######## design 1 ########
Fig. 1: design 1, layout detail
Window x 14 to 54, y 0 to 40 um. Cells in grey, sequential cells in the stronger grey; small squares are vias.
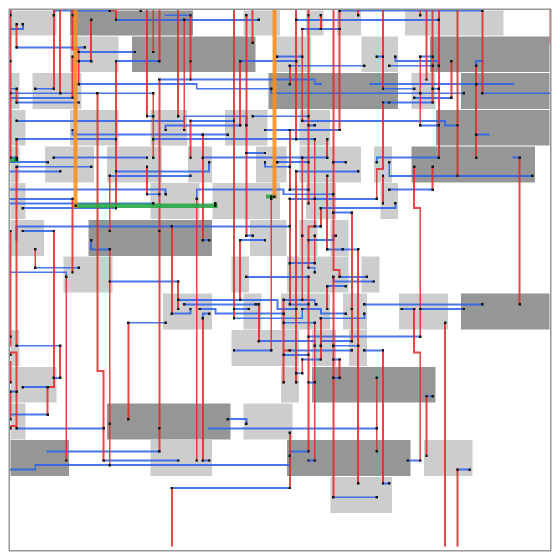
Fig. 2: design 1, cell placement
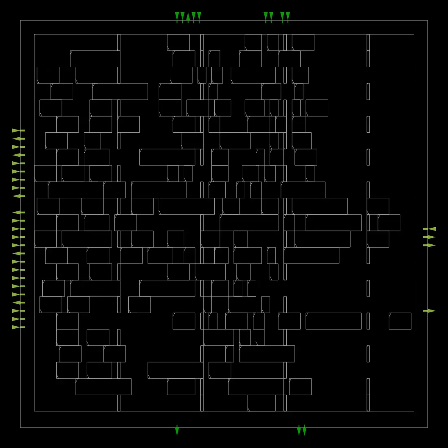
==> src/rtl/reg_write_arbiter.sv <==
// Round-robin write arbiter driving en/data/clear of a shared N-bit register.
// Optional per-owner burst hold limit enabled by defining ARB_HOLD_LIMIT_EN.
module reg_write_arbiter #(
  parameter int unsigned WIDTH    = 4,
  parameter int unsigned NREQ     = 4,
  parameter int unsigned MAX_HOLD = 4
) (
  input  logic                     clk,
  input  logic                     reset,
  input  logic [NREQ-1:0]          req,
  input  logic [NREQ-1:0]          lock,
  input  logic [NREQ*WIDTH-1:0]    wdata,
  input  logic                     clr_req,
  output logic [NREQ-1:0]          gnt,
  output logic                     reg_en,
  output logic [WIDTH-1:0]         reg_d,
  output logic                     reg_clr,
  output logic                     busy,
  output logic [$clog2(NREQ)-1:0]  last_id
);

  localparam int unsigned IDW = $clog2(NREQ);

  typedef enum logic {
    S_IDLE,
    S_LOCKED
  } state_e;

  state_e           state_q, state_d;
  logic [IDW-1:0]   ptr_q, ptr_d;
  logic [IDW-1:0]   last_id_q, last_id_d;
  logic [NREQ-1:0]  gnt_q, gnt_d;
  logic             reg_en_q, reg_en_d;
  logic [WIDTH-1:0] reg_d_q, reg_d_d;
  logic             reg_clr_q, reg_clr_d;

  logic [WIDTH-1:0] wdata_a [NREQ];
  logic [NREQ-1:0]  arb_req;
  logic             do_arb;
  logic             found;
  logic [IDW-1:0]   pick;
  int unsigned      idx;
  logic             limit_hit;

`ifdef ARB_HOLD_LIMIT_EN
  localparam int unsigned HCW = $clog2(MAX_HOLD + 1);
  logic [HCW-1:0] hold_q, hold_d;

  assign limit_hit = (hold_q >= HCW'(MAX_HOLD));

  always_ff @(posedge clk or negedge reset) begin
    if (!reset) hold_q <= '0;
    else        hold_q <= hold_d;
  end
`else
  localparam int unsigned unused_max_hold = MAX_HOLD;
  assign limit_hit = 1'b0;
`endif

  always_comb begin
    for (int unsigned i = 0; i < NREQ; i++) begin
      wdata_a[i] = wdata[i*WIDTH +: WIDTH];
    end
  end

  always_comb begin
    state_d   = state_q;
    ptr_d     = ptr_q;
    last_id_d = last_id_q;
    gnt_d     = '0;
    reg_en_d  = 1'b0;
    reg_d_d   = reg_d_q;
    reg_clr_d = 1'b0;
    arb_req   = req;
    do_arb    = 1'b0;
    found     = 1'b0;
    pick      = '0;
    idx       = 0;
`ifdef ARB_HOLD_LIMIT_EN
    hold_d    = hold_q;
`endif

    // In LOCKED, last_id_q is the owner; the pointer already sits past it.
    if (clr_req) begin
      reg_clr_d = 1'b1;
      state_d   = S_IDLE;
    end else if (state_q == S_IDLE) begin
      do_arb = 1'b1;
    end else if (limit_hit) begin
      arb_req[last_id_q] = 1'b0;
      state_d            = S_IDLE;
      do_arb             = 1'b1;
    end else if (req[last_id_q] && lock[last_id_q]) begin
      gnt_d[last_id_q] = 1'b1;
      reg_en_d         = 1'b1;
      reg_d_d          = wdata_a[last_id_q];
`ifdef ARB_HOLD_LIMIT_EN
      hold_d           = hold_q + 1'b1;
`endif
    end else begin
      state_d = S_IDLE;
      do_arb  = 1'b1;
    end

    if (do_arb) begin
      for (int unsigned i = 0; i < NREQ; i++) begin
        idx = (32'(ptr_q) + i) % NREQ;
        if (!found && arb_req[IDW'(idx)]) begin
          found = 1'b1;
          pick  = IDW'(idx);
        end
      end
      if (found) begin
        gnt_d[pick] = 1'b1;
        reg_en_d    = 1'b1;
        reg_d_d     = wdata_a[pick];
        last_id_d   = pick;
        ptr_d       = (pick == IDW'(NREQ - 1)) ? '0 : pick + 1'b1;
        if (lock[pick]) begin
          state_d = S_LOCKED;
`ifdef ARB_HOLD_LIMIT_EN
          hold_d  = HCW'(1);
`endif
        end
      end
    end
  end

  always_ff @(posedge clk or negedge reset) begin
    if (!reset) begin
      state_q   <= S_IDLE;
      ptr_q     <= '0;
      last_id_q <= '0;
      gnt_q     <= '0;
      reg_en_q  <= 1'b0;
      reg_d_q   <= '0;
      reg_clr_q <= 1'b0;
    end else begin
      state_q   <= state_d;
      ptr_q     <= ptr_d;
      last_id_q <= last_id_d;
      gnt_q     <= gnt_d;
      reg_en_q  <= reg_en_d;
      reg_d_q   <= reg_d_d;
      reg_clr_q <= reg_clr_d;
    end
  end

  assign gnt     = gnt_q;
  assign reg_en  = reg_en_q;
  assign reg_d   = reg_d_q;
  assign reg_clr = reg_clr_q;
  assign busy    = (state_q == S_LOCKED);
  assign last_id = last_id_q;

endmodule
==> config.mk <==
export PLATFORM = sky130hd
export DESIGN_NAME = reg_write_arbiter
export DESIGN_NICKNAME = d
export VERILOG_FILES = /design/src/rtl/reg_write_arbiter.sv
export SDC_FILE = /design/constraint.sdc
export NUM_CORES = 1
export LEC_CHECK = 0
export CAP_MARGIN = 5
export CELL_PAD_IN_SITES_DETAIL_PLACEMENT = 1
export CELL_PAD_IN_SITES_GLOBAL_PLACEMENT = 1
export CORE_MARGIN = 2
export CORE_UTILIZATION = 26
export CTS_CLUSTER_DIAMETER = 50
export DETAILED_ROUTE_END_ITERATION = 7
export PLACE_DENSITY = 0.72
export REMOVE_ABC_BUFFERS = 1
export SETUP_SLACK_MARGIN = 0.05
export SKIP_CTS_REPAIR_TIMING = 1
export SKIP_LAST_GASP = 1
export SYNTH_ARGS = -nofsm -noshare
export SYNTH_HDL_FRONTEND = slang
export SYNTH_SLANG_ARGS = --single-unit
==> constraint.sdc <==
create_clock -name clk -period 2.01 [get_ports clk]
set_input_delay 0.201 -clock clk [delete_from_list [all_inputs] [get_ports clk]]
set_output_delay 0.201 -clock clk [all_outputs]
set_load 0.03 [all_outputs]
==> results.cfg <==
; flow metrics
[run_status]
status = complete, no violations

[grt]
grt_pass1_wl_mm = 4.95
grt_max_degree = 16

[timing]
drv_slew = 0
finalWorstSetupSlack_ps = 221
fin_crit_sh_pct = 89.0

[die]
dieArea_um2 = 4570
die_x_um = 67.6

[hold_path]
worstHoldPathType = in -> async

[setup_path]
cp-endpoint = reg_d[2]$_DFF_PN0_
rrSetupSlack_ps = 260
r2r-end = reg_d[2]$_DFF_PN0_

[drt]
ant_nets = 0
drc = 0
routed_via_density = 4.87
wl_mm = 3.13

[placed_design]
place_hpwl_mm = 2.49

[synthesis]
synth.avg_cell_area_um2 = 10.8
synth_area_um2 = 1050
yosysWarnings = 0

[layout]
final_core_util_pct = 40.4
Notes on Fig. 1 above:
layer	colour
met3	green
met4	orange
met2	red
met1	blue
sequential cells in the window	12
cells with their middle in the window	57
netlist names of flops here include	gnt (4), last_id (2), ptr_q (2)
most frequent	dfrtp_1 (11), mux2i_1 (6), nand2_1 (6)

Notes on Fig. 2 above:
flop count: 15
Seq/total area: 23.6%

==> sequential cells by signal (all words and copies together) (netlist names) <==
signal,count
busy,1
reg_clr,1
reg_d,4
last_id,2
gnt,4
ptr_q,2
reg_en,1
==> where the power goes <==
part	internal (W)	leakage (nW)	switching (W)	total, W
Sequential	0.000408	0.183	0.000124	0.000532
Clock	0.000141	0.0228	0.000114	0.000254
Combinational	0.000548	0.491	0.000535	0.00108
==> layout make-up <==
| class | instances | area (um^2) | area share [%] |
|---|---|---|---|
| repair buffers | 49 | 490 | 30.8 |
| clock buffers | 4 | 45.0 | 2.83 |
| inverters | 4 | 15.0 | 0.942 |
| flip-flops and latches | 15 | 377 | 23.6 |
| multi-input cells | 72 | 604 | 37.9 |
| well taps | 50 | 62.6 | 3.92 |
==> logic make-up after synthesis <==
group	count (synthesis)	share of synthesized area, %
buffers and inverters	10	6.78
and+or+nand+nor	23	10.2
AOI/OAI and AO/OA	19	12.5
DFF	15	35.7
muxes	26	30.0
adders and majority gates	4	4.76
==> critical path: stages <==
cell and delay (ps):
clkdlybuf4s50_1 500, nand2b_2 150, nand2_1 70, a211o_1 340, buf_12 170, mux2i_1 120, mux2_2 270, mux2i_1 150

######## design 2 ########
Fig. 3: design 2, wiring by layer
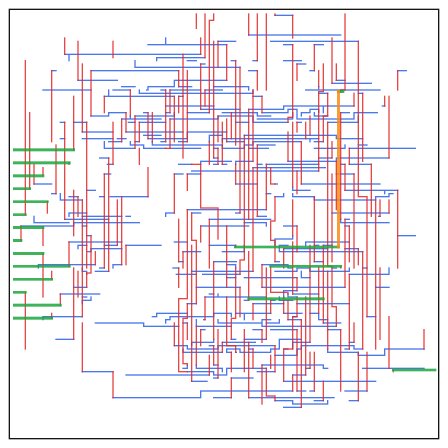
Fig. 4: design 2, sequential cells grouped by signal name
Other sequential cells in the stronger grey, the rest of the logic in the fainter grey.
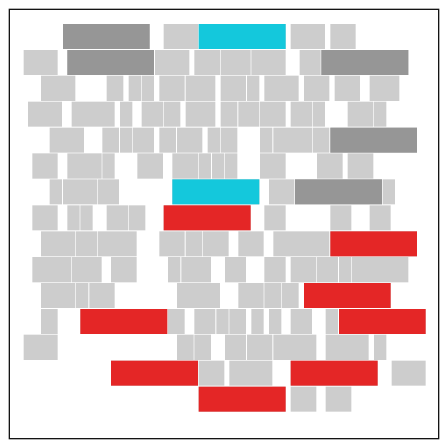
### src/rtl/redundancy_mode_controller.sv
// Sequences independent/DMR/TMR mode changes across lockstep channels: blocks all
// handshakes, waits for the redundancy modules to drain, commits, then fuses handshakes.
`timescale 1ns/1ps

module redundancy_mode_controller #(
   parameter int unsigned NumChannels   = 3,
   parameter int unsigned TimeoutCycles = 256,
   parameter logic [1:0]  ResetMode     = 2'b00
) (
   input  logic                   clk_i,
   input  logic                   rst_ni,
   input  logic [1:0]             mode_i,
   output logic [1:0]             mode_o,
   output logic                   busy_o,
   output logic                   error_o,
   input  logic [NumChannels-1:0] busy_i,
   input  logic [NumChannels-1:0] valid_i,
   output logic [NumChannels-1:0] ready_o,
   output logic [NumChannels-1:0] valid_o,
   input  logic [NumChannels-1:0] ready_i
);

   localparam logic [1:0] MODE_DMR  = 2'b01;
   localparam logic [1:0] MODE_TMR  = 2'b10;
   localparam logic [1:0] MODE_RSVD = 2'b11;

   localparam int unsigned     CntW   = $clog2(TimeoutCycles);
   localparam logic [CntW-1:0] CntMax = CntW'(TimeoutCycles - 1);

   if (NumChannels < 3) begin : g_bad_channels
      $error("NumChannels must be >= 3");
   end
   if (TimeoutCycles < 2) begin : g_bad_timeout
      $error("TimeoutCycles must be >= 2");
   end
   if (ResetMode == MODE_RSVD) begin : g_bad_reset_mode
      $error("ResetMode must be a legal mode");
   end

   typedef enum logic [1:0] {
      RUN,
      WAIT_IDLE,
      COMMIT
   } state_e;

   state_e                   state_q, state_d;
   logic [1:0]               mode_q, mode_d;
   logic [1:0]               target_q, target_d;
   logic                     error_q, error_d;
   logic [CntW-1:0]          cnt_q, cnt_d;
   logic                     req_legal;
   logic                     set_error;
   logic                     blocked;
   logic [NumChannels-1:0]   grp_mask;

   assign req_legal = (mode_i != MODE_RSVD) && (mode_i != mode_q);

   // NOTE: every variable gets a default before the case, so no path can infer a latch.
   always_comb begin
      state_d   = state_q;
      mode_d    = mode_q;
      target_d  = target_q;
      error_d   = error_q;
      cnt_d     = cnt_q;
      set_error = 1'b0;
      case (state_q)
         RUN: begin
            if (req_legal) begin
               target_d = mode_i;
               cnt_d    = '0;
               state_d  = WAIT_IDLE;
            end
         end
         WAIT_IDLE: begin
            if (req_legal) target_d = mode_i;
            if (mode_i == mode_q) begin
               state_d = RUN;
            end else if (busy_i == '0) begin
               state_d = COMMIT;
            end else begin
               if (cnt_q != CntMax) cnt_d = cnt_q + CntW'(1);
               if (cnt_q == CntMax) begin
                  set_error = 1'b1;
                  error_d   = 1'b1;
               end
            end
         end
         COMMIT: begin
            mode_d  = target_q;
            error_d = 1'b0;
            state_d = RUN;
         end
         default: state_d = RUN;
      endcase
   end

   // NOTE: state registers use non-blocking assignments so all flops update together.
   always_ff @(posedge clk_i or negedge rst_ni) begin
      if (!rst_ni) begin
         state_q  <= RUN;
         mode_q   <= ResetMode;
         target_q <= ResetMode;
         error_q  <= 1'b0;
         cnt_q    <= '0;
      end else begin
         state_q  <= state_d;
         mode_q   <= mode_d;
         target_q <= target_d;
         error_q  <= error_d;
         cnt_q    <= cnt_d;
      end
   end

   // The request term makes blocking effective in the very cycle a request appears.
   assign blocked = (state_q != RUN) || req_legal;
   assign busy_o  = blocked;
   assign mode_o  = mode_q;
   assign error_o = error_q | set_error;

   always_comb begin
      case (mode_q)
         MODE_DMR: grp_mask = NumChannels'(2'b11);
         MODE_TMR: grp_mask = NumChannels'(3'b111);
         default:  grp_mask = NumChannels'(1'b1);
      endcase
   end

   // Grouped channels mirror channel 0 downstream; only channel 0 sees the fused ready.
   always_comb begin
      valid_o = '0;
      ready_o = '0;
      if (!blocked) begin
         for (int i = 0; i < int'(NumChannels); i++) begin
            if (grp_mask[i]) begin
               valid_o[i] = valid_i[0];
            end else begin
               valid_o[i] = valid_i[i];
               ready_o[i] = ready_i[i];
            end
         end
         ready_o[0] = &(ready_i | ~grp_mask);
      end
   end

endmodule

### config.mk
export PLATFORM = sky130hd
export DESIGN_NAME = redundancy_mode_controller
export DESIGN_NICKNAME = d
export VERILOG_FILES = /design/src/rtl/redundancy_mode_controller.sv
export SDC_FILE = /design/constraint.sdc
export NUM_CORES = 1
export LEC_CHECK = 0
export ABC_CLOCK_PERIOD_IN_PS = 2770
export CAP_MARGIN = 0
export CORE_UTILIZATION = 50
export CTS_BUF_LIST = sky130_fd_sc_hd__clkbuf_4
export CTS_CLUSTER_SIZE = 24
export DETAILED_ROUTE_END_ITERATION = 10
export PLACE_DENSITY = 0.81
export SLEW_MARGIN = 20
export SYNTH_ARGS = -nofsm -noshare
export SYNTH_HDL_FRONTEND = slang
export SYNTH_SLANG_ARGS = --single-unit
### constraint.sdc
create_clock -name clk_i -period 2.77 [get_ports clk_i]
set_input_delay 0.6925 -clock clk_i [delete_from_list [all_inputs] [get_ports clk_i]]
set_output_delay 0.6925 -clock clk_i [all_outputs]
set_load 0.02 [all_outputs]
==> results.cfg <==
; flow metrics
[flow_run]
warning_count = 27

[power_and_ir_drop]
pwr_density_cell_nw_per_um2 = 872
maxPowerGroup = combinational logic
p_leak_nw = 0.592
p_comb_share_pct = 55.5
powerSeq_w = 0.000344

[layout]
final_net_count = 148
sh_comb_area_pct = 39.2
regArea_um2 = 375
diodes = 0
top_area_cell_class = multi-input combinational cells

[synthesis]
ys_cells = 100
synth_area_um2 = 922
syn_inst = 100
top_cell = dfrtp_1
synthesis.nets = 115
ys_seq_share_pct = 40.7

[timing]
tightest_slew_ps = 700
rsz0062_at_grt = true

[grt]
grt_pass1_wl_mm = 3.23

[setup_path]
cp-endpoint = ready_o[2]
worst_setup_path_start_kind = input port
rr_startpoint = mode_o[1]$_DFFE_PN0P_

[clocking]
cts_buffers = 3
worstSkewPairLatency_ps = 270

[run_status]
status = complete, no violations
## Picture notes: Fig. 3
layer	colour	wire length
met1	blue	900 um
met3	green	78.0 um
met2	red	999 um
met4	orange	16.3 um

## Picture notes: Fig. 4
name in the netlist	colour	sequential cells
cnt_q	red	8
target_q	cyan	2
not coloured	5

==> routing by layer <==
layer  part of all wire (%)  vias up  global-route usage (%)
met3                    3.9        2                    3.60
met2                     50       22                    36.2
met4                   0.80        0                    10.3
met5                      0        -                       0
li1                       -      431                       -
met1                     45      442                    28.0
==> stage by stage <==
step	total power (W)	hold slack, ps	util, %	setup slack, ps	instances
6_report	0.00107	510	71.2	38.6	157
5_1_grt	0.00115	535	71.2	-28.3	157
4_1_cts	0.00105	517	69.8	6.61	156
3_5_place_dp	0.000943	505	70.1	-413	152
3_3_place_gp	0.000929	491	70.1	-415	152
2_1_floorplan	0.000738	397	-	65.8	100
==> kinds of logic after synthesis <==
kind of cell,synth area share [%]
fa+ha+maj,2.71
flops,40.7
buf+inv,7.06
simple gates,22.4
mux,2.17
compound gates,23.1
xor+xnor,1.90
==> worst max-delay path: stages <==
cell	delay, ps
clkdlybuf4s50_1	470
or2b_1	230
a21oi_1	120
nor4_1	60
buf_4	150
and3_1	180
buf_6	130
==> registers in the layout (all words and copies together) (netlist names) <==
signal	flops
mode_o	2
error_q	1
state_q	2
target_q	2
cnt_q	8

######## design 3 ########
**src/rtl/fix_bfp_norm.sv**
```systemverilog
// rtl/fix_bfp_norm.sv - block-floating-point frame normalizer
// Buffers a frame, finds the common redundant-sign-bit count, streams it back shifted.
module fix_bfp_norm #(
   parameter int WIDTH     = 16,
   parameter int FRAME_LEN = 8,
   parameter int EXP_WIDTH = $clog2(WIDTH)
) (
   input  logic                 clk,
   input  logic                 rst_n,
   input  logic [WIDTH-1:0]     in_data,
   input  logic                 in_valid,
   output logic                 in_ready,
   output logic [WIDTH-1:0]     out_data,
   output logic [EXP_WIDTH-1:0] out_exp,
   output logic                 out_last,
   output logic                 out_valid,
   input  logic                 out_ready
);

   localparam int PTR_WIDTH = $clog2(FRAME_LEN);
   localparam logic ST_FILL  = 1'b0;
   localparam logic ST_DRAIN = 1'b1;
   localparam logic [EXP_WIDTH-1:0] RSB_MAX  = EXP_WIDTH'(WIDTH - 1);
   localparam logic [PTR_WIDTH-1:0] PTR_LAST = PTR_WIDTH'(FRAME_LEN - 1);

   // Leading bits matching the sign bit, excluding the sign bit itself.
   function automatic logic [EXP_WIDTH-1:0] rsb(input logic [WIDTH-1:0] x);
      logic [EXP_WIDTH-1:0] n;
      logic                 run;
      n   = '0;
      run = 1'b1;
      for (int i = WIDTH - 2; i >= 0; i--) begin
         if (run && (x[i] == x[WIDTH-1])) n = n + EXP_WIDTH'(1);
         else                             run = 1'b0;
      end
      return n;
   endfunction

   logic                 state;
   logic [WIDTH-1:0]     mem [FRAME_LEN];
   logic [PTR_WIDTH-1:0] wr_ptr;
   logic [PTR_WIDTH-1:0] rd_ptr;
   logic [EXP_WIDTH-1:0] min_rsb;
   logic [EXP_WIDTH-1:0] shift_exp;
   logic [EXP_WIDTH-1:0] in_rsb;
   logic [EXP_WIDTH-1:0] frame_min;
   logic                 accept;
   logic                 xfer;

   assign in_rsb    = rsb(in_data);
   assign frame_min = (in_rsb < min_rsb) ? in_rsb : min_rsb;
   assign in_ready  = (state == ST_FILL);
   assign out_valid = (state == ST_DRAIN);
   assign accept    = in_valid && in_ready;
   assign xfer      = out_valid && out_ready;

   assign out_data  = out_valid ? (mem[rd_ptr] << shift_exp) : '0;
   assign out_exp   = out_valid ? shift_exp : '0;
   assign out_last  = out_valid && (rd_ptr == PTR_LAST);

   always_ff @(posedge clk) begin
      if (accept) mem[wr_ptr] <= in_data;
   end

   always_ff @(posedge clk or negedge rst_n) begin
      if (!rst_n) begin
         state     <= ST_FILL;
         wr_ptr    <= '0;
         rd_ptr    <= '0;
         min_rsb   <= RSB_MAX;
         shift_exp <= '0;
      end else if (state == ST_FILL) begin
         if (accept) begin
            if (wr_ptr == PTR_LAST) begin
               shift_exp <= frame_min;
               min_rsb   <= RSB_MAX;
               wr_ptr    <= '0;
               state     <= ST_DRAIN;
            end else begin
               min_rsb <= frame_min;
               wr_ptr  <= wr_ptr + PTR_WIDTH'(1);
            end
         end
      end else if (xfer) begin
         if (rd_ptr == PTR_LAST) begin
            rd_ptr <= '0;
            state  <= ST_FILL;
         end else begin
            rd_ptr <= rd_ptr + PTR_WIDTH'(1);
         end
      end
   end

endmodule
```
**config.mk**
```make
export PLATFORM = sky130hd
export DESIGN_NAME = fix_bfp_norm
export DESIGN_NICKNAME = d
export VERILOG_FILES = /design/src/rtl/fix_bfp_norm.sv
export SDC_FILE = /design/constraint.sdc
export NUM_CORES = 1
export LEC_CHECK = 0
export CAP_MARGIN = 40
export CORE_MARGIN = 1.5
export CORE_UTILIZATION = 50
export CTS_BUF_LIST = sky130_fd_sc_hd__clkbuf_4 sky130_fd_sc_hd__clkbuf_8
export CTS_CLUSTER_DIAMETER = 50
export CTS_CLUSTER_SIZE = 40
export DETAILED_ROUTE_END_ITERATION = 10
export PLACE_DENSITY = 0.75
export SLEW_MARGIN = 25
export SYNTH_ARGS = -nofsm -noshare
export SYNTH_HDL_FRONTEND = slang
export SYNTH_SLANG_ARGS = --single-unit
```
**constraint.sdc**
```tcl
create_clock -name clk -period 4.2 [get_ports clk]
set_clock_uncertainty 0.1 [all_clocks]
set_input_delay 0.84 -clock clk [delete_from_list [all_inputs] [get_ports clk]]
set_output_delay 0.84 -clock clk [all_outputs]
set_load 0.05 [all_outputs]
```
Fig. 5: design 3, signal wires on met3
Bar = 50 um.
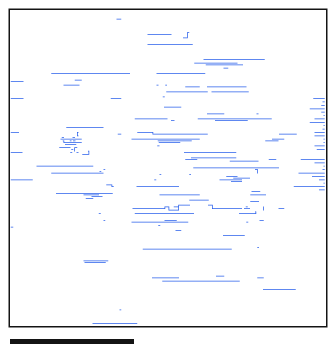
longest straight run	35.4 um
main direction	horizontal

Fig. 6: design 3, wiring by layer
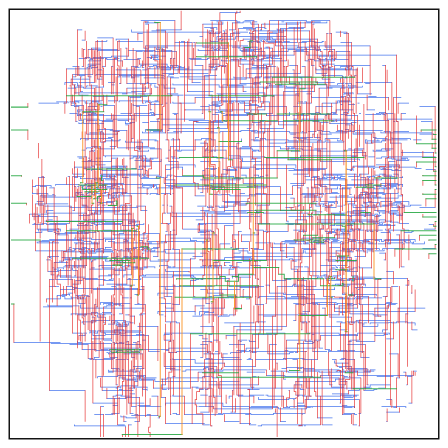
layer	colour	wire length
met3	green	1040 um
met1	blue	7670 um
met4	orange	538 um
met2	red	9770 um

==> results.cfg <==
; flow metrics
[die]
fp_util_pct = 50.8

[timing]
drv_slew = 0
finalWorstSetupSlack_ps = -3100
setup_viol = 8

[layout]
seq_share_pct = 41.7
comb_cells = 411
sh_comb_area_pct = 35.7

[synthesis]
ys.flop_type = edfxtp_1
ys_top_cells_by_area = edfxtp_1 50%, mux4_2 9.7%, dfrtp_1 3.6%, mux2_2 3.2%, ha_1 3.1%

[power_and_ir_drop]
p_leak_nw = 3.79
pwr_density_cell_nw_per_um2 = 603
clockPowerShare_pct = 17.4

[setup_path]
worstRegToRegCells = 9
arrival_ps = 7520
cp_top_family = AND-OR/OR-AND gates
cp-endpoint = shift_exp[1]$_DFFE_PN0P_
r2r-end = shift_exp[1]$_DFFE_PN0P_
crit_type = in -> reg
setup.worst_path.end_class = flip-flop
worst-path-buf-inv = 6
critical-path-slowest-cell = or3_4

[grt]
grt_pass1_wl_mm = 29.5

[run_status]
violations = negative setup slack
status = finished, violations left

[drt]
wl_mm = 19.0

[clocking]
htree_levels = 4
-- registers in the layout (all words and copies together), names as in the netlist --
register	flops
rd_ptr	3
wr_ptr	3
out_valid	1
shift_exp	4
mem	128
min_rsb	4
-- metal layers --
metal	global-route usage (%)	routed length [um]
met3	3.52	1040
met2	42.8	9770
met5	0	0
met4	9.56	537
met1	29.3	7670
-- cell families after synthesis --
group                      share of synthesized area [%]
adders and majority gates                           3.09
buffers and inverters                               2.75
muxes                                               15.6
and+or+nand+nor                                     11.5
xor gates and xnor gates                            2.11
DFF                                                 54.8
AOI/OAI and AO/OA                                   10.0
-- what timing repair did --
| item | 4_1_cts | 5_1_grt |
|---|---|---|
| pin swaps | 34 | 29 |
| setup endpoints to repair | 12 | 16 |
| gates resized | 60 | 21 |
| buffers inserted | 18 | 14 |
| hold endpoints to repair | 0 | 0 |
-- through the flow --
stage | setup slack [ps] | instances | power [W] | instance area, um^2
after global placement | -3710 | 912 | 0.00476 | 9240
final | -3100 | 975 | 0.00611 | 10100
after global routing | -3410 | 975 | 0.00641 | 10100
after CTS | -3020 | 961 | 0.00599 | 9950
after floorplan | -3330 | 606 | 0.00386 | 7790
after detailed placement | -4160 | 912 | 0.00485 | 9240

######## design 4 ########
[src/rtl/fp_fma_pkg.sv]
// Shared constants, state encoding and record layout for the FMA operand gather.
// Optional row sequence checking is enabled with the ROW_CHECK_EN macro.
package fp_fma_pkg;

    localparam int DW       = 64;
    localparam int TAG_W    = 6;
    localparam int ROWS     = 14;
    localparam int DEPTH    = 2;
    localparam int ROW_W    = 4;
    localparam int WORD_W   = 70;
    localparam int SOF_BIT  = 69;
    localparam int MODE_LSB = 64;
    localparam int MODE_W   = 2;
    localparam int REC_W    = 3 * DW + MODE_W;

    typedef enum logic [1:0] {
        ST_IDLE  = 2'd0,
        ST_GET_B = 2'd1,
        ST_GET_C = 2'd2,
        ST_GET_A = 2'd3
    } gather_st_e;

    typedef struct packed {
        logic [DW-1:0]     a;
        logic [DW-1:0]     b;
        logic [DW-1:0]     c;
        logic [MODE_W-1:0] mode;
    } triple_t;

    function automatic logic [ROW_W-1:0] next_row(input logic [ROW_W-1:0] r);
        return (r == ROW_W'(ROWS - 1)) ? '0 : r + 1'b1;
    endfunction

endpackage

[src/rtl/triple_fifo.sv]
// Small synchronous FIFO holding completed operand triples.
// Push while full is accepted only when a pop happens in the same cycle.
module triple_fifo
    import fp_fma_pkg::*;
#(
    parameter int W     = REC_W,
    parameter int DEPTH = 2
) (
    input  logic         clk,
    input  logic         rst,
    input  logic         push,
    input  logic         pop,
    input  logic [W-1:0] din,
    output logic [W-1:0] dout,
    output logic         full,
    output logic         empty
);

    localparam int AW = $clog2(DEPTH);

    logic [W-1:0]  mem_q [DEPTH];
    logic [AW-1:0] wr_q;
    logic [AW-1:0] rd_q;
    logic [AW:0]   cnt_q;
    logic          push_ok;
    logic          pop_ok;

    assign empty   = (cnt_q == '0);
    assign full    = (cnt_q == (AW + 1)'(DEPTH));
    assign pop_ok  = pop && !empty;
    assign push_ok = push && (!full || pop_ok);
    assign dout    = mem_q[rd_q];

    // Storage, pointers and occupancy; memory cleared so the head reads zero after reset.
    always_ff @(posedge clk) begin
        if (rst) begin
            for (int i = 0; i < DEPTH; i++) begin
                mem_q[i] <= '0;
            end
            wr_q  <= '0;
            rd_q  <= '0;
            cnt_q <= '0;
        end else begin
            if (push_ok) begin
                mem_q[wr_q] <= din;
                wr_q        <= wr_q + 1'b1;
            end
            if (pop_ok) begin
                rd_q <= rd_q + 1'b1;
            end
            unique case ({push_ok, pop_ok})
                2'b10:   cnt_q <= cnt_q + 1'b1;
                2'b01:   cnt_q <= cnt_q - 1'b1;
                default: cnt_q <= cnt_q;
            endcase
        end
    end

endmodule

[src/rtl/fma_operand_gather.sv]
// Groups deserializer words into FMA operand triples and queues them for the datapath.
// Define ROW_CHECK_EN to add row sequence checking and the seq_err flag.
module fma_operand_gather
    import fp_fma_pkg::*;
(
    input  logic              clk,
    input  logic              rst,
    input  logic              load,
    input  logic [ROW_W-1:0]  row,
    input  logic [WORD_W-1:0] din_word,
    output logic [DW-1:0]     op_a,
    output logic [DW-1:0]     op_b,
    output logic [DW-1:0]     op_c,
    output logic [MODE_W-1:0] rnd_mode,
    output logic              out_valid,
    input  logic              out_ready,
    output logic              overflow,
`ifdef ROW_CHECK_EN
    output logic              seq_err,
`endif
    output logic              busy
);

    gather_st_e        state_q, state_d;
    logic [DW-1:0]     a_q, a_d;
    logic [DW-1:0]     b_q, b_d;
    logic [MODE_W-1:0] mode_q, mode_d;
    logic              ovf_q;
    logic              push;
    logic              pop;
    logic              full;
    logic              empty;
    logic              row_bad;
    logic              seq_set;
    logic              sof;
    logic [MODE_W-1:0] mode_in;
    logic [DW-1:0]     opnd;
    triple_t           rec_in;
    triple_t           rec_out;
    logic              unused_bits;

    assign sof     = din_word[SOF_BIT];
    assign mode_in = din_word[MODE_LSB +: MODE_W];
    assign opnd    = din_word[DW-1:0];

`ifdef ROW_CHECK_EN
    logic [ROW_W-1:0] exp_row_q;
    logic             seq_q;

    assign row_bad     = load && !sof && (state_q != ST_IDLE) && (row != exp_row_q);
    assign seq_err     = seq_q;
    assign unused_bits = ^din_word[68:66];

    // Expected row follows every accepted word; SOF resyncs it.
    always_ff @(posedge clk) begin
        if (rst) begin
            exp_row_q <= '0;
            seq_q     <= 1'b0;
        end else begin
            if (load && (sof || (state_q != ST_IDLE && !row_bad))) begin
                exp_row_q <= next_row(row);
            end
            if (seq_set) begin
                seq_q <= 1'b1;
            end
        end
    end
`else
    assign row_bad     = 1'b0;
    assign unused_bits = ^{din_word[68:66], row};
`endif

    // Next-state, staging and push decision for each incoming word.
    always_comb begin
        state_d = state_q;
        a_d     = a_q;
        b_d     = b_q;
        mode_d  = mode_q;
        push    = 1'b0;
        seq_set = 1'b0;
        if (load) begin
            if (sof) begin
                a_d     = opnd;
                mode_d  = mode_in;
                state_d = ST_GET_B;
            end else if (row_bad) begin
                seq_set = 1'b1;
                state_d = ST_IDLE;
            end else begin
                unique case (state_q)
                    ST_GET_A: begin
                        a_d     = opnd;
                        state_d = ST_GET_B;
                    end
                    ST_GET_B: begin
                        b_d     = opnd;
                        state_d = ST_GET_C;
                    end
                    ST_GET_C: begin
                        push    = 1'b1;
                        state_d = ST_GET_A;
                    end
                    default: state_d = ST_IDLE;
                endcase
            end
        end
    end

    // State, staging registers, mode latch and sticky overflow.
    always_ff @(posedge clk) begin
        if (rst) begin
            state_q <= ST_IDLE;
            a_q     <= '0;
            b_q     <= '0;
            mode_q  <= '0;
            ovf_q   <= 1'b0;
        end else begin
            state_q <= state_d;
            a_q     <= a_d;
            b_q     <= b_d;
            mode_q  <= mode_d;
            if (push && full && !pop) begin
                ovf_q <= 1'b1;
            end
        end
    end

    assign rec_in = '{a: a_q, b: b_q, c: opnd, mode: mode_q};
    assign pop    = out_valid && out_ready;

    triple_fifo #(
        .W     (REC_W),
        .DEPTH (DEPTH)
    ) u_fifo (
        .clk   (clk),
        .rst   (rst),
        .push  (push),
        .pop   (pop),
        .din   (rec_in),
        .dout  (rec_out),
        .full  (full),
        .empty (empty)
    );

    assign out_valid = !empty;
    assign op_a      = rec_out.a;
    assign op_b      = rec_out.b;
    assign op_c      = rec_out.c;
    assign rnd_mode  = rec_out.mode;
    assign overflow  = ovf_q;
    assign busy      = (state_q == ST_GET_B) || (state_q == ST_GET_C) || !empty;

endmodule

[config.mk]
export PLATFORM = sky130hd
export DESIGN_NAME = fma_operand_gather
export DESIGN_NICKNAME = d
export VERILOG_FILES = /design/src/rtl/fp_fma_pkg.sv /design/src/rtl/triple_fifo.sv /design/src/rtl/fma_operand_gather.sv
export SDC_FILE = /design/constraint.sdc
export NUM_CORES = 1
export LEC_CHECK = 0
export ABC_AREA = 0
export ABC_CLOCK_PERIOD_IN_PS = 15860
export CAP_MARGIN = 10
export CORE_UTILIZATION = 50
export DETAILED_ROUTE_END_ITERATION = 10
export GPL_TIMING_DRIVEN = 0
export PLACE_DENSITY = 0.73
export RECOVER_POWER = 100
export REMOVE_ABC_BUFFERS = 1
export SYNTH_ARGS = -nofsm -noshare
export SYNTH_HDL_FRONTEND = slang
export SYNTH_SLANG_ARGS = --single-unit
[constraint.sdc]
create_clock -name clk -period 15.86 [get_ports clk]
set_input_delay 1.586 -clock clk [delete_from_list [all_inputs] [get_ports clk]]
set_output_delay 1.586 -clock clk [all_outputs]
set_load 0.005 [all_outputs]
Fig. 7: design 4, signal wires on met3
Bar = 50 um.
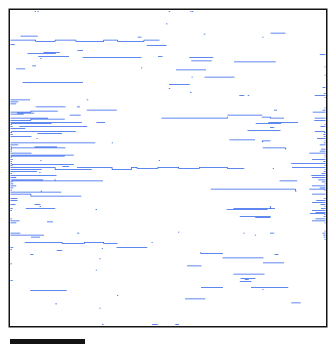
longest straight run	60.0 um
main direction	horizontal
nets with wire on the layer	159
share of all routed wire	5.1%

==> results.cfg <==
; flow metrics
[power_and_ir_drop]
pwr_density_cell_nw_per_um2 = 111
p_comb_w = 0.000166
powerSeq_w = 0.00153
maxPowerGroup = sequential cells
switching_share_pct = 20.5

[clocking]
cts_sinks = 526

[timing]
drv_slew = 273
period_needed_ps = 9560
fmax_mhz = 105
setup_viol = 0

[synthesis]
synthMuxAreaShare_pct = 10.2
ys_top_cells_by_area = edfxtp_1 54%, dfxtp_1 13%, and2_1 11%, mux2_2 10%, nand2_1 4.6%
xor_share_pct = 0.122

[hold_path]
holdPathStages = 2

[placed_design]
placed_area_um2 = 25300

[flow_run]
cap_viol_max_count = 5

[setup_path]
critPathLaunch = rst

[drt]
met2_length_mm = 23.5
wl_met3_mm = 2.44
wl_met1_mm = 20.3
drt_iter0_markers = 716

[run_status]
violations = max-capacitance violations, max-slew violations
status = finished, violations left

[layout]
final_core_util_pct = 63.4
lay_top_count = edfxtp_1

[grt]
grtUsageMet2_pct = 36.5
## state kept, by name (all words and copies together), names as in the netlist, named ones only
| signal | flops |
|---|---|
| b_q | 64 |
| overflow | 1 |
| a_q | 64 |
| u_fifo.cnt_q | 2 |
| state_q | 2 |
| u_fifo.rd_q | 1 |
| mode_q | 2 |
| u_fifo.mem_q | 388 |
| u_fifo.wr_q | 1 |
## per-stage QoR
stage,worst slack (ps),cells,total power [W],setup TNS (ps)
after CTS,11480,2489,0.00301,0
after global routing,5800,2489,0.00307,0
after detailed placement,11030,2392,0.00174,0
final,6300,2489,0.00297,0
after floorplan,4100,1546,0.00163,0
after global placement,-3050,2352,0.00175,-606830
## layout make-up
class                   instances  area (um^2)  share of cell area [%]
inverters                       6         22.5                  0.0842
clock buffers                  74         1530                    5.70
clock inverters                23          267                   0.996
multi-input cells            1014         6560                    24.5
well taps                     539          674                    2.52
repair buffers                307         3300                    12.3
flip-flops and latches        526        14400                    53.9
## critical path, stage by stage
cell	delay [ps]
clkbuf_1	2590
clkbuf_1	2800
o21bai_1	840
clkbuf_1	1120
buf_12	310
buf_12	240
buf_16	190

######## design 5 ########
==> src/rtl/aes_byte_loader.sv <==
// aes_byte_loader
// Collects 16-byte frames from an 8-bit valid/ready stream into a key or a
// plaintext register. A completed plaintext frame, with a key already loaded,
// fires a one-cycle start to the AES core. The loader then blocks input until
// the core reports done, or until a timeout aborts the operation with an error.
module aes_byte_loader #(
    parameter int DONE_TIMEOUT = 64,
    parameter int CNT_W        = 16
) (
    input  logic         iClk,
    input  logic         iRst,
    input  logic [7:0]   iByteData,
    input  logic         iByteValid,
    input  logic         iIsKey,
    output logic         oByteReady,
    output logic [127:0] oKey,
    output logic [127:0] oPlaintext,
    output logic         oKeyValid,
    output logic         oStart,
    input  logic         iDone,
    output logic         oBusy,
    output logic         oError
);

    typedef enum logic [1:0] {
        S_IDLE,
        S_COLLECT,
        S_START,
        S_WAIT
    } state_t;

    localparam logic [CNT_W-1:0] WAIT_LIMIT = CNT_W'(DONE_TIMEOUT - 1);

    state_t           state;
    logic [3:0]       byte_cnt;
    logic             frame_is_key;
    logic [CNT_W-1:0] wait_cnt;

    logic             accept;
    logic             tgt_key;
    logic [3:0]       lane;

    // Handshake and busy flags are decoded straight from the state so that
    // input is blocked in the same cycle the loader leaves COLLECT.
    assign oByteReady = (state == S_IDLE) || (state == S_COLLECT);
    assign oBusy      = (state == S_START) || (state == S_WAIT);
    assign accept     = iByteValid && oByteReady;

    // Frame type comes from iIsKey only on the first byte; afterwards the
    // latched type steers the remaining bytes.
    assign tgt_key    = (state == S_IDLE) ? iIsKey : frame_is_key;

    // Byte k of a frame lands in lane 15-k, so byte 0 is the most significant.
    assign lane       = 4'd15 - byte_cnt;

    // Frame assembly, start/error pulses and core hand-off sequencing.
    // NOTE: every register here is assigned with <= so all of them update
    // together from the values present before the edge.
    always_ff @(posedge iClk or posedge iRst) begin
        if (iRst) begin
            // NOTE: the wide data registers are reset too, because a reset must
            // discard a loaded key rather than leave it usable.
            state        <= S_IDLE;
            byte_cnt     <= '0;
            frame_is_key <= 1'b0;
            wait_cnt     <= '0;
            oKey         <= '0;
            oPlaintext   <= '0;
            oKeyValid    <= 1'b0;
            oStart       <= 1'b0;
            oError       <= 1'b0;
        end else begin
            oStart <= 1'b0;
            oError <= 1'b0;

            if (accept) begin
                if (tgt_key) begin
                    oKey[{lane, 3'b000} +: 8] <= iByteData;
                end else begin
                    oPlaintext[{lane, 3'b000} +: 8] <= iByteData;
                end
            end

            case (state)
                S_IDLE: begin
                    if (accept) begin
                        frame_is_key <= iIsKey;
                        byte_cnt     <= 4'd1;
                        state        <= S_COLLECT;
                    end
                end

                S_COLLECT: begin
                    if (accept) begin
                        if (byte_cnt == 4'd15) begin
                            byte_cnt <= '0;
                            if (frame_is_key) begin
                                oKeyValid <= 1'b1;
                                state     <= S_IDLE;
                            end else if (oKeyValid) begin
                                oStart <= 1'b1;
                                state  <= S_START;
                            end else begin
                                // Plaintext without a key cannot be encrypted.
                                oError <= 1'b1;
                                state  <= S_IDLE;
                            end
                        end else begin
                            byte_cnt <= byte_cnt + 4'd1;
                        end
                    end
                end

                S_START: begin
                    // iDone may still be high from the previous operation,
                    // so it is not looked at until WAIT.
                    wait_cnt <= '0;
                    state    <= S_WAIT;
                end

                S_WAIT: begin
                    if (iDone) begin
                        state <= S_IDLE;
                    end else if (wait_cnt == WAIT_LIMIT) begin
                        oError <= 1'b1;
                        state  <= S_IDLE;
                    end else begin
                        wait_cnt <= wait_cnt + CNT_W'(1);
                    end
                end

                default: begin
                    state <= S_IDLE;
                end
            endcase
        end
    end

endmodule

==> config.mk <==
export PLATFORM = sky130hd
export DESIGN_NAME = aes_byte_loader
export DESIGN_NICKNAME = d
export VERILOG_FILES = /design/src/rtl/aes_byte_loader.sv
export SDC_FILE = /design/constraint.sdc
export NUM_CORES = 1
export LEC_CHECK = 0
export ABC_AREA = 1
export CORE_AREA = 2 2 155 157
export CTS_CLUSTER_DIAMETER = 60
export DETAILED_ROUTE_END_ITERATION = 16
export DIE_AREA = 0 0 157 159
export PLACE_DENSITY = 0.79
export SLEW_MARGIN = 20
export SYNTH_ARGS = -nofsm -noshare
export SYNTH_HDL_FRONTEND = slang
export SYNTH_SLANG_ARGS = --single-unit
==> constraint.sdc <==
create_clock -name iClk -period 11.2 [get_ports iClk]
set_input_delay 2.24 -clock iClk [delete_from_list [all_inputs] [get_ports iClk]]
set_output_delay 2.24 -clock iClk [all_outputs]
set_load 0.02 [all_outputs]
Fig. 8: design 5, signal wires on met3
Bar = 50 um.
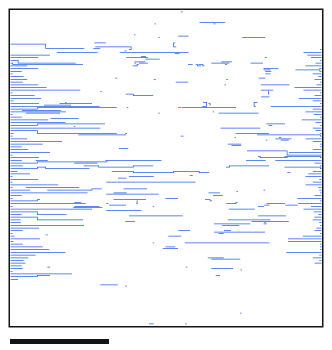
share of all routed wire	9.0%
main direction	horizontal
nets with wire on the layer	251

==> results.cfg <==
; flow metrics
[synthesis]
yosysWarnings = 0
synth_area_um2 = 11400
edf_count = 0
compound_area_share_pct = 9.41

[setup_path]
critical-path-slowest-cell = inv_2
setup.worst_path.end_class = flip-flop
crit_type = in -> reg
worstPathCellList = clkdlybuf4s50_1 > nand2_2 > inv_2 > nand2_1 > inv_2 > nand3_1 > nand2_1 > o21ai_0
worstRegToRegCells = 8

[timing]
tightest_slew_ps = 936
skew_ps = 14.9
drv_slew = 0
setup_viol = 0

[layout]
syn_to_final_growth_pct = 33.5
fill_cells = 1822
drive_above_1_share_pct = 5.14
fin_cells = 1856

[power_and_ir_drop]
clockPowerShare_pct = 21.5
p_leak_nw = 6.99

[grt]
grt_pass1_vias = 9747
grt_pass1_wl_mm = 54.4

[placed_design]
io_buffers = 273

[run_status]
status = complete, no violations

[die]
fp_util_pct = 49.4

[flow_run]
warning_count = 30
Fig. 9: design 5, wiring by layer
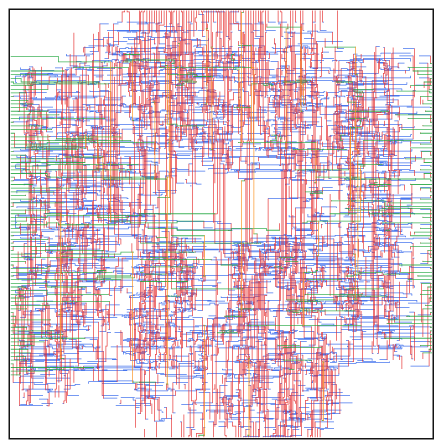
layer	colour	wire length
met1	blue	13500 um
met4	orange	1050 um
met2	red	16500 um
met3	green	3070 um

## tightest hold or removal path: cells and delay by family, from the launching register on
family / cells / cell delay (ps)
flops: 1 / 340
simple gates: 2 / 90
## final cells by class
| cell class | instances | area [um^2] | area share [%] |
|---|---|---|---|
| inverters | 59 | 229 | 1.50 |
| flip-flops and latches | 282 | 7060 | 46.2 |
| clock buffers | 47 | 883 | 5.78 |
| well taps | 319 | 399 | 2.61 |
| clock inverters | 5 | 50.0 | 0.327 |
| repair buffers | 276 | 2760 | 18.1 |
| multi-input cells | 868 | 3910 | 25.6 |
## through the flow
step           setup slack [ps]  instance area, um^2
2_1_floorplan              1180                11400
3_3_place_gp               6110                14300
3_5_place_dp               6040                14300
4_1_cts                    6540                15300
5_1_grt                    6260                15300
6_report                   6550                15300
## state kept, by name (all words and copies together), names as in the netlist, named ones only
signal / cells
oKey: 128
oPlaintext: 128
wait_cnt: 16
byte_cnt: 4
frame_is_key: 1
oError: 1
oKeyValid: 1
oStart: 1
state: 1
## routing by layer
metal / GRT usage [%] / vias up / wire [um]
li1: - / 4637 / -
met1: 35.5 / 4763 / 13500
met2: 45.6 / 417 / 16500
met3: 7.13 / 77 / 3070
met4: 8.80 / 0 / 1050
met5: 0 / - / 0

######## design 6 ########
**src/rtl/uart_rx_line_buffer_pkg.sv**
```systemverilog
// Shared ASCII control codes, FSM state encoding and byte classifier for the UART RX line buffer.
package uart_rx_line_buffer_pkg;

    localparam logic [7:0] ASCII_CR  = 8'h0D;
    localparam logic [7:0] ASCII_LF  = 8'h0A;
    localparam logic [7:0] ASCII_BS  = 8'h08;
    localparam logic [7:0] ASCII_DEL = 8'h7F;

    typedef enum logic {
        StFill  = 1'b0,
        StDrain = 1'b1
    } state_e;

    function automatic logic is_erase(input logic [7:0] b);
        return (b == ASCII_BS) || (b == ASCII_DEL);
    endfunction

endpackage

```
**src/rtl/uart_line_mem.sv**
```systemverilog
// DEPTH x 8 line store: one synchronous write port, one combinational read port.
module uart_line_mem #(
    parameter int unsigned DEPTH  = 32,
    parameter int unsigned ADDR_W = 5
) (
    input  logic              i_clk,
    input  logic              i_we,
    input  logic [ADDR_W-1:0] i_waddr,
    input  logic [7:0]        i_wdata,
    input  logic [ADDR_W-1:0] i_raddr,
    output logic [7:0]        o_rdata
);

    logic [7:0] r_mem [DEPTH];

    always_ff @(posedge i_clk) begin
        if (i_we) begin
            r_mem[i_waddr] <= i_wdata;
        end
    end

    assign o_rdata = r_mem[i_raddr];

endmodule

```
**src/rtl/uart_rx_line_buffer.sv**
```systemverilog
// Collects UART RX bytes into a line with backspace editing, then drains it on CR as a byte stream.
// Define RX_ECHO_EN to enable local echo of accepted bytes.
module uart_rx_line_buffer
    import uart_rx_line_buffer_pkg::*;
#(
    parameter int unsigned DEPTH  = 32,
    parameter int unsigned ADDR_W = 5
) (
    input  logic            clk,
    input  logic            rst,
    input  logic [7:0]      rx_byte,
    input  logic            rx_valid,
    output logic [7:0]      line_data,
    output logic            line_valid,
    input  logic            line_ready,
    output logic            line_last,
    output logic [ADDR_W:0] line_len,
    output logic            overflow,
    output logic            dropped,
    output logic [7:0]      echo_data,
    output logic            echo_valid
);

    localparam logic [ADDR_W:0] FULL_CNT = (ADDR_W+1)'(DEPTH);
    localparam logic [ADDR_W:0] ONE_CNT  = (ADDR_W+1)'(1);

    state_e            r_state, w_state_d;
    logic [ADDR_W:0]   r_count, w_count_d;
    logic [ADDR_W-1:0] r_rd_ptr, w_rd_ptr_d;
    logic [ADDR_W:0]   r_line_len, w_line_len_d;
    logic              r_ovf, w_ovf_d;
    logic              r_dropped, w_dropped_d;
    logic              w_we;
    logic              w_last;
    logic              w_hs;
    logic [7:0]        w_rdata;
`ifdef RX_ECHO_EN
    logic              r_echo_valid, w_echo_valid_d;
    logic [7:0]        r_echo_data, w_echo_data_d;
    logic              r_lf_pending, w_lf_pending_d;
`endif

    uart_line_mem #(
        .DEPTH  (DEPTH),
        .ADDR_W (ADDR_W)
    ) u_mem (
        .i_clk   (clk),
        .i_we    (w_we),
        .i_waddr (r_count[ADDR_W-1:0]),
        .i_wdata (rx_byte),
        .i_raddr (r_rd_ptr),
        .o_rdata (w_rdata)
    );

    assign w_last = ({1'b0, r_rd_ptr} == (r_line_len - ONE_CNT));
    assign w_hs   = line_valid & line_ready;

    always_comb begin
        w_state_d    = r_state;
        w_count_d    = r_count;
        w_rd_ptr_d   = r_rd_ptr;
        w_line_len_d = r_line_len;
        w_ovf_d      = r_ovf;
        w_dropped_d  = 1'b0;
        w_we         = 1'b0;
`ifdef RX_ECHO_EN
        w_echo_valid_d = r_lf_pending;
        w_echo_data_d  = r_lf_pending ? ASCII_LF : 8'h00;
        w_lf_pending_d = 1'b0;
`endif
        unique case (r_state)
            StFill: begin
                if (rx_valid) begin
                    if (rx_byte == ASCII_CR) begin
                        if (r_count != '0) begin
                            w_line_len_d = r_count;
                            w_rd_ptr_d   = '0;
                            w_state_d    = StDrain;
`ifdef RX_ECHO_EN
                            w_echo_valid_d = 1'b1;
                            w_echo_data_d  = ASCII_CR;
                            w_lf_pending_d = 1'b1;
`endif
                        end
                    end else if (rx_byte == ASCII_LF) begin
                        w_count_d = r_count;
                    end else if (is_erase(rx_byte)) begin
                        if (r_count != '0) begin
                            w_count_d = r_count - ONE_CNT;
`ifdef RX_ECHO_EN
                            w_echo_valid_d = 1'b1;
                            w_echo_data_d  = ASCII_BS;
`endif
                        end
                    end else if (r_count != FULL_CNT) begin
                        w_we      = 1'b1;
                        w_count_d = r_count + ONE_CNT;
`ifdef RX_ECHO_EN
                        w_echo_valid_d = 1'b1;
                        w_echo_data_d  = rx_byte;
`endif
                    end else begin
                        w_ovf_d = 1'b1;
                    end
                end
            end
            StDrain: begin
                // Bytes arriving while a line is pending are lost, even on the final handshake.
                w_dropped_d = rx_valid;
                if (w_hs) begin
                    if (w_last) begin
                        w_state_d    = StFill;
                        w_count_d    = '0;
                        w_ovf_d      = 1'b0;
                        w_line_len_d = '0;
                        w_rd_ptr_d   = '0;
                    end else begin
                        w_rd_ptr_d = r_rd_ptr + ADDR_W'(1);
                    end
                end
            end
            default: w_state_d = StFill;
        endcase
    end

    always_ff @(posedge clk) begin
        if (rst) begin
            r_state    <= StFill;
            r_count    <= '0;
            r_rd_ptr   <= '0;
            r_line_len <= '0;
            r_ovf      <= 1'b0;
            r_dropped  <= 1'b0;
        end else begin
            r_state    <= w_state_d;
            r_count    <= w_count_d;
            r_rd_ptr   <= w_rd_ptr_d;
            r_line_len <= w_line_len_d;
            r_ovf      <= w_ovf_d;
            r_dropped  <= w_dropped_d;
        end
    end

`ifdef RX_ECHO_EN
    always_ff @(posedge clk) begin
        if (rst) begin
            r_echo_valid <= 1'b0;
            r_echo_data  <= 8'h00;
            r_lf_pending <= 1'b0;
        end else begin
            r_echo_valid <= w_echo_valid_d;
            r_echo_data  <= w_echo_data_d;
            r_lf_pending <= w_lf_pending_d;
        end
    end

    assign echo_valid = r_echo_valid;
    assign echo_data  = r_echo_data;
`else
    assign echo_valid = 1'b0;
    assign echo_data  = 8'h00;
`endif

    assign line_valid = (r_state == StDrain);
    assign line_data  = line_valid ? w_rdata : 8'h00;
    assign line_last  = line_valid & w_last;
    assign line_len   = r_line_len;
    assign overflow   = line_valid & r_ovf;
    assign dropped    = r_dropped;

endmodule

```
**config.mk**
```make
export PLATFORM = sky130hd
export DESIGN_NAME = uart_rx_line_buffer
export DESIGN_NICKNAME = d
export VERILOG_FILES = /design/src/rtl/uart_rx_line_buffer_pkg.sv /design/src/rtl/uart_line_mem.sv /design/src/rtl/uart_rx_line_buffer.sv
export SDC_FILE = /design/constraint.sdc
export NUM_CORES = 1
export LEC_CHECK = 0
export CORE_ASPECT_RATIO = 1.4
export CORE_MARGIN = 2
export CORE_UTILIZATION = 40
export CTS_BUF_LIST = sky130_fd_sc_hd__clkbuf_16
export DETAILED_ROUTE_END_ITERATION = 12
export SYNTH_ARGS = -nofsm -noshare
export SYNTH_HDL_FRONTEND = slang
export SYNTH_SLANG_ARGS = --single-unit
```
**constraint.sdc**
```tcl
create_clock -name clk -period 7.7 [get_ports clk]
set_clock_uncertainty 0.2 [all_clocks]
set_input_delay 1.155 -clock clk [delete_from_list [all_inputs] [get_ports clk]]
set_output_delay 1.155 -clock clk [all_outputs]
set_load 0.02 [all_outputs]
```
Fig. 10: design 6, clock wires, drivers and flops
Bar = 50 um.
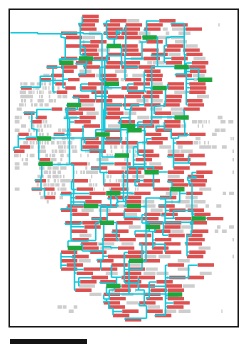
[cells driving clock nets] green | count: 28
[clock wires] cyan | length: 3160 um
[flip-flops] red | count: 281
routed clock nets	29

==> results.cfg <==
; flow metrics
[run_status]
status = complete, no violations

[setup_path]
crit_type = reg -> out
worst-path-buf-inv = 2
worst_setup_path_start_kind = flip-flop
cp_top_family = multiplexers
setup.worst_path.end_class = primary output

[die]
dieArea_um2 = 30000
chipHeight_um = 204

[clocking]
cts_root_buf = clkbuf_16

[synthesis]
numSynthFlops = 281
syn_inst = 605
yosysTopAreaCellShare_pct = 67.2
edf_count = 256
ys.flop_type = edfxtp_1

[layout]
syn_to_final_growth_pct = 14.4
fill_cells = 2425
drive_above_1_share_pct = 22.5
clk_share_pct = 7.19
design_area_um2 = 13100
clkbuf_count = 31
inverters_excl_clock = 9

[placed_design]
place_hpwl_mm = 15.3

[grt]
grt.total_usage_pct = 16.6
grt_max_degree = 53

[timing]
setup_viol = 0
fmax_mhz = 188

[hold_path]
holdPathStages = 2

[flow_run]
warning_count = 26

[drt]
top_layer_used = met4
wl_met3_mm = 1.06
==> kinds of logic after synthesis <==
logic type	share of synthesized area [%]
AND-OR/OR-AND	2.83
XOR/XNOR	0.919
adder cells (fa/ha/maj)	0.831
buffers and inverters	2.06
flip-flops	71.6
multiplexers	16.4
other	0.0328
AND/OR/NAND/NOR	5.30
==> metal layers <==
layer / global-route usage [%] / vias to the layer above
met3: 1.83 / 35
met4: 4.43 / 0
met2: 29.0 / 148
met5: 0 / -
met1: 22.3 / 3045
li1: - / 2525
==> where the power goes <==
part	switching [W]	internal, W	total [W]
sequential	0.00000643	0.00167	0.00168
clock	0.000568	0.000794	0.00136
combinational	0.0000517	0.0000206	0.0000723
total	0.000626	0.00249	0.00311
==> sequential cells by signal, indices dropped and copies added, names as in the netlist, named ones only <==
signal and count:
r_rd_ptr 5, line_len 6, u_mem.r_mem 256, r_ovf 1
r_count 6, line_valid 1, dropped 1
==> synth_stat cells, drive strengths merged (6+ instances only) <==
cell type / n
edfxtp: 256
mux4: 80
nor2: 43
dfxtp: 25
buf: 23
a21oi: 21
clkbuf: 17
nand3: 17
o21ai: 14
nor3: 12
nand2: 11
xor2: 9
inv: 8
mux2i: 8
or4: 7
and2: 6
ha: 6

######## design 7 ########
Fig. 11: design 7, cell placement
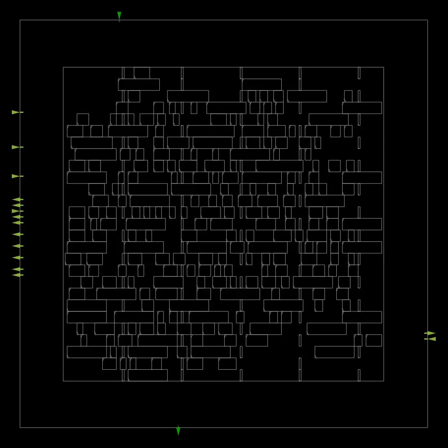
Fig. 12: design 7, layout detail
Window x 28 to 68, y 9 to 49 um. Cells in grey, sequential cells in the stronger grey; small squares are vias.
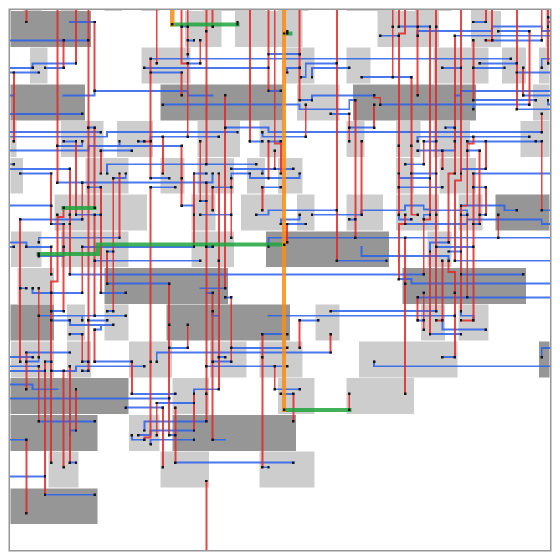
Fig. 13: design 7, wiring by layer
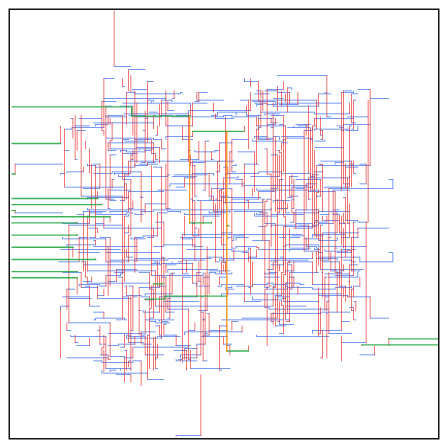
[config.mk]
export PLATFORM = sky130hd
export DESIGN_NAME = ov7670_cfg_arbiter_flat
export DESIGN_NICKNAME = d
export VERILOG_FILES = /design/src/rtl/ov7670_cfg_arbiter_if.sv /design/src/rtl/ov7670_cfg_arbiter.sv /design/src/flat_wrapper.sv
export SDC_FILE = /design/constraint.sdc
export NUM_CORES = 1
export LEC_CHECK = 0
export CAP_MARGIN = 20
export CELL_PAD_IN_SITES_DETAIL_PLACEMENT = 1
export CELL_PAD_IN_SITES_GLOBAL_PLACEMENT = 2
export CORE_MARGIN = 10
export CORE_UTILIZATION = 39
export CTS_BUF_LIST = sky130_fd_sc_hd__clkbuf_4 sky130_fd_sc_hd__clkbuf_8
export CTS_CLUSTER_DIAMETER = 40
export DETAILED_ROUTE_END_ITERATION = 10
export GPL_TIMING_DRIVEN = 0
export PLACE_DENSITY = 0.93
export SLEW_MARGIN = 20
export SYNTH_ARGS = -nofsm -noshare
export SYNTH_HDL_FRONTEND = slang
export SYNTH_SLANG_ARGS = --single-unit
[constraint.sdc]
create_clock -name clk -period 2.5 [get_ports clk]
set_clock_uncertainty 0.15 [all_clocks]
set_input_delay 0.5 -clock clk [delete_from_list [all_inputs] [get_ports clk]]
set_output_delay 0.5 -clock clk [all_outputs]
set_load 0.03 [all_outputs]
[src/rtl/ov7670_cfg_arbiter_if.sv]
`default_nettype none
// ============================================================================
// Module      : ov7670_cfg_arbiter_if
// Description : Bundle between the camera configuration arbiter, the camera
//               request sources and the shared SCCB configuration controller.
// Revision    : 1.0 - initial release
// ============================================================================
interface ov7670_cfg_arbiter_if;
  logic [2:0] req;        // per-camera request: bit0 left, bit1 center, bit2 right
  logic       cfg_done;   // done flag from the shared SCCB controller
  logic       cfg_start;  // one-cycle resend pulse to the shared controller
  logic [2:0] sel;        // one-hot camera grant (000 = no camera driven)
  logic [2:0] cfg_ok;     // sticky per-camera success flags
  logic [2:0] cfg_err;    // sticky per-camera timeout flags
  logic       busy;       // arbiter not idle

  // Arbiter side
  modport master (
    input  req,
    input  cfg_done,
    output cfg_start,
    output sel,
    output cfg_ok,
    output cfg_err,
    output busy
  );

  // Requesters / controller side
  modport slave (
    output req,
    output cfg_done,
    input  cfg_start,
    input  sel,
    input  cfg_ok,
    input  cfg_err,
    input  busy
  );
endinterface
`default_nettype wire

[src/rtl/ov7670_cfg_arbiter.sv]
`default_nettype none
// ============================================================================
// Module      : ov7670_cfg_arbiter
// Description : Round-robin arbiter that shares one SCCB configuration
//               controller between three OV7670 cameras. Grants one camera
//               at a time, pulses a resend, waits for a fresh done (or a
//               timeout) and holds the grant for a settle guard period.
// Revision    : 1.0 - initial release
// ============================================================================
module ov7670_cfg_arbiter #(
  parameter int C_TIMEOUT  = 1000000,
  parameter int C_SETTLE   = 16,
  parameter bit C_INIT_ALL = 1'b1
) (
  input  wire logic            clk,
  input  wire logic            rst_n,
  ov7670_cfg_arbiter_if.master bus
);

  localparam int C_TMO_W = (C_TIMEOUT > 0) ? $clog2(C_TIMEOUT + 1) : 1;
  localparam int C_SET_W = (C_SETTLE > 1) ? $clog2(C_SETTLE) : 1;
  localparam logic [C_TMO_W-1:0] C_TMO_MAX  = C_TMO_W'(C_TIMEOUT);
  localparam logic [C_SET_W-1:0] C_SET_LAST = C_SET_W'(C_SETTLE - 1);

  typedef enum logic [2:0] {
    S_IDLE      = 3'd0,
    S_ARB       = 3'd1,
    S_START     = 3'd2,
    S_WAIT_LOW  = 3'd3,
    S_WAIT_DONE = 3'd4,
    S_SETTLE    = 3'd5
  } state_t;

  state_t               r_state;
  state_t               w_next;
  logic [2:0]           r_pending;
  logic [1:0]           r_last;
  logic [1:0]           w_pick;
  logic [2:0]           w_pick_oh;
  logic                 w_grant;
  logic [C_TMO_W-1:0]   r_tmo_cnt;
  logic [C_SET_W-1:0]   r_set_cnt;
  logic                 w_tmo_hit;
  logic                 w_set_last;
  logic                 w_done_ok;
  logic                 w_tmo_err;
  logic [2:0]           r_sel;
  logic                 r_cfg_start;
  logic [2:0]           r_cfg_ok;
  logic [2:0]           r_cfg_err;
  logic                 r_busy;

  assign w_grant    = (r_state == S_ARB);
  assign w_tmo_hit  = (r_tmo_cnt == C_TMO_MAX);
  assign w_set_last = (r_set_cnt == C_SET_LAST);
  assign w_pick_oh  = 3'b001 << w_pick;

  // Round-robin pick: search starts one past the last granted camera.
  always_comb begin
    w_pick = 2'd0;
    case (r_last)
      2'd0:    w_pick = r_pending[1] ? 2'd1 : (r_pending[2] ? 2'd2 : 2'd0);
      2'd1:    w_pick = r_pending[2] ? 2'd2 : (r_pending[0] ? 2'd0 : 2'd1);
      default: w_pick = r_pending[0] ? 2'd0 : (r_pending[1] ? 2'd1 : 2'd2);
    endcase
  end

  // Next-state decode; a fresh done wins over a simultaneous timeout.
  always_comb begin
    w_next    = r_state;
    w_done_ok = 1'b0;
    w_tmo_err = 1'b0;
    case (r_state)
      S_IDLE:      if (r_pending != 3'b000) w_next = S_ARB;
      S_ARB:       w_next = S_START;
      S_START:     w_next = S_WAIT_LOW;
      S_WAIT_LOW: begin
        // A done still high from the previous camera is ignored here.
        if (w_tmo_hit) begin
          w_tmo_err = 1'b1;
          w_next    = S_SETTLE;
        end else if (!bus.cfg_done) begin
          w_next = S_WAIT_DONE;
        end
      end
      S_WAIT_DONE: begin
        if (bus.cfg_done) begin
          w_done_ok = 1'b1;
          w_next    = S_SETTLE;
        end else if (w_tmo_hit) begin
          w_tmo_err = 1'b1;
          w_next    = S_SETTLE;
        end
      end
      S_SETTLE:    if (w_set_last) w_next = S_IDLE;
      default:     w_next = S_IDLE;
    endcase
  end

  // State register.
  always_ff @(posedge clk or negedge rst_n) begin
    if (!rst_n) r_state <= S_IDLE;
    else        r_state <= w_next;
  end

  // Pending requests and round-robin history; a grant clears its bit, a new
  // request in the same cycle re-arms it so no request is ever lost.
  always_ff @(posedge clk or negedge rst_n) begin
    if (!rst_n) begin
      r_pending <= C_INIT_ALL ? 3'b111 : 3'b000;
      r_last    <= 2'd2;
    end else begin
      r_pending <= (r_pending & ~(w_grant ? w_pick_oh : 3'b000)) | bus.req;
      if (w_grant) r_last <= w_pick;
    end
  end

  // Timeout counter (saturating) and settle guard counter.
  always_ff @(posedge clk or negedge rst_n) begin
    if (!rst_n) begin
      r_tmo_cnt <= '0;
      r_set_cnt <= '0;
    end else begin
      if (w_grant) begin
        r_tmo_cnt <= '0;
      end else if ((r_state == S_WAIT_LOW || r_state == S_WAIT_DONE) && !w_tmo_hit) begin
        r_tmo_cnt <= r_tmo_cnt + 1'b1;
      end
      if (r_state == S_SETTLE) r_set_cnt <= r_set_cnt + 1'b1;
      else                     r_set_cnt <= '0;
    end
  end

  // Registered outputs; sel only changes on entering START or leaving SETTLE.
  always_ff @(posedge clk or negedge rst_n) begin
    if (!rst_n) begin
      r_sel       <= 3'b000;
      r_cfg_start <= 1'b0;
      r_cfg_ok    <= 3'b000;
      r_cfg_err   <= 3'b000;
      r_busy      <= 1'b0;
    end else begin
      r_cfg_start <= w_grant;
      r_busy      <= (w_next != S_IDLE);
      if (w_grant) begin
        r_sel     <= w_pick_oh;
        r_cfg_ok  <= r_cfg_ok & ~w_pick_oh;
        r_cfg_err <= r_cfg_err & ~w_pick_oh;
      end
      if (w_done_ok) r_cfg_ok  <= r_cfg_ok | r_sel;
      if (w_tmo_err) r_cfg_err <= r_cfg_err | r_sel;
      if (r_state == S_SETTLE && w_set_last) r_sel <= 3'b000;
    end
  end

  assign bus.sel       = r_sel;
  assign bus.cfg_start = r_cfg_start;
  assign bus.cfg_ok    = r_cfg_ok;
  assign bus.cfg_err   = r_cfg_err;
  assign bus.busy      = r_busy;

endmodule
`default_nettype wire

[src/flat_wrapper.sv]
// flat-port wrapper written by rule: the top's interface ports become plain ports
module ov7670_cfg_arbiter_flat 
#(
  parameter int C_TIMEOUT  = 1000000,
  parameter int C_SETTLE   = 16,
  parameter bit C_INIT_ALL = 1'b1
)
  (clk, rst_n, bus_req, bus_cfg_done, bus_cfg_start, bus_sel, bus_cfg_ok, bus_cfg_err, bus_busy);
  ov7670_cfg_arbiter_if bus_i ();
  input  wire logic clk;
  input  wire logic rst_n;
  input wire logic [$bits(bus_i.req)-1:0] bus_req;
  input wire logic [$bits(bus_i.cfg_done)-1:0] bus_cfg_done;
  output wire logic [$bits(bus_i.cfg_start)-1:0] bus_cfg_start;
  output wire logic [$bits(bus_i.sel)-1:0] bus_sel;
  output wire logic [$bits(bus_i.cfg_ok)-1:0] bus_cfg_ok;
  output wire logic [$bits(bus_i.cfg_err)-1:0] bus_cfg_err;
  output wire logic [$bits(bus_i.busy)-1:0] bus_busy;
  assign bus_i.req = bus_req;
  assign bus_i.cfg_done = bus_cfg_done;
  assign bus_cfg_start = bus_i.cfg_start;
  assign bus_sel = bus_i.sel;
  assign bus_cfg_ok = bus_i.cfg_ok;
  assign bus_cfg_err = bus_i.cfg_err;
  assign bus_busy = bus_i.busy;
  ov7670_cfg_arbiter #(.C_TIMEOUT(C_TIMEOUT), .C_SETTLE(C_SETTLE), .C_INIT_ALL(C_INIT_ALL)) u_core (.clk(clk), .rst_n(rst_n), .bus(bus_i));
endmodule
==> results.cfg <==
; flow metrics
[die]
dieArea_um2 = 9100
num_tap_cells = 72
fp_util_pct = 40.2

[synthesis]
synth_cell_type_count = 50
synthMuxAreaShare_pct = 2.32

[setup_path]
cp_top_family = simple AND/OR/NAND/NOR gates
path_depth = 6
setup.worst_path.end_class = flip-flop

[timing]
rsz0062_at_grt = false

[grt]
met3_usage_pct = 4.24
grt.total_usage_pct = 12.9

[hold_path]
worstHoldPathType = in -> async

[drt]
vias = 1794

[run_status]
status = complete, no violations

[clocking]
hold_buffers = 0
Notes on Fig. 11 above:
Core Util, Final: 47.5%
flop count: 43

Notes on Fig. 12 above:
layer	colour
met4	orange
met3	green
met1	blue
met2	red
cells with their middle in the window	70
most frequent	dfrtp_1 (12), a21oi_1 (5), nor2_1 (4)
netlist names of flops here include	u_core.r_tmo_cnt (4), u_core.r_state (3), u_core.r_set_cnt (2)
sequential cells in the window	12

Notes on Fig. 13 above:
layer	colour	wire length
met4	orange	72.8 um
met1	blue	2420 um
met2	red	2490 um
met3	green	275 um

## worst register-to-register path: stages (launching register included)
cell and delay (ps):
dfrtp_1 390, buf_4 170, nor3b_4 420, o211ai_2 170
buf_6 170, or3_1 340, a21oi_1 170
## power by group
group          switching, W  internal, W  leakage (nW)
sequential         0.000111     0.000850         0.566
combinational      0.000572     0.000397         0.499
clock              0.000259     0.000399        0.0644
total              0.000942      0.00165          1.13
## placed cells by master, fill, tap and decap left out, types with 5 or more instances in the layout
cell,n
inv_1,5
clkdlybuf4s50_1,15
nor2_1,14
o21ai_1,5
nand3_1,9
a21oi_1,17
buf_2,6
o21ai_0,7
clkbuf_8,5
nand2_1,20
or4_1,8
dfrtp_1,39
o31ai_1,5
or3_1,5
## stage by stage
step           cell area, um^2  power [W]  util, %  std cells  setup WS, ps
6_report                  2620    0.00259     47.5        318           440
3_5_place_dp              2480    0.00196     45.1        310           461
3_3_place_gp              2470    0.00193     44.8        309          -442
2_1_floorplan             2220    0.00163        -        221           692
5_1_grt                   2620    0.00276     47.5        318           279
4_1_cts                   2620    0.00263     47.5        318           444

######## design 8 ########
Fig. 14: design 8, clock wires, drivers and flops
Bar = 50 um.
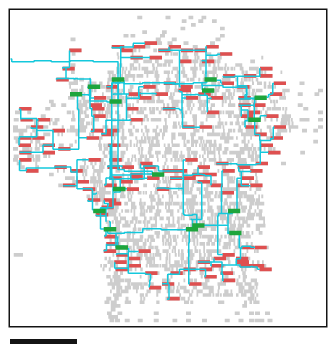
`config.mk`:
```
export PLATFORM = sky130hd
export DESIGN_NAME = div_unit_flat
export DESIGN_NICKNAME = d
export VERILOG_FILES = /design/src/rtl/div_unit_pkg.sv /design/src/rtl/div_unit_if.sv /design/src/rtl/div_unit.sv /design/src/flat_wrapper.sv
export SDC_FILE = /design/constraint.sdc
export NUM_CORES = 1
export LEC_CHECK = 0
export ABC_AREA = 1
export CORE_MARGIN = 2
export CORE_UTILIZATION = 25
export CTS_CLUSTER_SIZE = 14
export DETAILED_ROUTE_END_ITERATION = 7
export REMOVE_ABC_BUFFERS = 1
export SETUP_SLACK_MARGIN = 0.3
export SYNTH_ARGS = -nofsm -noshare
export SYNTH_HDL_FRONTEND = slang
export SYNTH_SLANG_ARGS = --single-unit
```
`constraint.sdc`:
```
create_clock -name clk -period 9.55 [get_ports clk]
set_clock_uncertainty 0.2 [all_clocks]
set_input_delay 2.3875 -clock clk [delete_from_list [all_inputs] [get_ports clk]]
set_output_delay 2.3875 -clock clk [all_outputs]
set_load 0.005 [all_outputs]
```
`src/rtl/div_unit_pkg.sv`:
```
// div_unit_pkg: shared constants for the iterative RV32M divider.
//   - funct3 codes for DIV/DIVU/REM/REMU
//   - divider FSM state encoding (2 bits)
//   - default operand width
//   - small op-decoding helpers used at request acceptance
package div_unit_pkg;

    localparam int DIV_WIDTH = 32;

    localparam logic [2:0] INST_DIV  = 3'b100;
    localparam logic [2:0] INST_DIVU = 3'b101;
    localparam logic [2:0] INST_REM  = 3'b110;
    localparam logic [2:0] INST_REMU = 3'b111;

    typedef enum logic [1:0] {
        DIV_STATE_IDLE = 2'b00,
        DIV_STATE_CALC = 2'b01,
        DIV_STATE_DONE = 2'b10
    } div_state_e;

    // True for the signed variants (DIV, REM).
    function automatic logic f_is_signed(input logic [2:0] op);
        return (op == INST_DIV) || (op == INST_REM);
    endfunction

    // True when the remainder rather than the quotient is returned.
    function automatic logic f_is_rem(input logic [2:0] op);
        return (op == INST_REM) || (op == INST_REMU);
    endfunction

endpackage

```
`src/rtl/div_unit_if.sv`:
```
// div_unit_if: request/response bundle between execute (master) and the
// divider (slave).
//   master drives: start_i, op_i, dividend_i, divisor_i, rd_i, flush_i
//   slave drives : div_busy_o, ready_o, result_o, rd_o
interface div_unit_if #(
    parameter int DATA_W = 32
);
    logic              start_i;
    logic [2:0]        op_i;
    logic [DATA_W-1:0] dividend_i;
    logic [DATA_W-1:0] divisor_i;
    logic [4:0]        rd_i;
    logic              flush_i;
    logic              div_busy_o;
    logic              ready_o;
    logic [DATA_W-1:0] result_o;
    logic [4:0]        rd_o;

    modport master (
        output start_i, op_i, dividend_i, divisor_i, rd_i, flush_i,
        input  div_busy_o, ready_o, result_o, rd_o
    );

    modport slave (
        input  start_i, op_i, dividend_i, divisor_i, rd_i, flush_i,
        output div_busy_o, ready_o, result_o, rd_o
    );
endinterface

```
`src/rtl/div_unit.sv`:
```
// div_unit: iterative restoring divider, one quotient bit per cycle.
// Ports:
//   clk  - rising-edge clock
//   rst  - asynchronous active-high reset
//   bus  - div_unit_if.slave: request (start/op/operands/rd/flush) in,
//          busy / ready pulse / result / rd out
// Operands are converted to magnitudes on acceptance; the signs needed to
// fix up quotient and remainder are applied while entering DONE so the
// result leaves the block straight from a register.
module div_unit
    import div_unit_pkg::*;
#(
    parameter int DATA_W = 32,
    parameter int CNT_W  = 6
) (
    input  logic        clk,
    input  logic        rst,
    div_unit_if.slave   bus
);

    localparam logic [CNT_W-1:0]  LAST_CNT = CNT_W'(DATA_W - 1);
    localparam logic [CNT_W-1:0]  CNT_ONE  = {{(CNT_W-1){1'b0}}, 1'b1};
    localparam logic [DATA_W-1:0] ALL_ONES = {DATA_W{1'b1}};
    localparam logic [DATA_W-1:0] ZERO     = {DATA_W{1'b0}};
    localparam logic [DATA_W-1:0] MIN_NEG  = {1'b1, {(DATA_W-1){1'b0}}};

    div_state_e        r_state;
    logic [CNT_W-1:0]  r_cnt;
    logic [DATA_W-1:0] r_rem;      // partial remainder
    logic [DATA_W-1:0] r_quo;      // dividend bits shift out the top, quotient bits in at the bottom
    logic [DATA_W-1:0] r_dvs;      // divisor magnitude
    logic              r_neg_q;
    logic              r_neg_r;
    logic              r_is_rem;
    logic [4:0]        r_rd;
    logic              r_busy;
    logic              r_ready;
    logic [DATA_W-1:0] r_result;
    logic [4:0]        r_rd_o;

    logic              w_signed;
    logic              w_dvd_neg;
    logic              w_dvs_neg;
    logic [DATA_W-1:0] w_dvd_mag;
    logic [DATA_W-1:0] w_dvs_mag;
    logic              w_div_zero;
    logic              w_ovf;
    logic [DATA_W:0]   w_shift;
    logic [DATA_W:0]   w_diff;
    logic              w_qbit;
    logic [DATA_W-1:0] w_rem_nxt;
    logic [DATA_W-1:0] w_quo_nxt;
    logic [DATA_W-1:0] w_res_fin;

    // Request decode: operand magnitudes and special-case detection.
    always_comb begin
        w_signed   = f_is_signed(bus.op_i);
        w_dvd_neg  = w_signed & bus.dividend_i[DATA_W-1];
        w_dvs_neg  = w_signed & bus.divisor_i[DATA_W-1];
        w_dvd_mag  = w_dvd_neg ? (ZERO - bus.dividend_i) : bus.dividend_i;
        w_dvs_mag  = w_dvs_neg ? (ZERO - bus.divisor_i) : bus.divisor_i;
        w_div_zero = (bus.divisor_i == ZERO);
        w_ovf      = w_signed && (bus.dividend_i == MIN_NEG) && (bus.divisor_i == ALL_ONES);
    end

    // One shift-subtract step through the single shared subtractor.
    always_comb begin
        w_shift = {r_rem, r_quo[DATA_W-1]};
        w_diff  = w_shift - {1'b0, r_dvs};
        // Since the remainder is always below the divisor, a negative trial
        // result means the shifted value itself still fits in DATA_W bits.
        if (!w_diff[DATA_W]) begin
            w_qbit    = 1'b1;
            w_rem_nxt = w_diff[DATA_W-1:0];
        end else begin
            w_qbit    = 1'b0;
            w_rem_nxt = w_shift[DATA_W-1:0];
        end
        w_quo_nxt = {r_quo[DATA_W-2:0], w_qbit};
    end

    // Sign correction of the final step's outputs, selected by operation.
    always_comb begin
        if (r_is_rem) begin
            w_res_fin = r_neg_r ? (ZERO - w_rem_nxt) : w_rem_nxt;
        end else begin
            w_res_fin = r_neg_q ? (ZERO - w_quo_nxt) : w_quo_nxt;
        end
    end

    // Divider FSM with datapath and registered outputs.
    always_ff @(posedge clk or posedge rst) begin
        if (rst) begin
            r_state  <= DIV_STATE_IDLE;
            r_cnt    <= {CNT_W{1'b0}};
            r_rem    <= ZERO;
            r_quo    <= ZERO;
            r_dvs    <= ZERO;
            r_neg_q  <= 1'b0;
            r_neg_r  <= 1'b0;
            r_is_rem <= 1'b0;
            r_rd     <= 5'd0;
            r_busy   <= 1'b0;
            r_ready  <= 1'b0;
            r_result <= ZERO;
            r_rd_o   <= 5'd0;
        end else if (bus.flush_i) begin
            // Abort: no ready pulse, last result/rd are left untouched.
            r_state <= DIV_STATE_IDLE;
            r_busy  <= 1'b0;
            r_ready <= 1'b0;
        end else begin
            case (r_state)
                DIV_STATE_IDLE: begin
                    r_ready <= 1'b0;
                    if (bus.start_i) begin
                        r_is_rem <= f_is_rem(bus.op_i);
                        r_rd     <= bus.rd_i;
                        r_neg_q  <= w_dvd_neg ^ w_dvs_neg;
                        r_neg_r  <= w_dvd_neg;
                        r_busy   <= 1'b1;
                        if (w_div_zero || w_ovf) begin
                            r_state <= DIV_STATE_DONE;
                            r_ready <= 1'b1;
                            r_rd_o  <= bus.rd_i;
                            if (w_div_zero) begin
                                r_result <= f_is_rem(bus.op_i) ? bus.dividend_i : ALL_ONES;
                            end else begin
                                r_result <= f_is_rem(bus.op_i) ? ZERO : MIN_NEG;
                            end
                        end else begin
                            r_state <= DIV_STATE_CALC;
                            r_cnt   <= {CNT_W{1'b0}};
                            r_rem   <= ZERO;
                            r_quo   <= w_dvd_mag;
                            r_dvs   <= w_dvs_mag;
                        end
                    end
                end
                DIV_STATE_CALC: begin
                    r_rem <= w_rem_nxt;
                    r_quo <= w_quo_nxt;
                    r_cnt <= r_cnt + CNT_ONE;
                    if (r_cnt == LAST_CNT) begin
                        r_state  <= DIV_STATE_DONE;
                        r_ready  <= 1'b1;
                        r_result <= w_res_fin;
                        r_rd_o   <= r_rd;
                    end
                end
                DIV_STATE_DONE: begin
                    r_state <= DIV_STATE_IDLE;
                    r_busy  <= 1'b0;
                    r_ready <= 1'b0;
                end
                default: begin
                    r_state <= DIV_STATE_IDLE;
                    r_busy  <= 1'b0;
                    r_ready <= 1'b0;
                end
            endcase
        end
    end

    assign bus.div_busy_o = r_busy;
    assign bus.ready_o    = r_ready;
    assign bus.result_o   = r_result;
    assign bus.rd_o       = r_rd_o;

endmodule
```
`src/flat_wrapper.sv`:
```
// flat-port wrapper written by rule: the top's interface ports become plain ports
module div_unit_flat import div_unit_pkg::*;
#(
    parameter int DATA_W = 32,
    parameter int CNT_W  = 6
)
  (clk, rst, bus_start_i, bus_op_i, bus_dividend_i, bus_divisor_i, bus_rd_i, bus_flush_i, bus_div_busy_o, bus_ready_o, bus_result_o, bus_rd_o);
  div_unit_if #(.DATA_W(DATA_W)) bus_i ();
  input  logic clk;
  input  logic rst;
  input wire logic [$bits(bus_i.start_i)-1:0] bus_start_i;
  input wire logic [$bits(bus_i.op_i)-1:0] bus_op_i;
  input wire logic [$bits(bus_i.dividend_i)-1:0] bus_dividend_i;
  input wire logic [$bits(bus_i.divisor_i)-1:0] bus_divisor_i;
  input wire logic [$bits(bus_i.rd_i)-1:0] bus_rd_i;
  input wire logic [$bits(bus_i.flush_i)-1:0] bus_flush_i;
  output wire logic [$bits(bus_i.div_busy_o)-1:0] bus_div_busy_o;
  output wire logic [$bits(bus_i.ready_o)-1:0] bus_ready_o;
  output wire logic [$bits(bus_i.result_o)-1:0] bus_result_o;
  output wire logic [$bits(bus_i.rd_o)-1:0] bus_rd_o;
  assign bus_i.start_i = bus_start_i;
  assign bus_i.op_i = bus_op_i;
  assign bus_i.dividend_i = bus_dividend_i;
  assign bus_i.divisor_i = bus_divisor_i;
  assign bus_i.rd_i = bus_rd_i;
  assign bus_i.flush_i = bus_flush_i;
  assign bus_div_busy_o = bus_i.div_busy_o;
  assign bus_ready_o = bus_i.ready_o;
  assign bus_result_o = bus_i.result_o;
  assign bus_rd_o = bus_i.rd_o;
  div_unit #(.DATA_W(DATA_W), .CNT_W(CNT_W)) u_core (.clk(clk), .rst(rst), .bus(bus_i));
endmodule
```
==> results.cfg <==
; flow metrics
[synthesis]
top_area_cell = dfrtp_1
synth.avg_cell_area_um2 = 6.30
top_cell = nand2_1
ys_seq_share_pct = 28.2
yosysTopAreaCellShare_pct = 28.2
ys_top_cells_by_area = dfrtp_1 28%, nand2_1 17%, inv_1 7.9%, o21ai_0 6.3%, nand3_1 5.9%
syn_inst = 2126

[grt]
grt_pass1_wl_mm = 71.5
globalRouteOverflowTotal = 0

[run_status]
status = complete, no violations

[setup_path]
cp-endpoint = u_core.bus.result_o[8]$_DFFE_PP0P_
crit_type = in -> reg

[layout]
layout.nonclk_buf_share_pct = 7.82
regArea_um2 = 3780
drive_above_1_share_pct = 8.26

[drt]
drt_iter0_markers = 1112
drc = 0

[timing]
relSlewSlack_pct = 27.2
fin_crit_sh_pct = 61.2

[power_and_ir_drop]
p_leak_nw = 7.56
switchingPower_w = 0.00331

[hold_path]
holdPathStages = 2

[flow_run]
warning_count = 28
About Fig. 14:
[flip-flops] red | count: 151
[clock wires] cyan | length: 2680 um
[cells driving clock nets] green | count: 17
flops lie	all over the die
routed clock nets	18

-- state kept, by name (all words and copies together), names as in the netlist, 2 cells and up --
register	flops
u_core.bus.rd_o	5
u_core.r_cnt	6
u_core.r_quo	32
u_core.bus.result_o	32
u_core.r_dvs	32
u_core.r_rem	32
u_core.r_rd	5
u_core.r_state	2
-- cells by family after synthesis --
group           Yosys count  share of synthesized area, %
mux                       5                         0.374
compound gates          384                          15.8
fa+ha+maj                39                          3.70
simple gates           1117                          37.4
buf+inv                 376                          11.0
xor+xnor                 54                          3.53
flops                   151                          28.2
-- layer usage --
layer | share of wire, % | up-vias | wire (um)
li1 | - | 6994 | -
met1 | 46 | 6201 | 20300
met2 | 47 | 274 | 20800
met3 | 4.3 | 43 | 1910
met4 | 2.0 | 2 | 876
met5 | 0.030 | - | 13
-- worst max-delay path, stage by stage --
cell             delay (ps)
clkdlybuf4s50_1         440
inv_1                   130
ha_1                    160
inv_1                    50
nor3_2                  120
nand2_1                 100
nor3_2                  190
inv_1                    60
nor2_1                  120
inv_1                    80
nor2_4                  140
nand3_2                 140
nor3_2                  180
nand4_1                 150
nor2_2                  720
nand2_1                 180
inv_2                   330
a21oi_1                 120
a21oi_1                 180

######## design 9 ########
===== src/rtl/ps2_line_buffer.sv =====
// PS/2 scan-code line editor: buffers ASCII characters and drains the line as packed words on Enter.
// Define PS2_LINE_SHIFT_EN to enable shift tracking, lowercase letters and the shifted '!' and '_'.
module ps2_line_buffer #(
  parameter int DEPTH          = 32,
  parameter int CHARS_PER_WORD = 4,
  parameter int WORD_W         = 32
) (
  input  logic                      clock,
  input  logic                      reset,
  input  logic [7:0]                ps2_info,
  input  logic                      ps2_enable,
  output logic [WORD_W-1:0]         out_word,
  output logic                      out_valid,
  input  logic                      out_ready,
  output logic                      out_last,
  output logic [WORD_W-1:0]         window,
  output logic [$clog2(DEPTH):0]    count,
  output logic                      busy,
  output logic                      overflow
);
  localparam int          AW  = $clog2(DEPTH);
  localparam int          CW  = AW + 1;
  localparam int unsigned CPW = CHARS_PER_WORD;

  typedef enum logic {COLLECT, DRAIN} state_t;

  state_t      state;
  logic        brk, ext;
  logic [7:0]  mem [DEPTH];
  logic [CW-1:0] rd_base, next_base;
  logic        is_make, char_ok, do_write;
  logic [7:0]  ch;
`ifdef PS2_LINE_SHIFT_EN
  logic        lshift, rshift;
`endif

  function automatic logic [8:0] translate(input logic [7:0] code);
    case (code)
      8'h1C: return {1'b1, 8'h41}; 8'h32: return {1'b1, 8'h42}; 8'h21: return {1'b1, 8'h43};
      8'h23: return {1'b1, 8'h44}; 8'h24: return {1'b1, 8'h45}; 8'h2B: return {1'b1, 8'h46};
      8'h34: return {1'b1, 8'h47}; 8'h33: return {1'b1, 8'h48}; 8'h43: return {1'b1, 8'h49};
      8'h3B: return {1'b1, 8'h4A}; 8'h42: return {1'b1, 8'h4B}; 8'h4B: return {1'b1, 8'h4C};
      8'h3A: return {1'b1, 8'h4D}; 8'h31: return {1'b1, 8'h4E}; 8'h44: return {1'b1, 8'h4F};
      8'h4D: return {1'b1, 8'h50}; 8'h15: return {1'b1, 8'h51}; 8'h2D: return {1'b1, 8'h52};
      8'h1B: return {1'b1, 8'h53}; 8'h2C: return {1'b1, 8'h54}; 8'h3C: return {1'b1, 8'h55};
      8'h2A: return {1'b1, 8'h56}; 8'h1D: return {1'b1, 8'h57}; 8'h22: return {1'b1, 8'h58};
      8'h35: return {1'b1, 8'h59}; 8'h1A: return {1'b1, 8'h5A};
      8'h45: return {1'b1, 8'h30}; 8'h16: return {1'b1, 8'h31}; 8'h1E: return {1'b1, 8'h32};
      8'h26: return {1'b1, 8'h33}; 8'h25: return {1'b1, 8'h34}; 8'h2E: return {1'b1, 8'h35};
      8'h36: return {1'b1, 8'h36}; 8'h3D: return {1'b1, 8'h37}; 8'h3E: return {1'b1, 8'h38};
      8'h46: return {1'b1, 8'h39};
      8'h29: return {1'b1, 8'h20}; 8'h4E: return {1'b1, 8'h2D};
      8'h54: return {1'b1, 8'h5B}; 8'h5B: return {1'b1, 8'h5D};
      default: return '0;
    endcase
  endfunction

  // Bytes at or beyond count read as 0x00 so the last word is zero-padded.
  function automatic logic [WORD_W-1:0] pack(input logic [CW-1:0] base);
    logic [WORD_W-1:0] w;
    int unsigned idx;
    w = '0;
    for (int unsigned k = 0; k < CPW; k++) begin
      idx = 32'(base) + k;
      if (idx < 32'(count)) w[WORD_W-1-8*k -: 8] = mem[idx[AW-1:0]];
    end
    return w;
  endfunction

  always_comb begin
    is_make = ps2_enable && ps2_info != 8'hF0 && ps2_info != 8'hE0 && !brk && !ext;
    {char_ok, ch} = translate(ps2_info);
`ifdef PS2_LINE_SHIFT_EN
    if (lshift || rshift) begin
      if (ps2_info == 8'h16) ch = 8'h21;
      if (ps2_info == 8'h4E) ch = 8'h5F;
    end else if (ch >= 8'h41 && ch <= 8'h5A) begin
      ch = ch | 8'h20;
    end
`endif
    do_write  = is_make && state == COLLECT && char_ok && count != CW'(DEPTH);
    next_base = rd_base + CW'(CPW);
  end

  always_ff @(posedge clock) begin
    if (do_write) mem[count[AW-1:0]] <= ch;
  end

  always_ff @(posedge clock) begin
    if (reset) begin
      state     <= COLLECT;
      brk       <= 1'b0;
      ext       <= 1'b0;
      rd_base   <= '0;
      out_word  <= '0;
      out_valid <= 1'b0;
      out_last  <= 1'b0;
      window    <= '0;
      count     <= '0;
      busy      <= 1'b0;
      overflow  <= 1'b0;
`ifdef PS2_LINE_SHIFT_EN
      lshift    <= 1'b0;
      rshift    <= 1'b0;
`endif
    end else begin
      if (ps2_enable) begin
        if (ps2_info == 8'hF0) brk <= 1'b1;
        else if (ps2_info == 8'hE0) ext <= 1'b1;
        else begin
          brk <= 1'b0;
          ext <= 1'b0;
`ifdef PS2_LINE_SHIFT_EN
          if (!ext && ps2_info == 8'h12) lshift <= !brk;
          if (!ext && ps2_info == 8'h59) rshift <= !brk;
`endif
        end
      end

      if (is_make && state == COLLECT) begin
        if (ps2_info == 8'h66) begin
          if (count != '0) begin
            count  <= count - 1'b1;
            window <= {8'h00, window[WORD_W-1:8]};
          end
        end else if (ps2_info == 8'h5A) begin
          if (count != '0) begin
            state     <= DRAIN;
            busy      <= 1'b1;
            rd_base   <= '0;
            out_word  <= pack('0);
            out_valid <= 1'b1;
            out_last  <= 32'(count) <= CPW;
          end
        end else if (char_ok) begin
          if (count != CW'(DEPTH)) begin
            count  <= count + 1'b1;
            window <= {window[WORD_W-9:0], ch};
          end else begin
            overflow <= 1'b1;
          end
        end
      end

      if (state == DRAIN && out_valid && out_ready) begin
        if (out_last) begin
          state     <= COLLECT;
          busy      <= 1'b0;
          out_valid <= 1'b0;
          out_last  <= 1'b0;
          out_word  <= '0;
          count     <= '0;
          overflow  <= 1'b0;
          window    <= '0;
        end else begin
          rd_base  <= next_base;
          out_word <= pack(next_base);
          out_last <= 32'(next_base) + CPW >= 32'(count);
        end
      end
    end
  end
endmodule


===== config.mk =====
export PLATFORM = sky130hd
export DESIGN_NAME = ps2_line_buffer
export DESIGN_NICKNAME = d
export VERILOG_FILES = /design/src/rtl/ps2_line_buffer.sv
export SDC_FILE = /design/constraint.sdc
export NUM_CORES = 1
export LEC_CHECK = 0
export ABC_AREA = 1
export ABC_CLOCK_PERIOD_IN_PS = 6900
export CORE_ASPECT_RATIO = 2
export CORE_MARGIN = 4
export CORE_UTILIZATION = 45
export DETAILED_ROUTE_END_ITERATION = 12
export GPL_TIMING_DRIVEN = 1
export PLACE_DENSITY = 0.71
export SYNTH_ARGS = -nofsm -noshare
export SYNTH_HDL_FRONTEND = slang
export SYNTH_SLANG_ARGS = --single-unit

===== constraint.sdc =====
create_clock -name clock -period 6.9 [get_ports clock]
set_input_delay 1.035 -clock clock [delete_from_list [all_inputs] [get_ports clock]]
set_output_delay 1.035 -clock clock [all_outputs]
set_load 0.005 [all_outputs]

Fig. 15: design 9, clock wires, drivers and flops
Bar = 50 um.
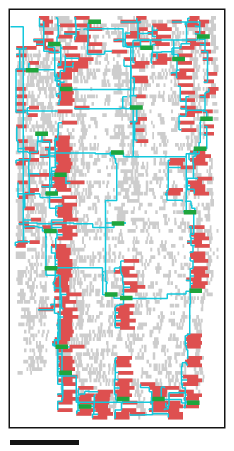
[cells driving clock nets] green | count: 27
[flip-flops] red | count: 303
[clock wires] cyan | length: 3690 um
routed clock nets	28
flops lie	all over the die

==> results.cfg <==
; flow metrics
[setup_path]
crit_fanout = 53
setup.worst_path.end_class = flip-flop
critical-path-slowest-cell = clkinv_1

[clocking]
cts_root_buf = clkbuf_16
cts_tree = yes
hold_buffers = 0

[drt]
wl_mm = 81.2

[timing]
rsz0062_at_grt = false
fin_crit_sh_pct = 66.9

[power_and_ir_drop]
p_leak_nw = 8.94
maxPowerGroup = sequential cells
internal_power_w = 0.00289
switching_share_pct = 24.1

[grt]
grt_pass1_wl_mm = 118

[run_status]
status = complete, no violations

[placed_design]
gp_congestion = 1.03

[layout]
lay_top_cells = 1065 x nand2_1, 412 x nand3_1, 224 x edfxtp_1, 215 x o21ai_0, 184 x nor2_1
lay_top_count = nand2_1

[synthesis]
ys_top_cells_by_count = 1065 x nand2_1, 412 x nand3_1, 224 x edfxtp_1
ys_cells = 2811
-- cell type report --
type                       instances  area (um^2)
antenna                            1         2.50
clock buffer                      30          687
clock inverter                    19          225
fill                            4375        21900
inverter                         201          761
multi-input combinational       2138         9820
sequential                       303         8320
tap                              550          688
timing repair buffer             106         1010
-- flip-flops by register name (all words and copies together), names as in the netlist --
name / count
mem: 224
out_last: 1
out_word: 28
ext: 1
brk: 1
window: 32
overflow: 1
out_valid: 1
count: 6
rd_base: 6
busy: 1
state: 1
-- worst max-delay path: cells and delay by family, from the launching register on --
family	cells	cell delay (ps)
DFF	1	730
buffers and inverters	4	1890
adders and majority gates	1	250
and+or+nand+nor	7	1500
xor gates and xnor gates	1	110
-- routing by layer --
metal,wire length (um),share of wire (%)
met3,4420,5.4
met1,25500,31
met5,19,0.023
met2,41700,51
met4,9560,12
-- cell families (layout without fill, tap and decap cells) --
kind of cell | after synthesis | count (layout) | synth area share [%]
xor+xnor | 15 | 15 | 0.783
simple gates | 1714 | 1714 | 36.5
other cells | 1 | 5 | 0.0191
fa+ha+maj | 43 | 43 | 2.74
compound gates | 362 | 362 | 9.73
buf+inv | 373 | 356 | 8.01
flops | 303 | 303 | 42.2

######## design 10 ########
--- config.mk ---
export PLATFORM = sky130hd
export DESIGN_NAME = pipe_buffer
export DESIGN_NICKNAME = d
export VERILOG_FILES = /design/src/rtl/elastic_pkg.sv /design/src/rtl/pipe_buffer.sv
export SDC_FILE = /design/constraint.sdc
export NUM_CORES = 1
export LEC_CHECK = 0
export ABC_CLOCK_PERIOD_IN_PS = 2850
export CAP_MARGIN = 0
export CORE_MARGIN = 2
export CORE_UTILIZATION = 35
export DETAILED_ROUTE_END_ITERATION = 6
export GPL_TIMING_DRIVEN = 0
export PLACE_DENSITY_LB_ADDON = 0.12
export SETUP_SLACK_MARGIN = 0.1
export SLEW_MARGIN = 20
export SYNTH_ARGS = -nofsm -noshare
export SYNTH_HDL_FRONTEND = slang
export SYNTH_SLANG_ARGS = --single-unit
--- constraint.sdc ---
create_clock -name i_clock -period 2.85 [get_ports i_clock]
set_input_delay 0.855 -clock i_clock [delete_from_list [all_inputs] [get_ports i_clock]]
set_output_delay 0.855 -clock i_clock [all_outputs]
set_load 0.02 [all_outputs]
--- src/rtl/elastic_pkg.sv ---
// -----------------------------------------------------------------------------
// elastic_pkg
// Shared definitions for the elastic (valid/ready) buffer family.
//   elastic_state_e : occupancy FSM state, encoding doubles as the word count
//                     (EMPTY=0, BUSY=1, FULL=2) so it can be exported directly.
// No ports (package).
// -----------------------------------------------------------------------------
package elastic_pkg;

    typedef enum logic [1:0] {
        EMPTY = 2'b00,
        BUSY  = 2'b01,
        FULL  = 2'b10
    } elastic_state_e;

endpackage : elastic_pkg

--- src/rtl/pipe_buffer.sv ---
// -----------------------------------------------------------------------------
// pipe_buffer
// Two-entry skid buffer on a valid/ready stream. Every output is driven
// straight from a flop, so there is no combinational path from input to
// output. out_reg feeds the downstream port; skid_reg catches the word that
// arrives in the cycle the downstream stalls.
//
// Ports:
//   i_clock       in   clock, rising edge
//   i_reset_n     in   asynchronous active-low reset
//   i_data        in   [DWIDTH] upstream payload
//   i_data_valid  in   upstream payload valid
//   o_data_ready  out  buffer can accept a word (flop)
//   o_data        out  [DWIDTH] downstream payload (flop)
//   o_data_valid  out  downstream payload valid (flop)
//   o_occupancy   out  [2] words held, 0/1/2 (flop), only with
//                      PIPE_BUFFER_OCCUPANCY_EN defined
//   i_data_ready  in   downstream can accept
//
// Build option: define PIPE_BUFFER_OCCUPANCY_EN to add o_occupancy.
// -----------------------------------------------------------------------------
module pipe_buffer
    import elastic_pkg::*;
#(
    parameter int unsigned DWIDTH = 8
) (
    input  logic              i_clock,
    input  logic              i_reset_n,
    input  logic [DWIDTH-1:0] i_data,
    input  logic              i_data_valid,
    output logic              o_data_ready,
    output logic [DWIDTH-1:0] o_data,
    output logic              o_data_valid,
`ifdef PIPE_BUFFER_OCCUPANCY_EN
    output logic [1:0]        o_occupancy,
`endif
    input  logic              i_data_ready
);

    elastic_state_e    state_q, state_d;
    logic [DWIDTH-1:0] out_q,   out_d;
    logic [DWIDTH-1:0] skid_q,  skid_d;
    logic              valid_q, valid_d;
    logic              ready_q, ready_d;

    logic in_hs;
    logic out_hs;

    assign in_hs  = i_data_valid & ready_q;
    assign out_hs = valid_q & i_data_ready;

    // State register
    always_ff @(posedge i_clock or negedge i_reset_n) begin
        if (!i_reset_n) begin
            state_q <= EMPTY;
        end else begin
            state_q <= state_d;
        end
    end

    // Next-state logic
    always_comb begin
        state_d = state_q;
        unique case (state_q)
            EMPTY: begin
                if (in_hs) state_d = BUSY;
            end
            BUSY: begin
                if (in_hs && !out_hs)      state_d = FULL;
                else if (!in_hs && out_hs) state_d = EMPTY;
            end
            FULL: begin
                // ready_q is low here, so only the drain side can move
                if (out_hs) state_d = BUSY;
            end
            default: state_d = EMPTY;
        endcase
    end

    // Output / datapath next values. valid and ready are derived from the
    // next state so they are registered alongside it.
    always_comb begin
        out_d   = out_q;
        skid_d  = skid_q;
        valid_d = (state_d != EMPTY);
        ready_d = (state_d != FULL);
        unique case (state_q)
            EMPTY: begin
                if (in_hs) out_d = i_data;
            end
            BUSY: begin
                if (in_hs && out_hs) out_d  = i_data;
                else if (in_hs)      skid_d = i_data;
            end
            FULL: begin
                if (out_hs) out_d = skid_q;
            end
            default: ;
        endcase
    end

    // ready_q resets low and rises on the first edge after reset release
    always_ff @(posedge i_clock or negedge i_reset_n) begin
        if (!i_reset_n) begin
            out_q   <= '0;
            skid_q  <= '0;
            valid_q <= 1'b0;
            ready_q <= 1'b0;
        end else begin
            out_q   <= out_d;
            skid_q  <= skid_d;
            valid_q <= valid_d;
            ready_q <= ready_d;
        end
    end

    assign o_data       = out_q;
    assign o_data_valid = valid_q;
    assign o_data_ready = ready_q;

`ifdef PIPE_BUFFER_OCCUPANCY_EN
    logic [1:0] occ_q;

    // State encoding equals the word count
    always_ff @(posedge i_clock or negedge i_reset_n) begin
        if (!i_reset_n) begin
            occ_q <= 2'd0;
        end else begin
            occ_q <= 2'(state_d);
        end
    end

    assign o_occupancy = occ_q;
`endif

endmodule : pipe_buffer
Fig. 16: design 10, sequential cells grouped by signal name
Other sequential cells in the stronger grey, the rest of the logic in the fainter grey.
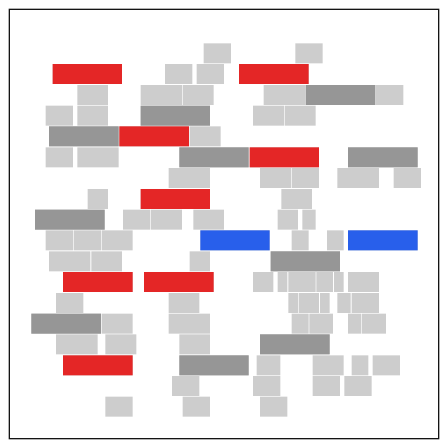
name in the netlist	colour	sequential cells
state_q	blue	2
skid_q	red	8
not coloured	10

Fig. 17: design 10, clock wires, drivers and flops
Bar = 20 um.
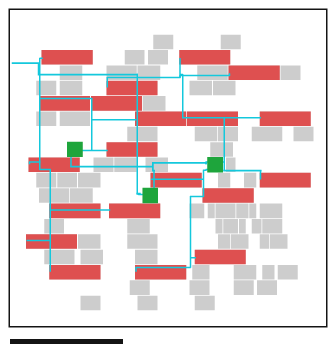
[clock wires] cyan | length: 278 um
[flip-flops] red | count: 20
[cells driving clock nets] green | count: 3
routed clock nets	4

==> results.cfg <==
; flow metrics
[run_status]
status = complete, no violations

[synthesis]
topCombFamilyByArea = multiplexers
synth_area_um2 = 946
synth.avg_cell_area_um2 = 14.6
numSynthFlops = 20
synthMuxAreaShare_pct = 31.7

[flow_run]
cap_viol_max_count = 0

[setup_path]
arrival_ps = 1400
worst_setup_path_start_kind = flip-flop
setup.worst_path.end_class = primary output

[drt]
met2_length_um = 765

[clocking]
cts_sinks = 20
hold_buffers = 0

[timing]
finalWorstSetupSlack_ps = 596
fin_tns_setup_ps = 0
hold_slack_ps = 512
period_needed_ps = 2250
relSlewSlack_pct = 39.0

[layout]
lay_top_cells = 21 x clkdlybuf4s50_1, 20 x dfrtp_1, 16 x mux2_2, 8 x mux2_4
fin_cells = 119

[power_and_ir_drop]
power_w = 0.00128
powerSeq_w = 0.000513
switchingPower_w = 0.000428
pwr_density_cell_nw_per_um2 = 1060

[die]
fp_util_pct = 37.5
==> final timing paths <==
path                                         from                    end  slack (ps)  depth (start not counted)
max                        o_data_valid$_DFF_PN0_           o_data_valid         600                          1
min                         skid_q[5]$_DFFE_PN0P_  skid_q[5]$_DFFE_PN0P_         510                          1
max reg2reg                  state_q[1]$_DFF_PN0_  o_data[5]$_DFFE_PN0P_        1270                          4
min reg2reg                 skid_q[5]$_DFFE_PN0P_  skid_q[5]$_DFFE_PN0P_         510                          1
max in group asynchronous               i_reset_n  skid_q[4]$_DFFE_PN0P_        1230                          1
min in group asynchronous               i_reset_n  o_data[2]$_DFFE_PN0P_        1050                          1
==> state kept, by name, summed over array words and instances, names as in the netlist <==
name / flops
o_data_ready: 1
o_data_valid: 1
o_data: 8
state_q: 2
skid_q: 8
==> final cells by class <==
type,count,area (um^2),area share (%)
Tap cell,30,37.5,3.09
Sequential cell,20,500,41.2
Timing Repair Buffer,21,210,17.3
Buffer,2,16.3,1.34
Inverter,1,3.75,0.309
Multi-Input combinational cell,42,425,35.0
Clock buffer,3,22.5,1.85

######## design 11 ########
Fig. 18: design 11, clock wires, drivers and flops
Bar = 20 um.
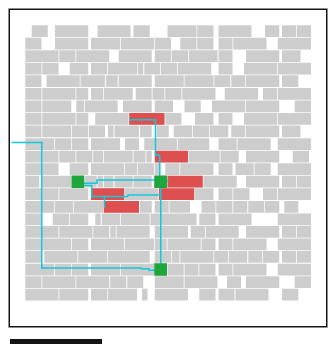
Fig. 19: design 11, signal wires on met3
Bar = 20 um.
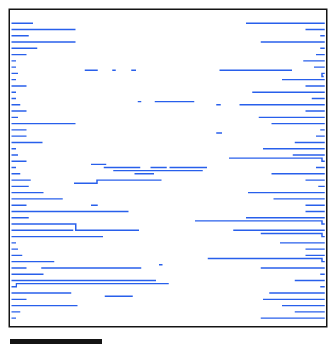
===== src/rtl/dmem_arbiter.sv =====
// Arbiter sharing a single-port data memory between the cpu MEM stage and a debug/loader port.
// Build option DMEM_ARB_RR_EN selects round-robin arbitration instead of cpu priority with a starvation guard.
module dmem_arbiter #(
  parameter int ADDR_W   = 8,
  parameter int DATA_W   = 16,
  parameter int MAX_WAIT = 4
) (
  input  logic              clk,
  input  logic              rst,
  input  logic              cpu_req,
  input  logic              cpu_we,
  input  logic [ADDR_W-1:0] cpu_addr,
  input  logic [DATA_W-1:0] cpu_wdata,
  output logic              cpu_gnt,
  output logic              cpu_rvalid,
  output logic [DATA_W-1:0] cpu_rdata,
  input  logic              dbg_req,
  input  logic              dbg_we,
  input  logic [ADDR_W-1:0] dbg_addr,
  input  logic [DATA_W-1:0] dbg_wdata,
  output logic              dbg_gnt,
  output logic              dbg_rvalid,
  output logic [DATA_W-1:0] dbg_rdata,
  output logic              mem_dwe,
  output logic [ADDR_W-1:0] mem_addr,
  output logic [DATA_W-1:0] mem_wdata,
  input  logic [DATA_W-1:0] mem_rdata
);

  localparam logic [1:0] OWN_NONE = 2'd0;
  localparam logic [1:0] OWN_CPU  = 2'd1;
  localparam logic [1:0] OWN_DBG  = 2'd2;

  logic       cpu_win;
  logic       dbg_win;
  logic [1:0] rd_owner_q;
  logic [1:0] rd_owner_d;

`ifdef DMEM_ARB_RR_EN
  // last_win_q: 1 = dbg won the most recent grant, 0 = cpu.
  logic last_win_q;
  logic last_win_d;

  always_comb begin
    cpu_win = 1'b0;
    dbg_win = 1'b0;
    if (!rst) begin
      if (cpu_req && dbg_req) begin
        cpu_win = last_win_q;
        dbg_win = !last_win_q;
      end else begin
        cpu_win = cpu_req;
        dbg_win = dbg_req;
      end
    end
  end

  always_comb begin
    last_win_d = last_win_q;
    if (cpu_win)      last_win_d = 1'b0;
    else if (dbg_win) last_win_d = 1'b1;
  end

  always_ff @(posedge clk) begin
    if (rst) last_win_q <= 1'b1;
    else     last_win_q <= last_win_d;
  end
`else
  localparam logic [3:0] MAX_WAIT_C = 4'(MAX_WAIT);

  logic [3:0] wait_cnt_q;
  logic [3:0] wait_cnt_d;

  // NOTE: every output of a combinational block gets a default first so no path leaves it unassigned (no latch).
  always_comb begin
    cpu_win = 1'b0;
    dbg_win = 1'b0;
    if (!rst) begin
      if (cpu_req && dbg_req) begin
        dbg_win = (wait_cnt_q == MAX_WAIT_C);
        cpu_win = !dbg_win;
      end else begin
        cpu_win = cpu_req;
        dbg_win = dbg_req;
      end
    end
  end

  always_comb begin
    wait_cnt_d = 4'd0;
    if (dbg_req && !dbg_win)
      wait_cnt_d = (wait_cnt_q == MAX_WAIT_C) ? wait_cnt_q : wait_cnt_q + 4'd1;
  end

  // NOTE: state registers use non-blocking assignments so every flop samples pre-edge values.
  always_ff @(posedge clk) begin
    if (rst) wait_cnt_q <= 4'd0;
    else     wait_cnt_q <= wait_cnt_d;
  end
`endif

  assign cpu_gnt = cpu_win;
  assign dbg_gnt = dbg_win;

  always_comb begin
    mem_dwe   = 1'b0;
    mem_addr  = '0;
    mem_wdata = '0;
    if (cpu_win) begin
      mem_dwe   = cpu_we;
      mem_addr  = cpu_addr;
      mem_wdata = cpu_wdata;
    end else if (dbg_win) begin
      mem_dwe   = dbg_we;
      mem_addr  = dbg_addr;
      mem_wdata = dbg_wdata;
    end
  end

  always_comb begin
    rd_owner_d = OWN_NONE;
    if (cpu_win && !cpu_we)      rd_owner_d = OWN_CPU;
    else if (dbg_win && !dbg_we) rd_owner_d = OWN_DBG;
  end

  always_ff @(posedge clk) begin
    if (rst) rd_owner_q <= OWN_NONE;
    else     rd_owner_q <= rd_owner_d;
  end

  // A read whose data cycle coincides with rst is dropped, so rst masks rvalid directly.
  assign cpu_rvalid = (rd_owner_q == OWN_CPU) && !rst;
  assign dbg_rvalid = (rd_owner_q == OWN_DBG) && !rst;
  assign cpu_rdata  = cpu_rvalid ? mem_rdata : '0;
  assign dbg_rdata  = dbg_rvalid ? mem_rdata : '0;

endmodule


===== config.mk =====
export PLATFORM = sky130hd
export DESIGN_NAME = dmem_arbiter
export DESIGN_NICKNAME = d
export VERILOG_FILES = /design/src/rtl/dmem_arbiter.sv
export SDC_FILE = /design/constraint.sdc
export NUM_CORES = 1
export LEC_CHECK = 0
export CORE_MARGIN = 3
export CORE_UTILIZATION = 20
export CTS_BUF_LIST = sky130_fd_sc_hd__clkbuf_4
export DETAILED_ROUTE_END_ITERATION = 8
export GPL_ROUTABILITY_DRIVEN = 0
export PLACE_DENSITY = 0.78
export SYNTH_ARGS = -nofsm -noshare
export SYNTH_HDL_FRONTEND = slang
export SYNTH_SLANG_ARGS = --single-unit

===== constraint.sdc =====
create_clock -name clk -period 1.5 [get_ports clk]
set_input_delay 0.3 -clock clk [delete_from_list [all_inputs] [get_ports clk]]
set_output_delay 0.3 -clock clk [all_outputs]
set_load 0.05 [all_outputs]

==> results.cfg <==
; flow metrics
[run_status]
status = finished, violations left
violations = negative setup slack

[power_and_ir_drop]
internal_power_w = 0.000764
p_comb_w = 0.000906

[setup_path]
cpMostUsedCell = buf_6
worst_setup_path_start_kind = flip-flop
critical-path-slowest-cell = dfxtp_2

[synthesis]
ys_top_cells_by_area = a22o_1 28%, and2_1 26%, dfxtp_1 15%, buf_6 7.2%, ha_1 3.2%
synthesis.nets = 164
synthArstFlopShare_pct = 0
numSynthFlops = 6

[timing]
setup_viol = 63
finalWorstSetupSlack_ps = -626
relSlewSlack_pct = 80.9
hold_slack_ps = 550

[grt]
top_usage_layer = met2
antenna_found_initial = 0
met3_usage_pct = 12.6

[placed_design]
place_hpwl_mm = 4.37
dp.cells = 282
placed_area_um2 = 3060

[die]
fp_util_pct = 21.0

[drt]
wl_mm = 6.34
About Fig. 18:
[cells driving clock nets] green | count: 3
[flip-flops] red | count: 6
[clock wires] cyan | length: 140 um
flops lie	middle

About Fig. 19:
share of all routed wire	14%
nets with wire on the layer	107
longest straight run	32.9 um
wire length on this layer	871 um
main direction	horizontal

## layout by cell type (no fill, tap or decap), drive strengths merged
cell type	synthesis	routed
buf	5	93
clkdlybuf4s50	0	67
and2	32	32
a22o	25	25
dfxtp	6	6
nor2	4	4
inv	4	4
clkbuf	2	3
nor3b	2	2
ha	2	2
clkinvlp	1	1
nand3b	1	1
o211a	1	1
a211oi	1	1
nand4	1	1
nand3	1	1
xor2	1	1
nor2b	1	1
and2b	1	1
xnor2	1	1
dlygate4sd2	0	1
clkdlybuf4s15	0	1
## layout make-up
type	count	area (um^2)	share of cell area, %
Inverter	5	20.0	0.589
Tap cell	48	60.1	1.77
Multi-Input combinational cell	74	908	26.7
Timing Repair Buffer	162	2260	66.6
Clock buffer	3	22.5	0.662
Sequential cell	6	125	3.68
## cells by family (layout without fill, tap and decap cells)
family,after synthesis,after routing,synth area share [%]
simple gates,43,43,36.5
compound gates,27,27,31.9
buf+inv,12,170,10.7
flops,6,6,15.4
fa+ha+maj,2,2,3.20
xor+xnor,2,2,2.24
## sequential cells by signal, summed over array words and instances (netlist names)
signal	count
rd_owner_q	2
wait_cnt_q	4

######## design 12 ########
`src/rtl/mem_stage_ctrl.sv`:
```
// -----------------------------------------------------------------------------
// mem_stage_ctrl : MEM stage of the pipeline.
// Consumes the EX/MEM register, runs loads/stores over a req/ack data-memory
// port, stalls upstream while an access is open, resolves branch/jump
// redirects and drives the MEM/WB register toward write-back.
//
// Ports
//   CLK, RST                 clock (posedge) / async active-high reset
//   Valid4 .. MemtoReg4      EX/MEM values and controls
//   Branch_addr1, Jump_addr1 redirect targets
//   mem_req/we/addr/wdata    data-memory request (registered, held until done)
//   mem_ack, mem_rdata       data-memory completion pulse and load data
//   Stall                    hold PC, IF/ID, ID/EX, EX/MEM
//   Redirect, Redirect_addr  next-PC override
//   RegWrite5 .. ReadData5   MEM/WB register
//   Mem_err                  sticky access-timeout flag
// -----------------------------------------------------------------------------
module mem_stage_ctrl #(
  parameter int DW      = 32,
  parameter int RW      = 5,
  parameter int TIMEOUT = 16
) (
  input  logic          CLK,
  input  logic          RST,
  input  logic          Valid4,
  input  logic [DW-1:0] ALUResult4,
  input  logic [DW-1:0] Wdata4,
  input  logic [RW-1:0] Wreg_addr4,
  input  logic [DW-1:0] Branch_addr1,
  input  logic [DW-1:0] Jump_addr1,
  input  logic          PCSrc4,
  input  logic          JtoPC4,
  input  logic          Branch4,
  input  logic          RegWrite4,
  input  logic          MemWrite4,
  input  logic          MemRead4,
  input  logic          MemtoReg4,
  output logic          mem_req,
  output logic          mem_we,
  output logic [DW-1:0] mem_addr,
  output logic [DW-1:0] mem_wdata,
  input  logic          mem_ack,
  input  logic [DW-1:0] mem_rdata,
  output logic          Stall,
  output logic          Redirect,
  output logic [DW-1:0] Redirect_addr,
  output logic          RegWrite5,
  output logic          MemtoReg5,
  output logic [RW-1:0] Wreg_addr5,
  output logic [DW-1:0] ALUResult5,
  output logic [DW-1:0] ReadData5,
  output logic          Mem_err
);

  localparam int CW = $clog2(TIMEOUT);
  localparam logic [CW-1:0] CNT_MAX = CW'(TIMEOUT - 1);
  localparam logic [CW-1:0] CNT_ONE = CW'(1);

  typedef enum logic [1:0] {
    S_IDLE = 2'd0,
    S_BUSY = 2'd1,
    S_DONE = 2'd2
  } state_t;

  state_t        state_q, state_d;
  logic [CW-1:0] cnt_q, cnt_d;
  logic          req_q, req_d;
  logic          we_q, we_d;
  logic [DW-1:0] addr_q, addr_d;
  logic [DW-1:0] wdata_q, wdata_d;
  logic          rw5_q, rw5_d;
  logic          m2r5_q, m2r5_d;
  logic [RW-1:0] wa5_q, wa5_d;
  logic [DW-1:0] alu5_q, alu5_d;
  logic [DW-1:0] rd5_q, rd5_d;
  logic          err_q, err_d;
  logic          memop_s;

  assign memop_s = Valid4 & (MemRead4 | MemWrite4);

  // State and output registers.
  always_ff @(posedge CLK or posedge RST) begin
    if (RST) begin
      state_q <= S_IDLE;
      cnt_q   <= '0;
      req_q   <= 1'b0;
      we_q    <= 1'b0;
      addr_q  <= '0;
      wdata_q <= '0;
      rw5_q   <= 1'b0;
      m2r5_q  <= 1'b0;
      wa5_q   <= '0;
      alu5_q  <= '0;
      rd5_q   <= '0;
      err_q   <= 1'b0;
    end else begin
      state_q <= state_d;
      cnt_q   <= cnt_d;
      req_q   <= req_d;
      we_q    <= we_d;
      addr_q  <= addr_d;
      wdata_q <= wdata_d;
      rw5_q   <= rw5_d;
      m2r5_q  <= m2r5_d;
      wa5_q   <= wa5_d;
      alu5_q  <= alu5_d;
      rd5_q   <= rd5_d;
      err_q   <= err_d;
    end
  end

  // Next-state and next-output logic of the access FSM.
  always_comb begin
    state_d = state_q;
    cnt_d   = cnt_q;
    req_d   = req_q;
    we_d    = we_q;
    addr_d  = addr_q;
    wdata_d = wdata_q;
    rw5_d   = rw5_q;
    m2r5_d  = m2r5_q;
    wa5_d   = wa5_q;
    alu5_d  = alu5_q;
    rd5_d   = rd5_q;
    err_d   = err_q;
    case (state_q)
      S_IDLE: begin
        if (memop_s) begin
          // Launch the access; store wins when both read and write are set.
          state_d = S_BUSY;
          req_d   = 1'b1;
          we_d    = MemWrite4;
          addr_d  = ALUResult4;
          wdata_d = Wdata4;
          cnt_d   = '0;
          rw5_d   = 1'b0;
          m2r5_d  = 1'b0;
          wa5_d   = '0;
          alu5_d  = '0;
          rd5_d   = '0;
        end else begin
          rw5_d  = Valid4 & RegWrite4;
          m2r5_d = MemtoReg4;
          wa5_d  = Wreg_addr4;
          alu5_d = ALUResult4;
          rd5_d  = '0;
        end
      end
      S_BUSY: begin
        if (mem_ack) begin
          // EX/MEM is frozen by Stall, so it still holds the accessing instruction.
          state_d = S_DONE;
          req_d   = 1'b0;
          rw5_d   = Valid4 & RegWrite4;
          m2r5_d  = MemtoReg4;
          wa5_d   = Wreg_addr4;
          alu5_d  = ALUResult4;
          rd5_d   = (MemRead4 & ~MemWrite4) ? mem_rdata : '0;
        end else if (cnt_q == CNT_MAX) begin
          // Give up: the instruction is dropped and the error latched.
          state_d = S_DONE;
          req_d   = 1'b0;
          err_d   = 1'b1;
          rw5_d   = 1'b0;
          m2r5_d  = 1'b0;
          wa5_d   = '0;
          alu5_d  = '0;
          rd5_d   = '0;
        end else begin
          cnt_d = cnt_q + CNT_ONE;
          rw5_d = 1'b0;
        end
      end
      S_DONE: begin
        // Release cycle: EX/MEM advances on this edge, MEM/WB takes a bubble.
        state_d = S_IDLE;
        rw5_d   = 1'b0;
        m2r5_d  = 1'b0;
        wa5_d   = '0;
        alu5_d  = '0;
        rd5_d   = '0;
      end
      default: begin
        state_d = S_IDLE;
        req_d   = 1'b0;
      end
    endcase
  end

  // Stall and redirect are decoded from the current state and EX/MEM contents.
  always_comb begin
    Stall         = 1'b0;
    Redirect      = 1'b0;
    Redirect_addr = '0;
    if (RST) begin
      Stall = 1'b0;
    end else if (state_q == S_BUSY) begin
      Stall = 1'b1;
    end else if (state_q == S_IDLE) begin
      Stall = memop_s;
      if (Valid4 && JtoPC4) begin
        Redirect      = 1'b1;
        Redirect_addr = Jump_addr1;
      end else if (Valid4 && PCSrc4 && Branch4) begin
        Redirect      = 1'b1;
        Redirect_addr = Branch_addr1;
      end else begin
        Redirect = 1'b0;
      end
    end else begin
      Stall = 1'b0;
    end
  end

  assign mem_req    = req_q;
  assign mem_we     = we_q;
  assign mem_addr   = addr_q;
  assign mem_wdata  = wdata_q;
  assign RegWrite5  = rw5_q;
  assign MemtoReg5  = m2r5_q;
  assign Wreg_addr5 = wa5_q;
  assign ALUResult5 = alu5_q;
  assign ReadData5  = rd5_q;
  assign Mem_err    = err_q;

endmodule

```
`config.mk`:
```
export PLATFORM = sky130hd
export DESIGN_NAME = mem_stage_ctrl
export DESIGN_NICKNAME = d
export VERILOG_FILES = /design/src/rtl/mem_stage_ctrl.sv
export SDC_FILE = /design/constraint.sdc
export NUM_CORES = 1
export LEC_CHECK = 0
export CORE_MARGIN = 2
export CORE_UTILIZATION = 28
export DETAILED_ROUTE_END_ITERATION = 7
export MAX_ROUTING_LAYER = met4
export SYNTH_ARGS = -nofsm -noshare
export SYNTH_HDL_FRONTEND = slang
export SYNTH_SLANG_ARGS = --single-unit
```
`constraint.sdc`:
```
create_clock -name CLK -period 7.8 [get_ports CLK]
set_input_delay 0.78 -clock CLK [delete_from_list [all_inputs] [get_ports CLK]]
set_output_delay 0.78 -clock CLK [all_outputs]
set_load 0.05 [all_outputs]
```
Fig. 20: design 12, signal wires on met3
Bar = 50 um.
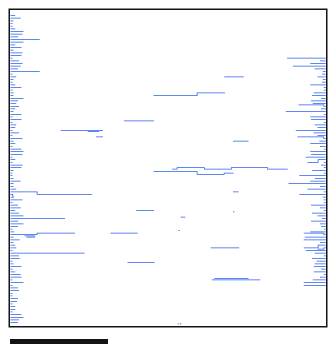
wire length on this layer	1300 um
longest straight run	37.5 um

==> results.cfg <==
; flow metrics
[run_status]
status = complete, no violations

[placed_design]
gp_congestion = 0.754
dp.cells = 1187

[synthesis]
synth_cell_type_count = 48
numSynthFlops = 144
adder_share_pct = 0.908
synth.avg_cell_area_um2 = 12.4

[die]
ioPinCount = 348

[timing]
skew_ps = 12.6
fin_crit_sh_pct = 61.8
rsz0062_at_grt = false
fmax_mhz = 207

[power_and_ir_drop]
maxPowerGroup = combinational logic
power_frac_seq_pct = 25.0
powerSeq_w = 0.00117

[clocking]
clk_pin_slew_worst_paths_ps = 60
cts_tree = yes

[setup_path]
critical-path-slowest-cell = nand3_1

[layout]
comb_area_um2 = 2880
Fig. 21: design 12, wiring by layer
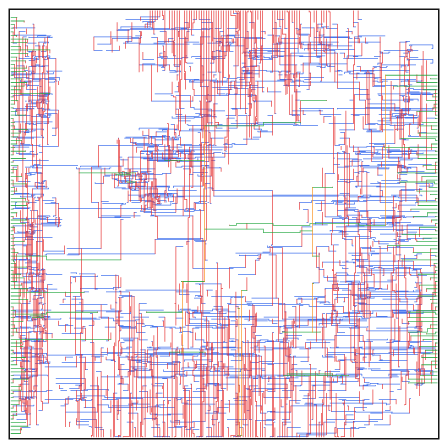
layer	colour	wire length
met1	blue	8940 um
met4	orange	288 um
met3	green	1300 um
met2	red	10600 um

## metrics by stage
step,worst slack (ps),total power (W),cell area [um^2]
5_1_grt,2650,0.00491,11200
3_5_place_dp,2880,0.00385,10600
6_report,2980,0.00468,11200
3_3_place_gp,3060,0.00382,10600
4_1_cts,2890,0.00475,11200
2_1_floorplan,1640,0.00297,6890
## final timing paths
| path | cells after the start | slack (ps) | start | endpoint |
|---|---|---|---|---|
| setup / recovery | 5 | 2980 | RST | Redirect_addr[8] |
| hold / removal | 1 | 470 | Mem_err$_DFFE_PP0P_ | Mem_err$_DFFE_PP0P_ |
| max in group asynchronous | 3 | 5500 | RST | Wreg_addr5[4]$_DFFE_PP0P_ |
| setup reg to reg | 5 | 5350 | state_q[0]$_DFFE_PP0P_ | mem_addr[3]$_DFFE_PP0P_ |
| min in group asynchronous | 2 | 870 | RST | mem_wdata[9]$_DFFE_PP0P_ |
| hold reg to reg | 1 | 470 | Mem_err$_DFFE_PP0P_ | Mem_err$_DFFE_PP0P_ |

######## design 13 ########
$ cat src/rtl/ddio_in.sv
// DDR input capture: samples datain on both inclock edges, presents rise/fall pairs on two SDR buses.
// Latency: rising sample 1 edge to dataout_h; falling sample appears on dataout_l at the next rising edge.
// Backpressure: none; every edge samples unconditionally, and the consumer samples on posedge inclock.
module ddio_in #(
  parameter int WIDTH = 8
) (
  input  logic             inclock,
  input  logic             aclr_n,
  input  logic [WIDTH-1:0] datain,
  output logic [WIDTH-1:0] dataout_h,
  output logic [WIDTH-1:0] dataout_l
);

  logic [WIDTH-1:0] rise_d, rise_q;
  logic [WIDTH-1:0] fall_d, fall_q;
  logic [WIDTH-1:0] l_d,    l_q;

  // Next-state: both capture banks take the pins directly; the low bank
  // re-times the falling sample into the rising-edge domain.
  always_comb begin
    rise_d = datain;
    fall_d = datain;
    l_d    = fall_q;
  end

  // Rising-edge banks: the new rising sample and the re-timed falling sample
  // update together, so the two outputs always form a coherent pair.
  always_ff @(posedge inclock or negedge aclr_n) begin
    if (!aclr_n) begin
      rise_q <= '0;
      l_q    <= '0;
    end else begin
      rise_q <= rise_d;
      l_q    <= l_d;
    end
  end

  // Falling-edge bank: holds the mid-cycle sample until the next rising edge.
  always_ff @(negedge inclock or negedge aclr_n) begin
    if (!aclr_n) begin
      fall_q <= '0;
    end else begin
      fall_q <= fall_d;
    end
  end

  // Outputs come straight from flops: no combinational path from datain.
  assign dataout_h = rise_q;
  assign dataout_l = l_q;

endmodule

$ cat config.mk
export PLATFORM = sky130hd
export DESIGN_NAME = ddio_in
export DESIGN_NICKNAME = d
export VERILOG_FILES = /design/src/rtl/ddio_in.sv
export SDC_FILE = /design/constraint.sdc
export NUM_CORES = 1
export LEC_CHECK = 0
export CAP_MARGIN = 40
export CORE_UTILIZATION = 38
export DETAILED_ROUTE_END_ITERATION = 8
export PLACE_DENSITY_LB_ADDON = 0.3
export SETUP_SLACK_MARGIN = 0.4
export SYNTH_ARGS = -nofsm -noshare
export SYNTH_HDL_FRONTEND = slang
export SYNTH_SLANG_ARGS = --single-unit
$ cat constraint.sdc
create_clock -name inclock -period 0.8 [get_ports inclock]
set_input_delay 0.2 -clock inclock [delete_from_list [all_inputs] [get_ports inclock]]
set_output_delay 0.2 -clock inclock [all_outputs]
set_load 0.005 [all_outputs]
Fig. 22: design 13, wiring by layer
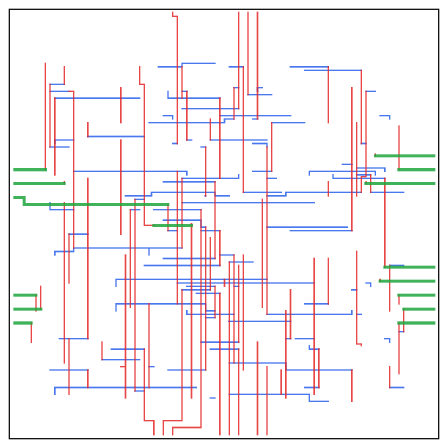
layer	colour	wire length
met2	red	615 um
met1	blue	375 um
met3	green	68.9 um

Fig. 23: design 13, routed metal per tile
8 x 8 tiles, from dark purple (low) to yellow (high), scaled to the fullest tile. Values are wire area over tile area, all layers added.
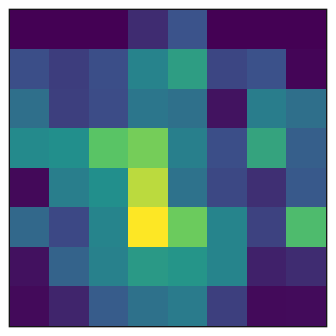
densest ninth of the die	middle
fullest tile	0.31
tiles over half the peak	16%

==> results.cfg <==
; flow metrics
[run_status]
status = finished, violations left
violations = negative hold slack, negative setup slack

[setup_path]
rr_startpoint = fall_q[3]$_DFF_NN0_
required_ps = 600
path_depth = 1
r2r-end = dataout_l[3]$_DFF_PN0_

[drt]
avgRoutedWirePerCell_um = 13.9
drc = 0

[timing]
tightest_slew_ps = 124
setup_viol = 24
drv_slew = 0
relSlewSlack_pct = 91.8
hold_slack_ps = -20.0
finalWorstSetupSlack_ps = -231
hold_viol = 8

[clocking]
clk_pin_slew_worst_paths_ps = 120
cts_buffers = 3

[placed_design]
place_ws_ps = -403

[power_and_ir_drop]
ir_drop_mv = 1.56

[synthesis]
synthesis.nets = 34

[hold_path]
worstHoldPathType = in -> reg

[layout]
design_area_um2 = 928
top_area_cell_class = sequential cells

[grt]
grt_pass1_vias = 392

[die]
dieArea_um2 = 1740
power by group:
group | switching [W] | total, W | internal, W
registers | 0.0000158 | 0.00129 | 0.00128
logic | 0.0000609 | 0.000174 | 0.000113
clock network | 0.000342 | 0.000619 | 0.000278
layer usage:
layer / global-route usage, % / vias up / share of wire [%]
met1: 13.4 / 165 / 35
li1: - / 147 / -
met5: 0 / - / 0
met4: 11.6 / 0 / 0
met3: 3.91 / 0 / 6.4
met2: 27.2 / 16 / 58
cells by family after synthesis:
family  count (synthesis)  share of synthesized area (%)
DFF                    24                            100
worst min path at each step:
stage,endpoint,slack [ps],startpoint,cells after the start
detailed placement,dataout_l[5]$_DFF_PN0_,560,aclr_n,2
finish,dataout_h[7]$_DFF_PN0_,-20,datain[7],1
global route,dataout_h[7]$_DFF_PN0_,-40,datain[7],1
CTS,dataout_h[3]$_DFF_PN0_,-40,datain[3],1
floorplan,dataout_h[0]$_DFF_PN0_,-100,aclr_n,0
global placement,dataout_l[5]$_DFF_PN0_,550,aclr_n,2
what timing repair did:
action / in CTS / in global routing
cloned: 1 / 0
setup buffers: 3 / 0
setup endpoints to repair: 58 / 32
resized: 106 / 0
pin swaps: 0 / 0
endpoints found under the hold margin: 8 / 8


==> gallery <==
Cell placement.
(a)
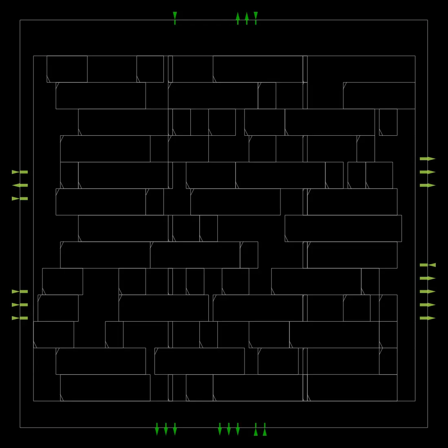
(b)
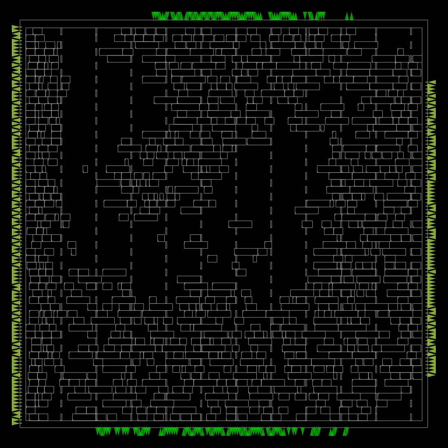
(c)
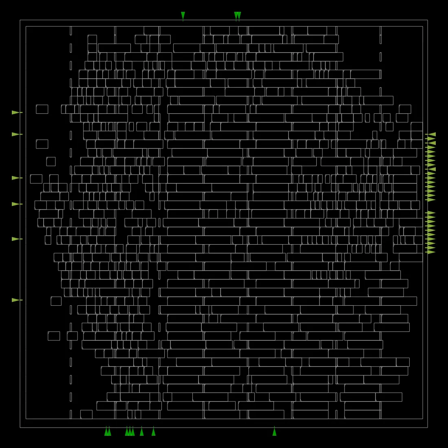
(d)
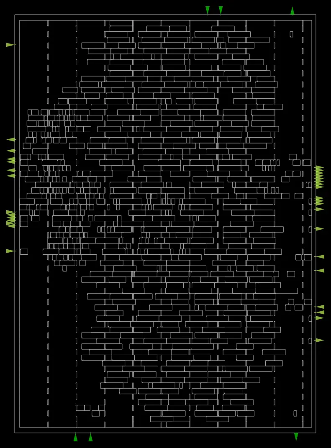
(e)
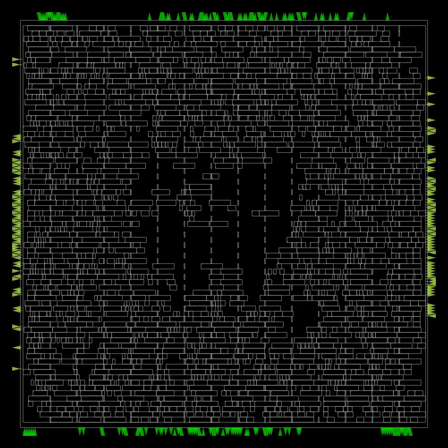
(f)
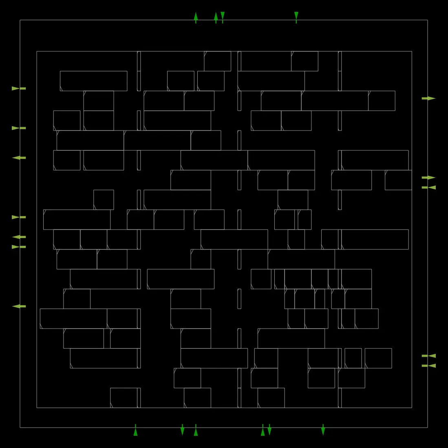
The one with the most cells is (e).
The one with the fewest cells is (a).
(c) is design 3.
(b) is design 12.
(d) is design 6.
(f) is design 10.
(a) is design 13.
(e) is design 4.


==> notes/layouts.md <==
Pictures saved along the way, in no particular order.

Signal wires on met3.
Plate I
Bar = 20 um.
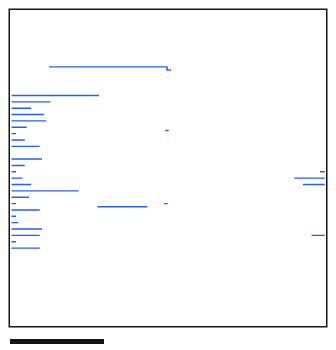
Plate II
Bar = 10 um.
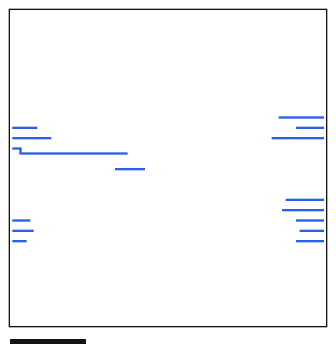
Plate III
Bar = 20 um.
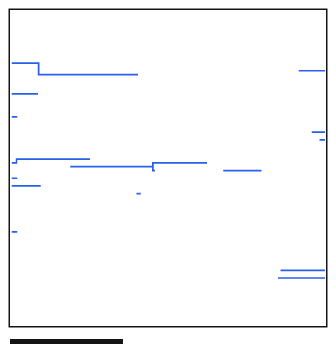
Plate IV
Bar = 10 um.
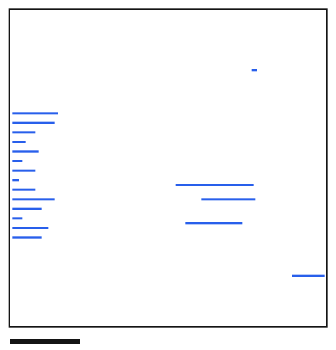
Plate V
Bar = 50 um.
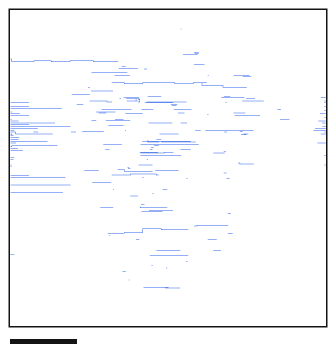
Plate VI
Bar = 50 um.
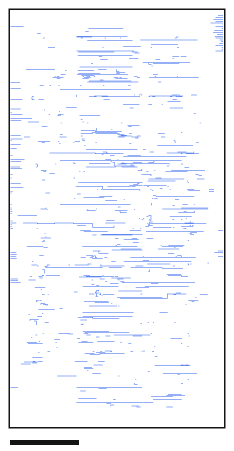
The one with the largest die is Plate V.
Design 1 is Plate I.
Design 8 is Plate V.
Design 2 is Plate IV.
Design 9 is Plate VI.
Design 10 is Plate III.
Design 13 is Plate II.

Power figures rest on the tool's default switching activity, not on a simulated workload.
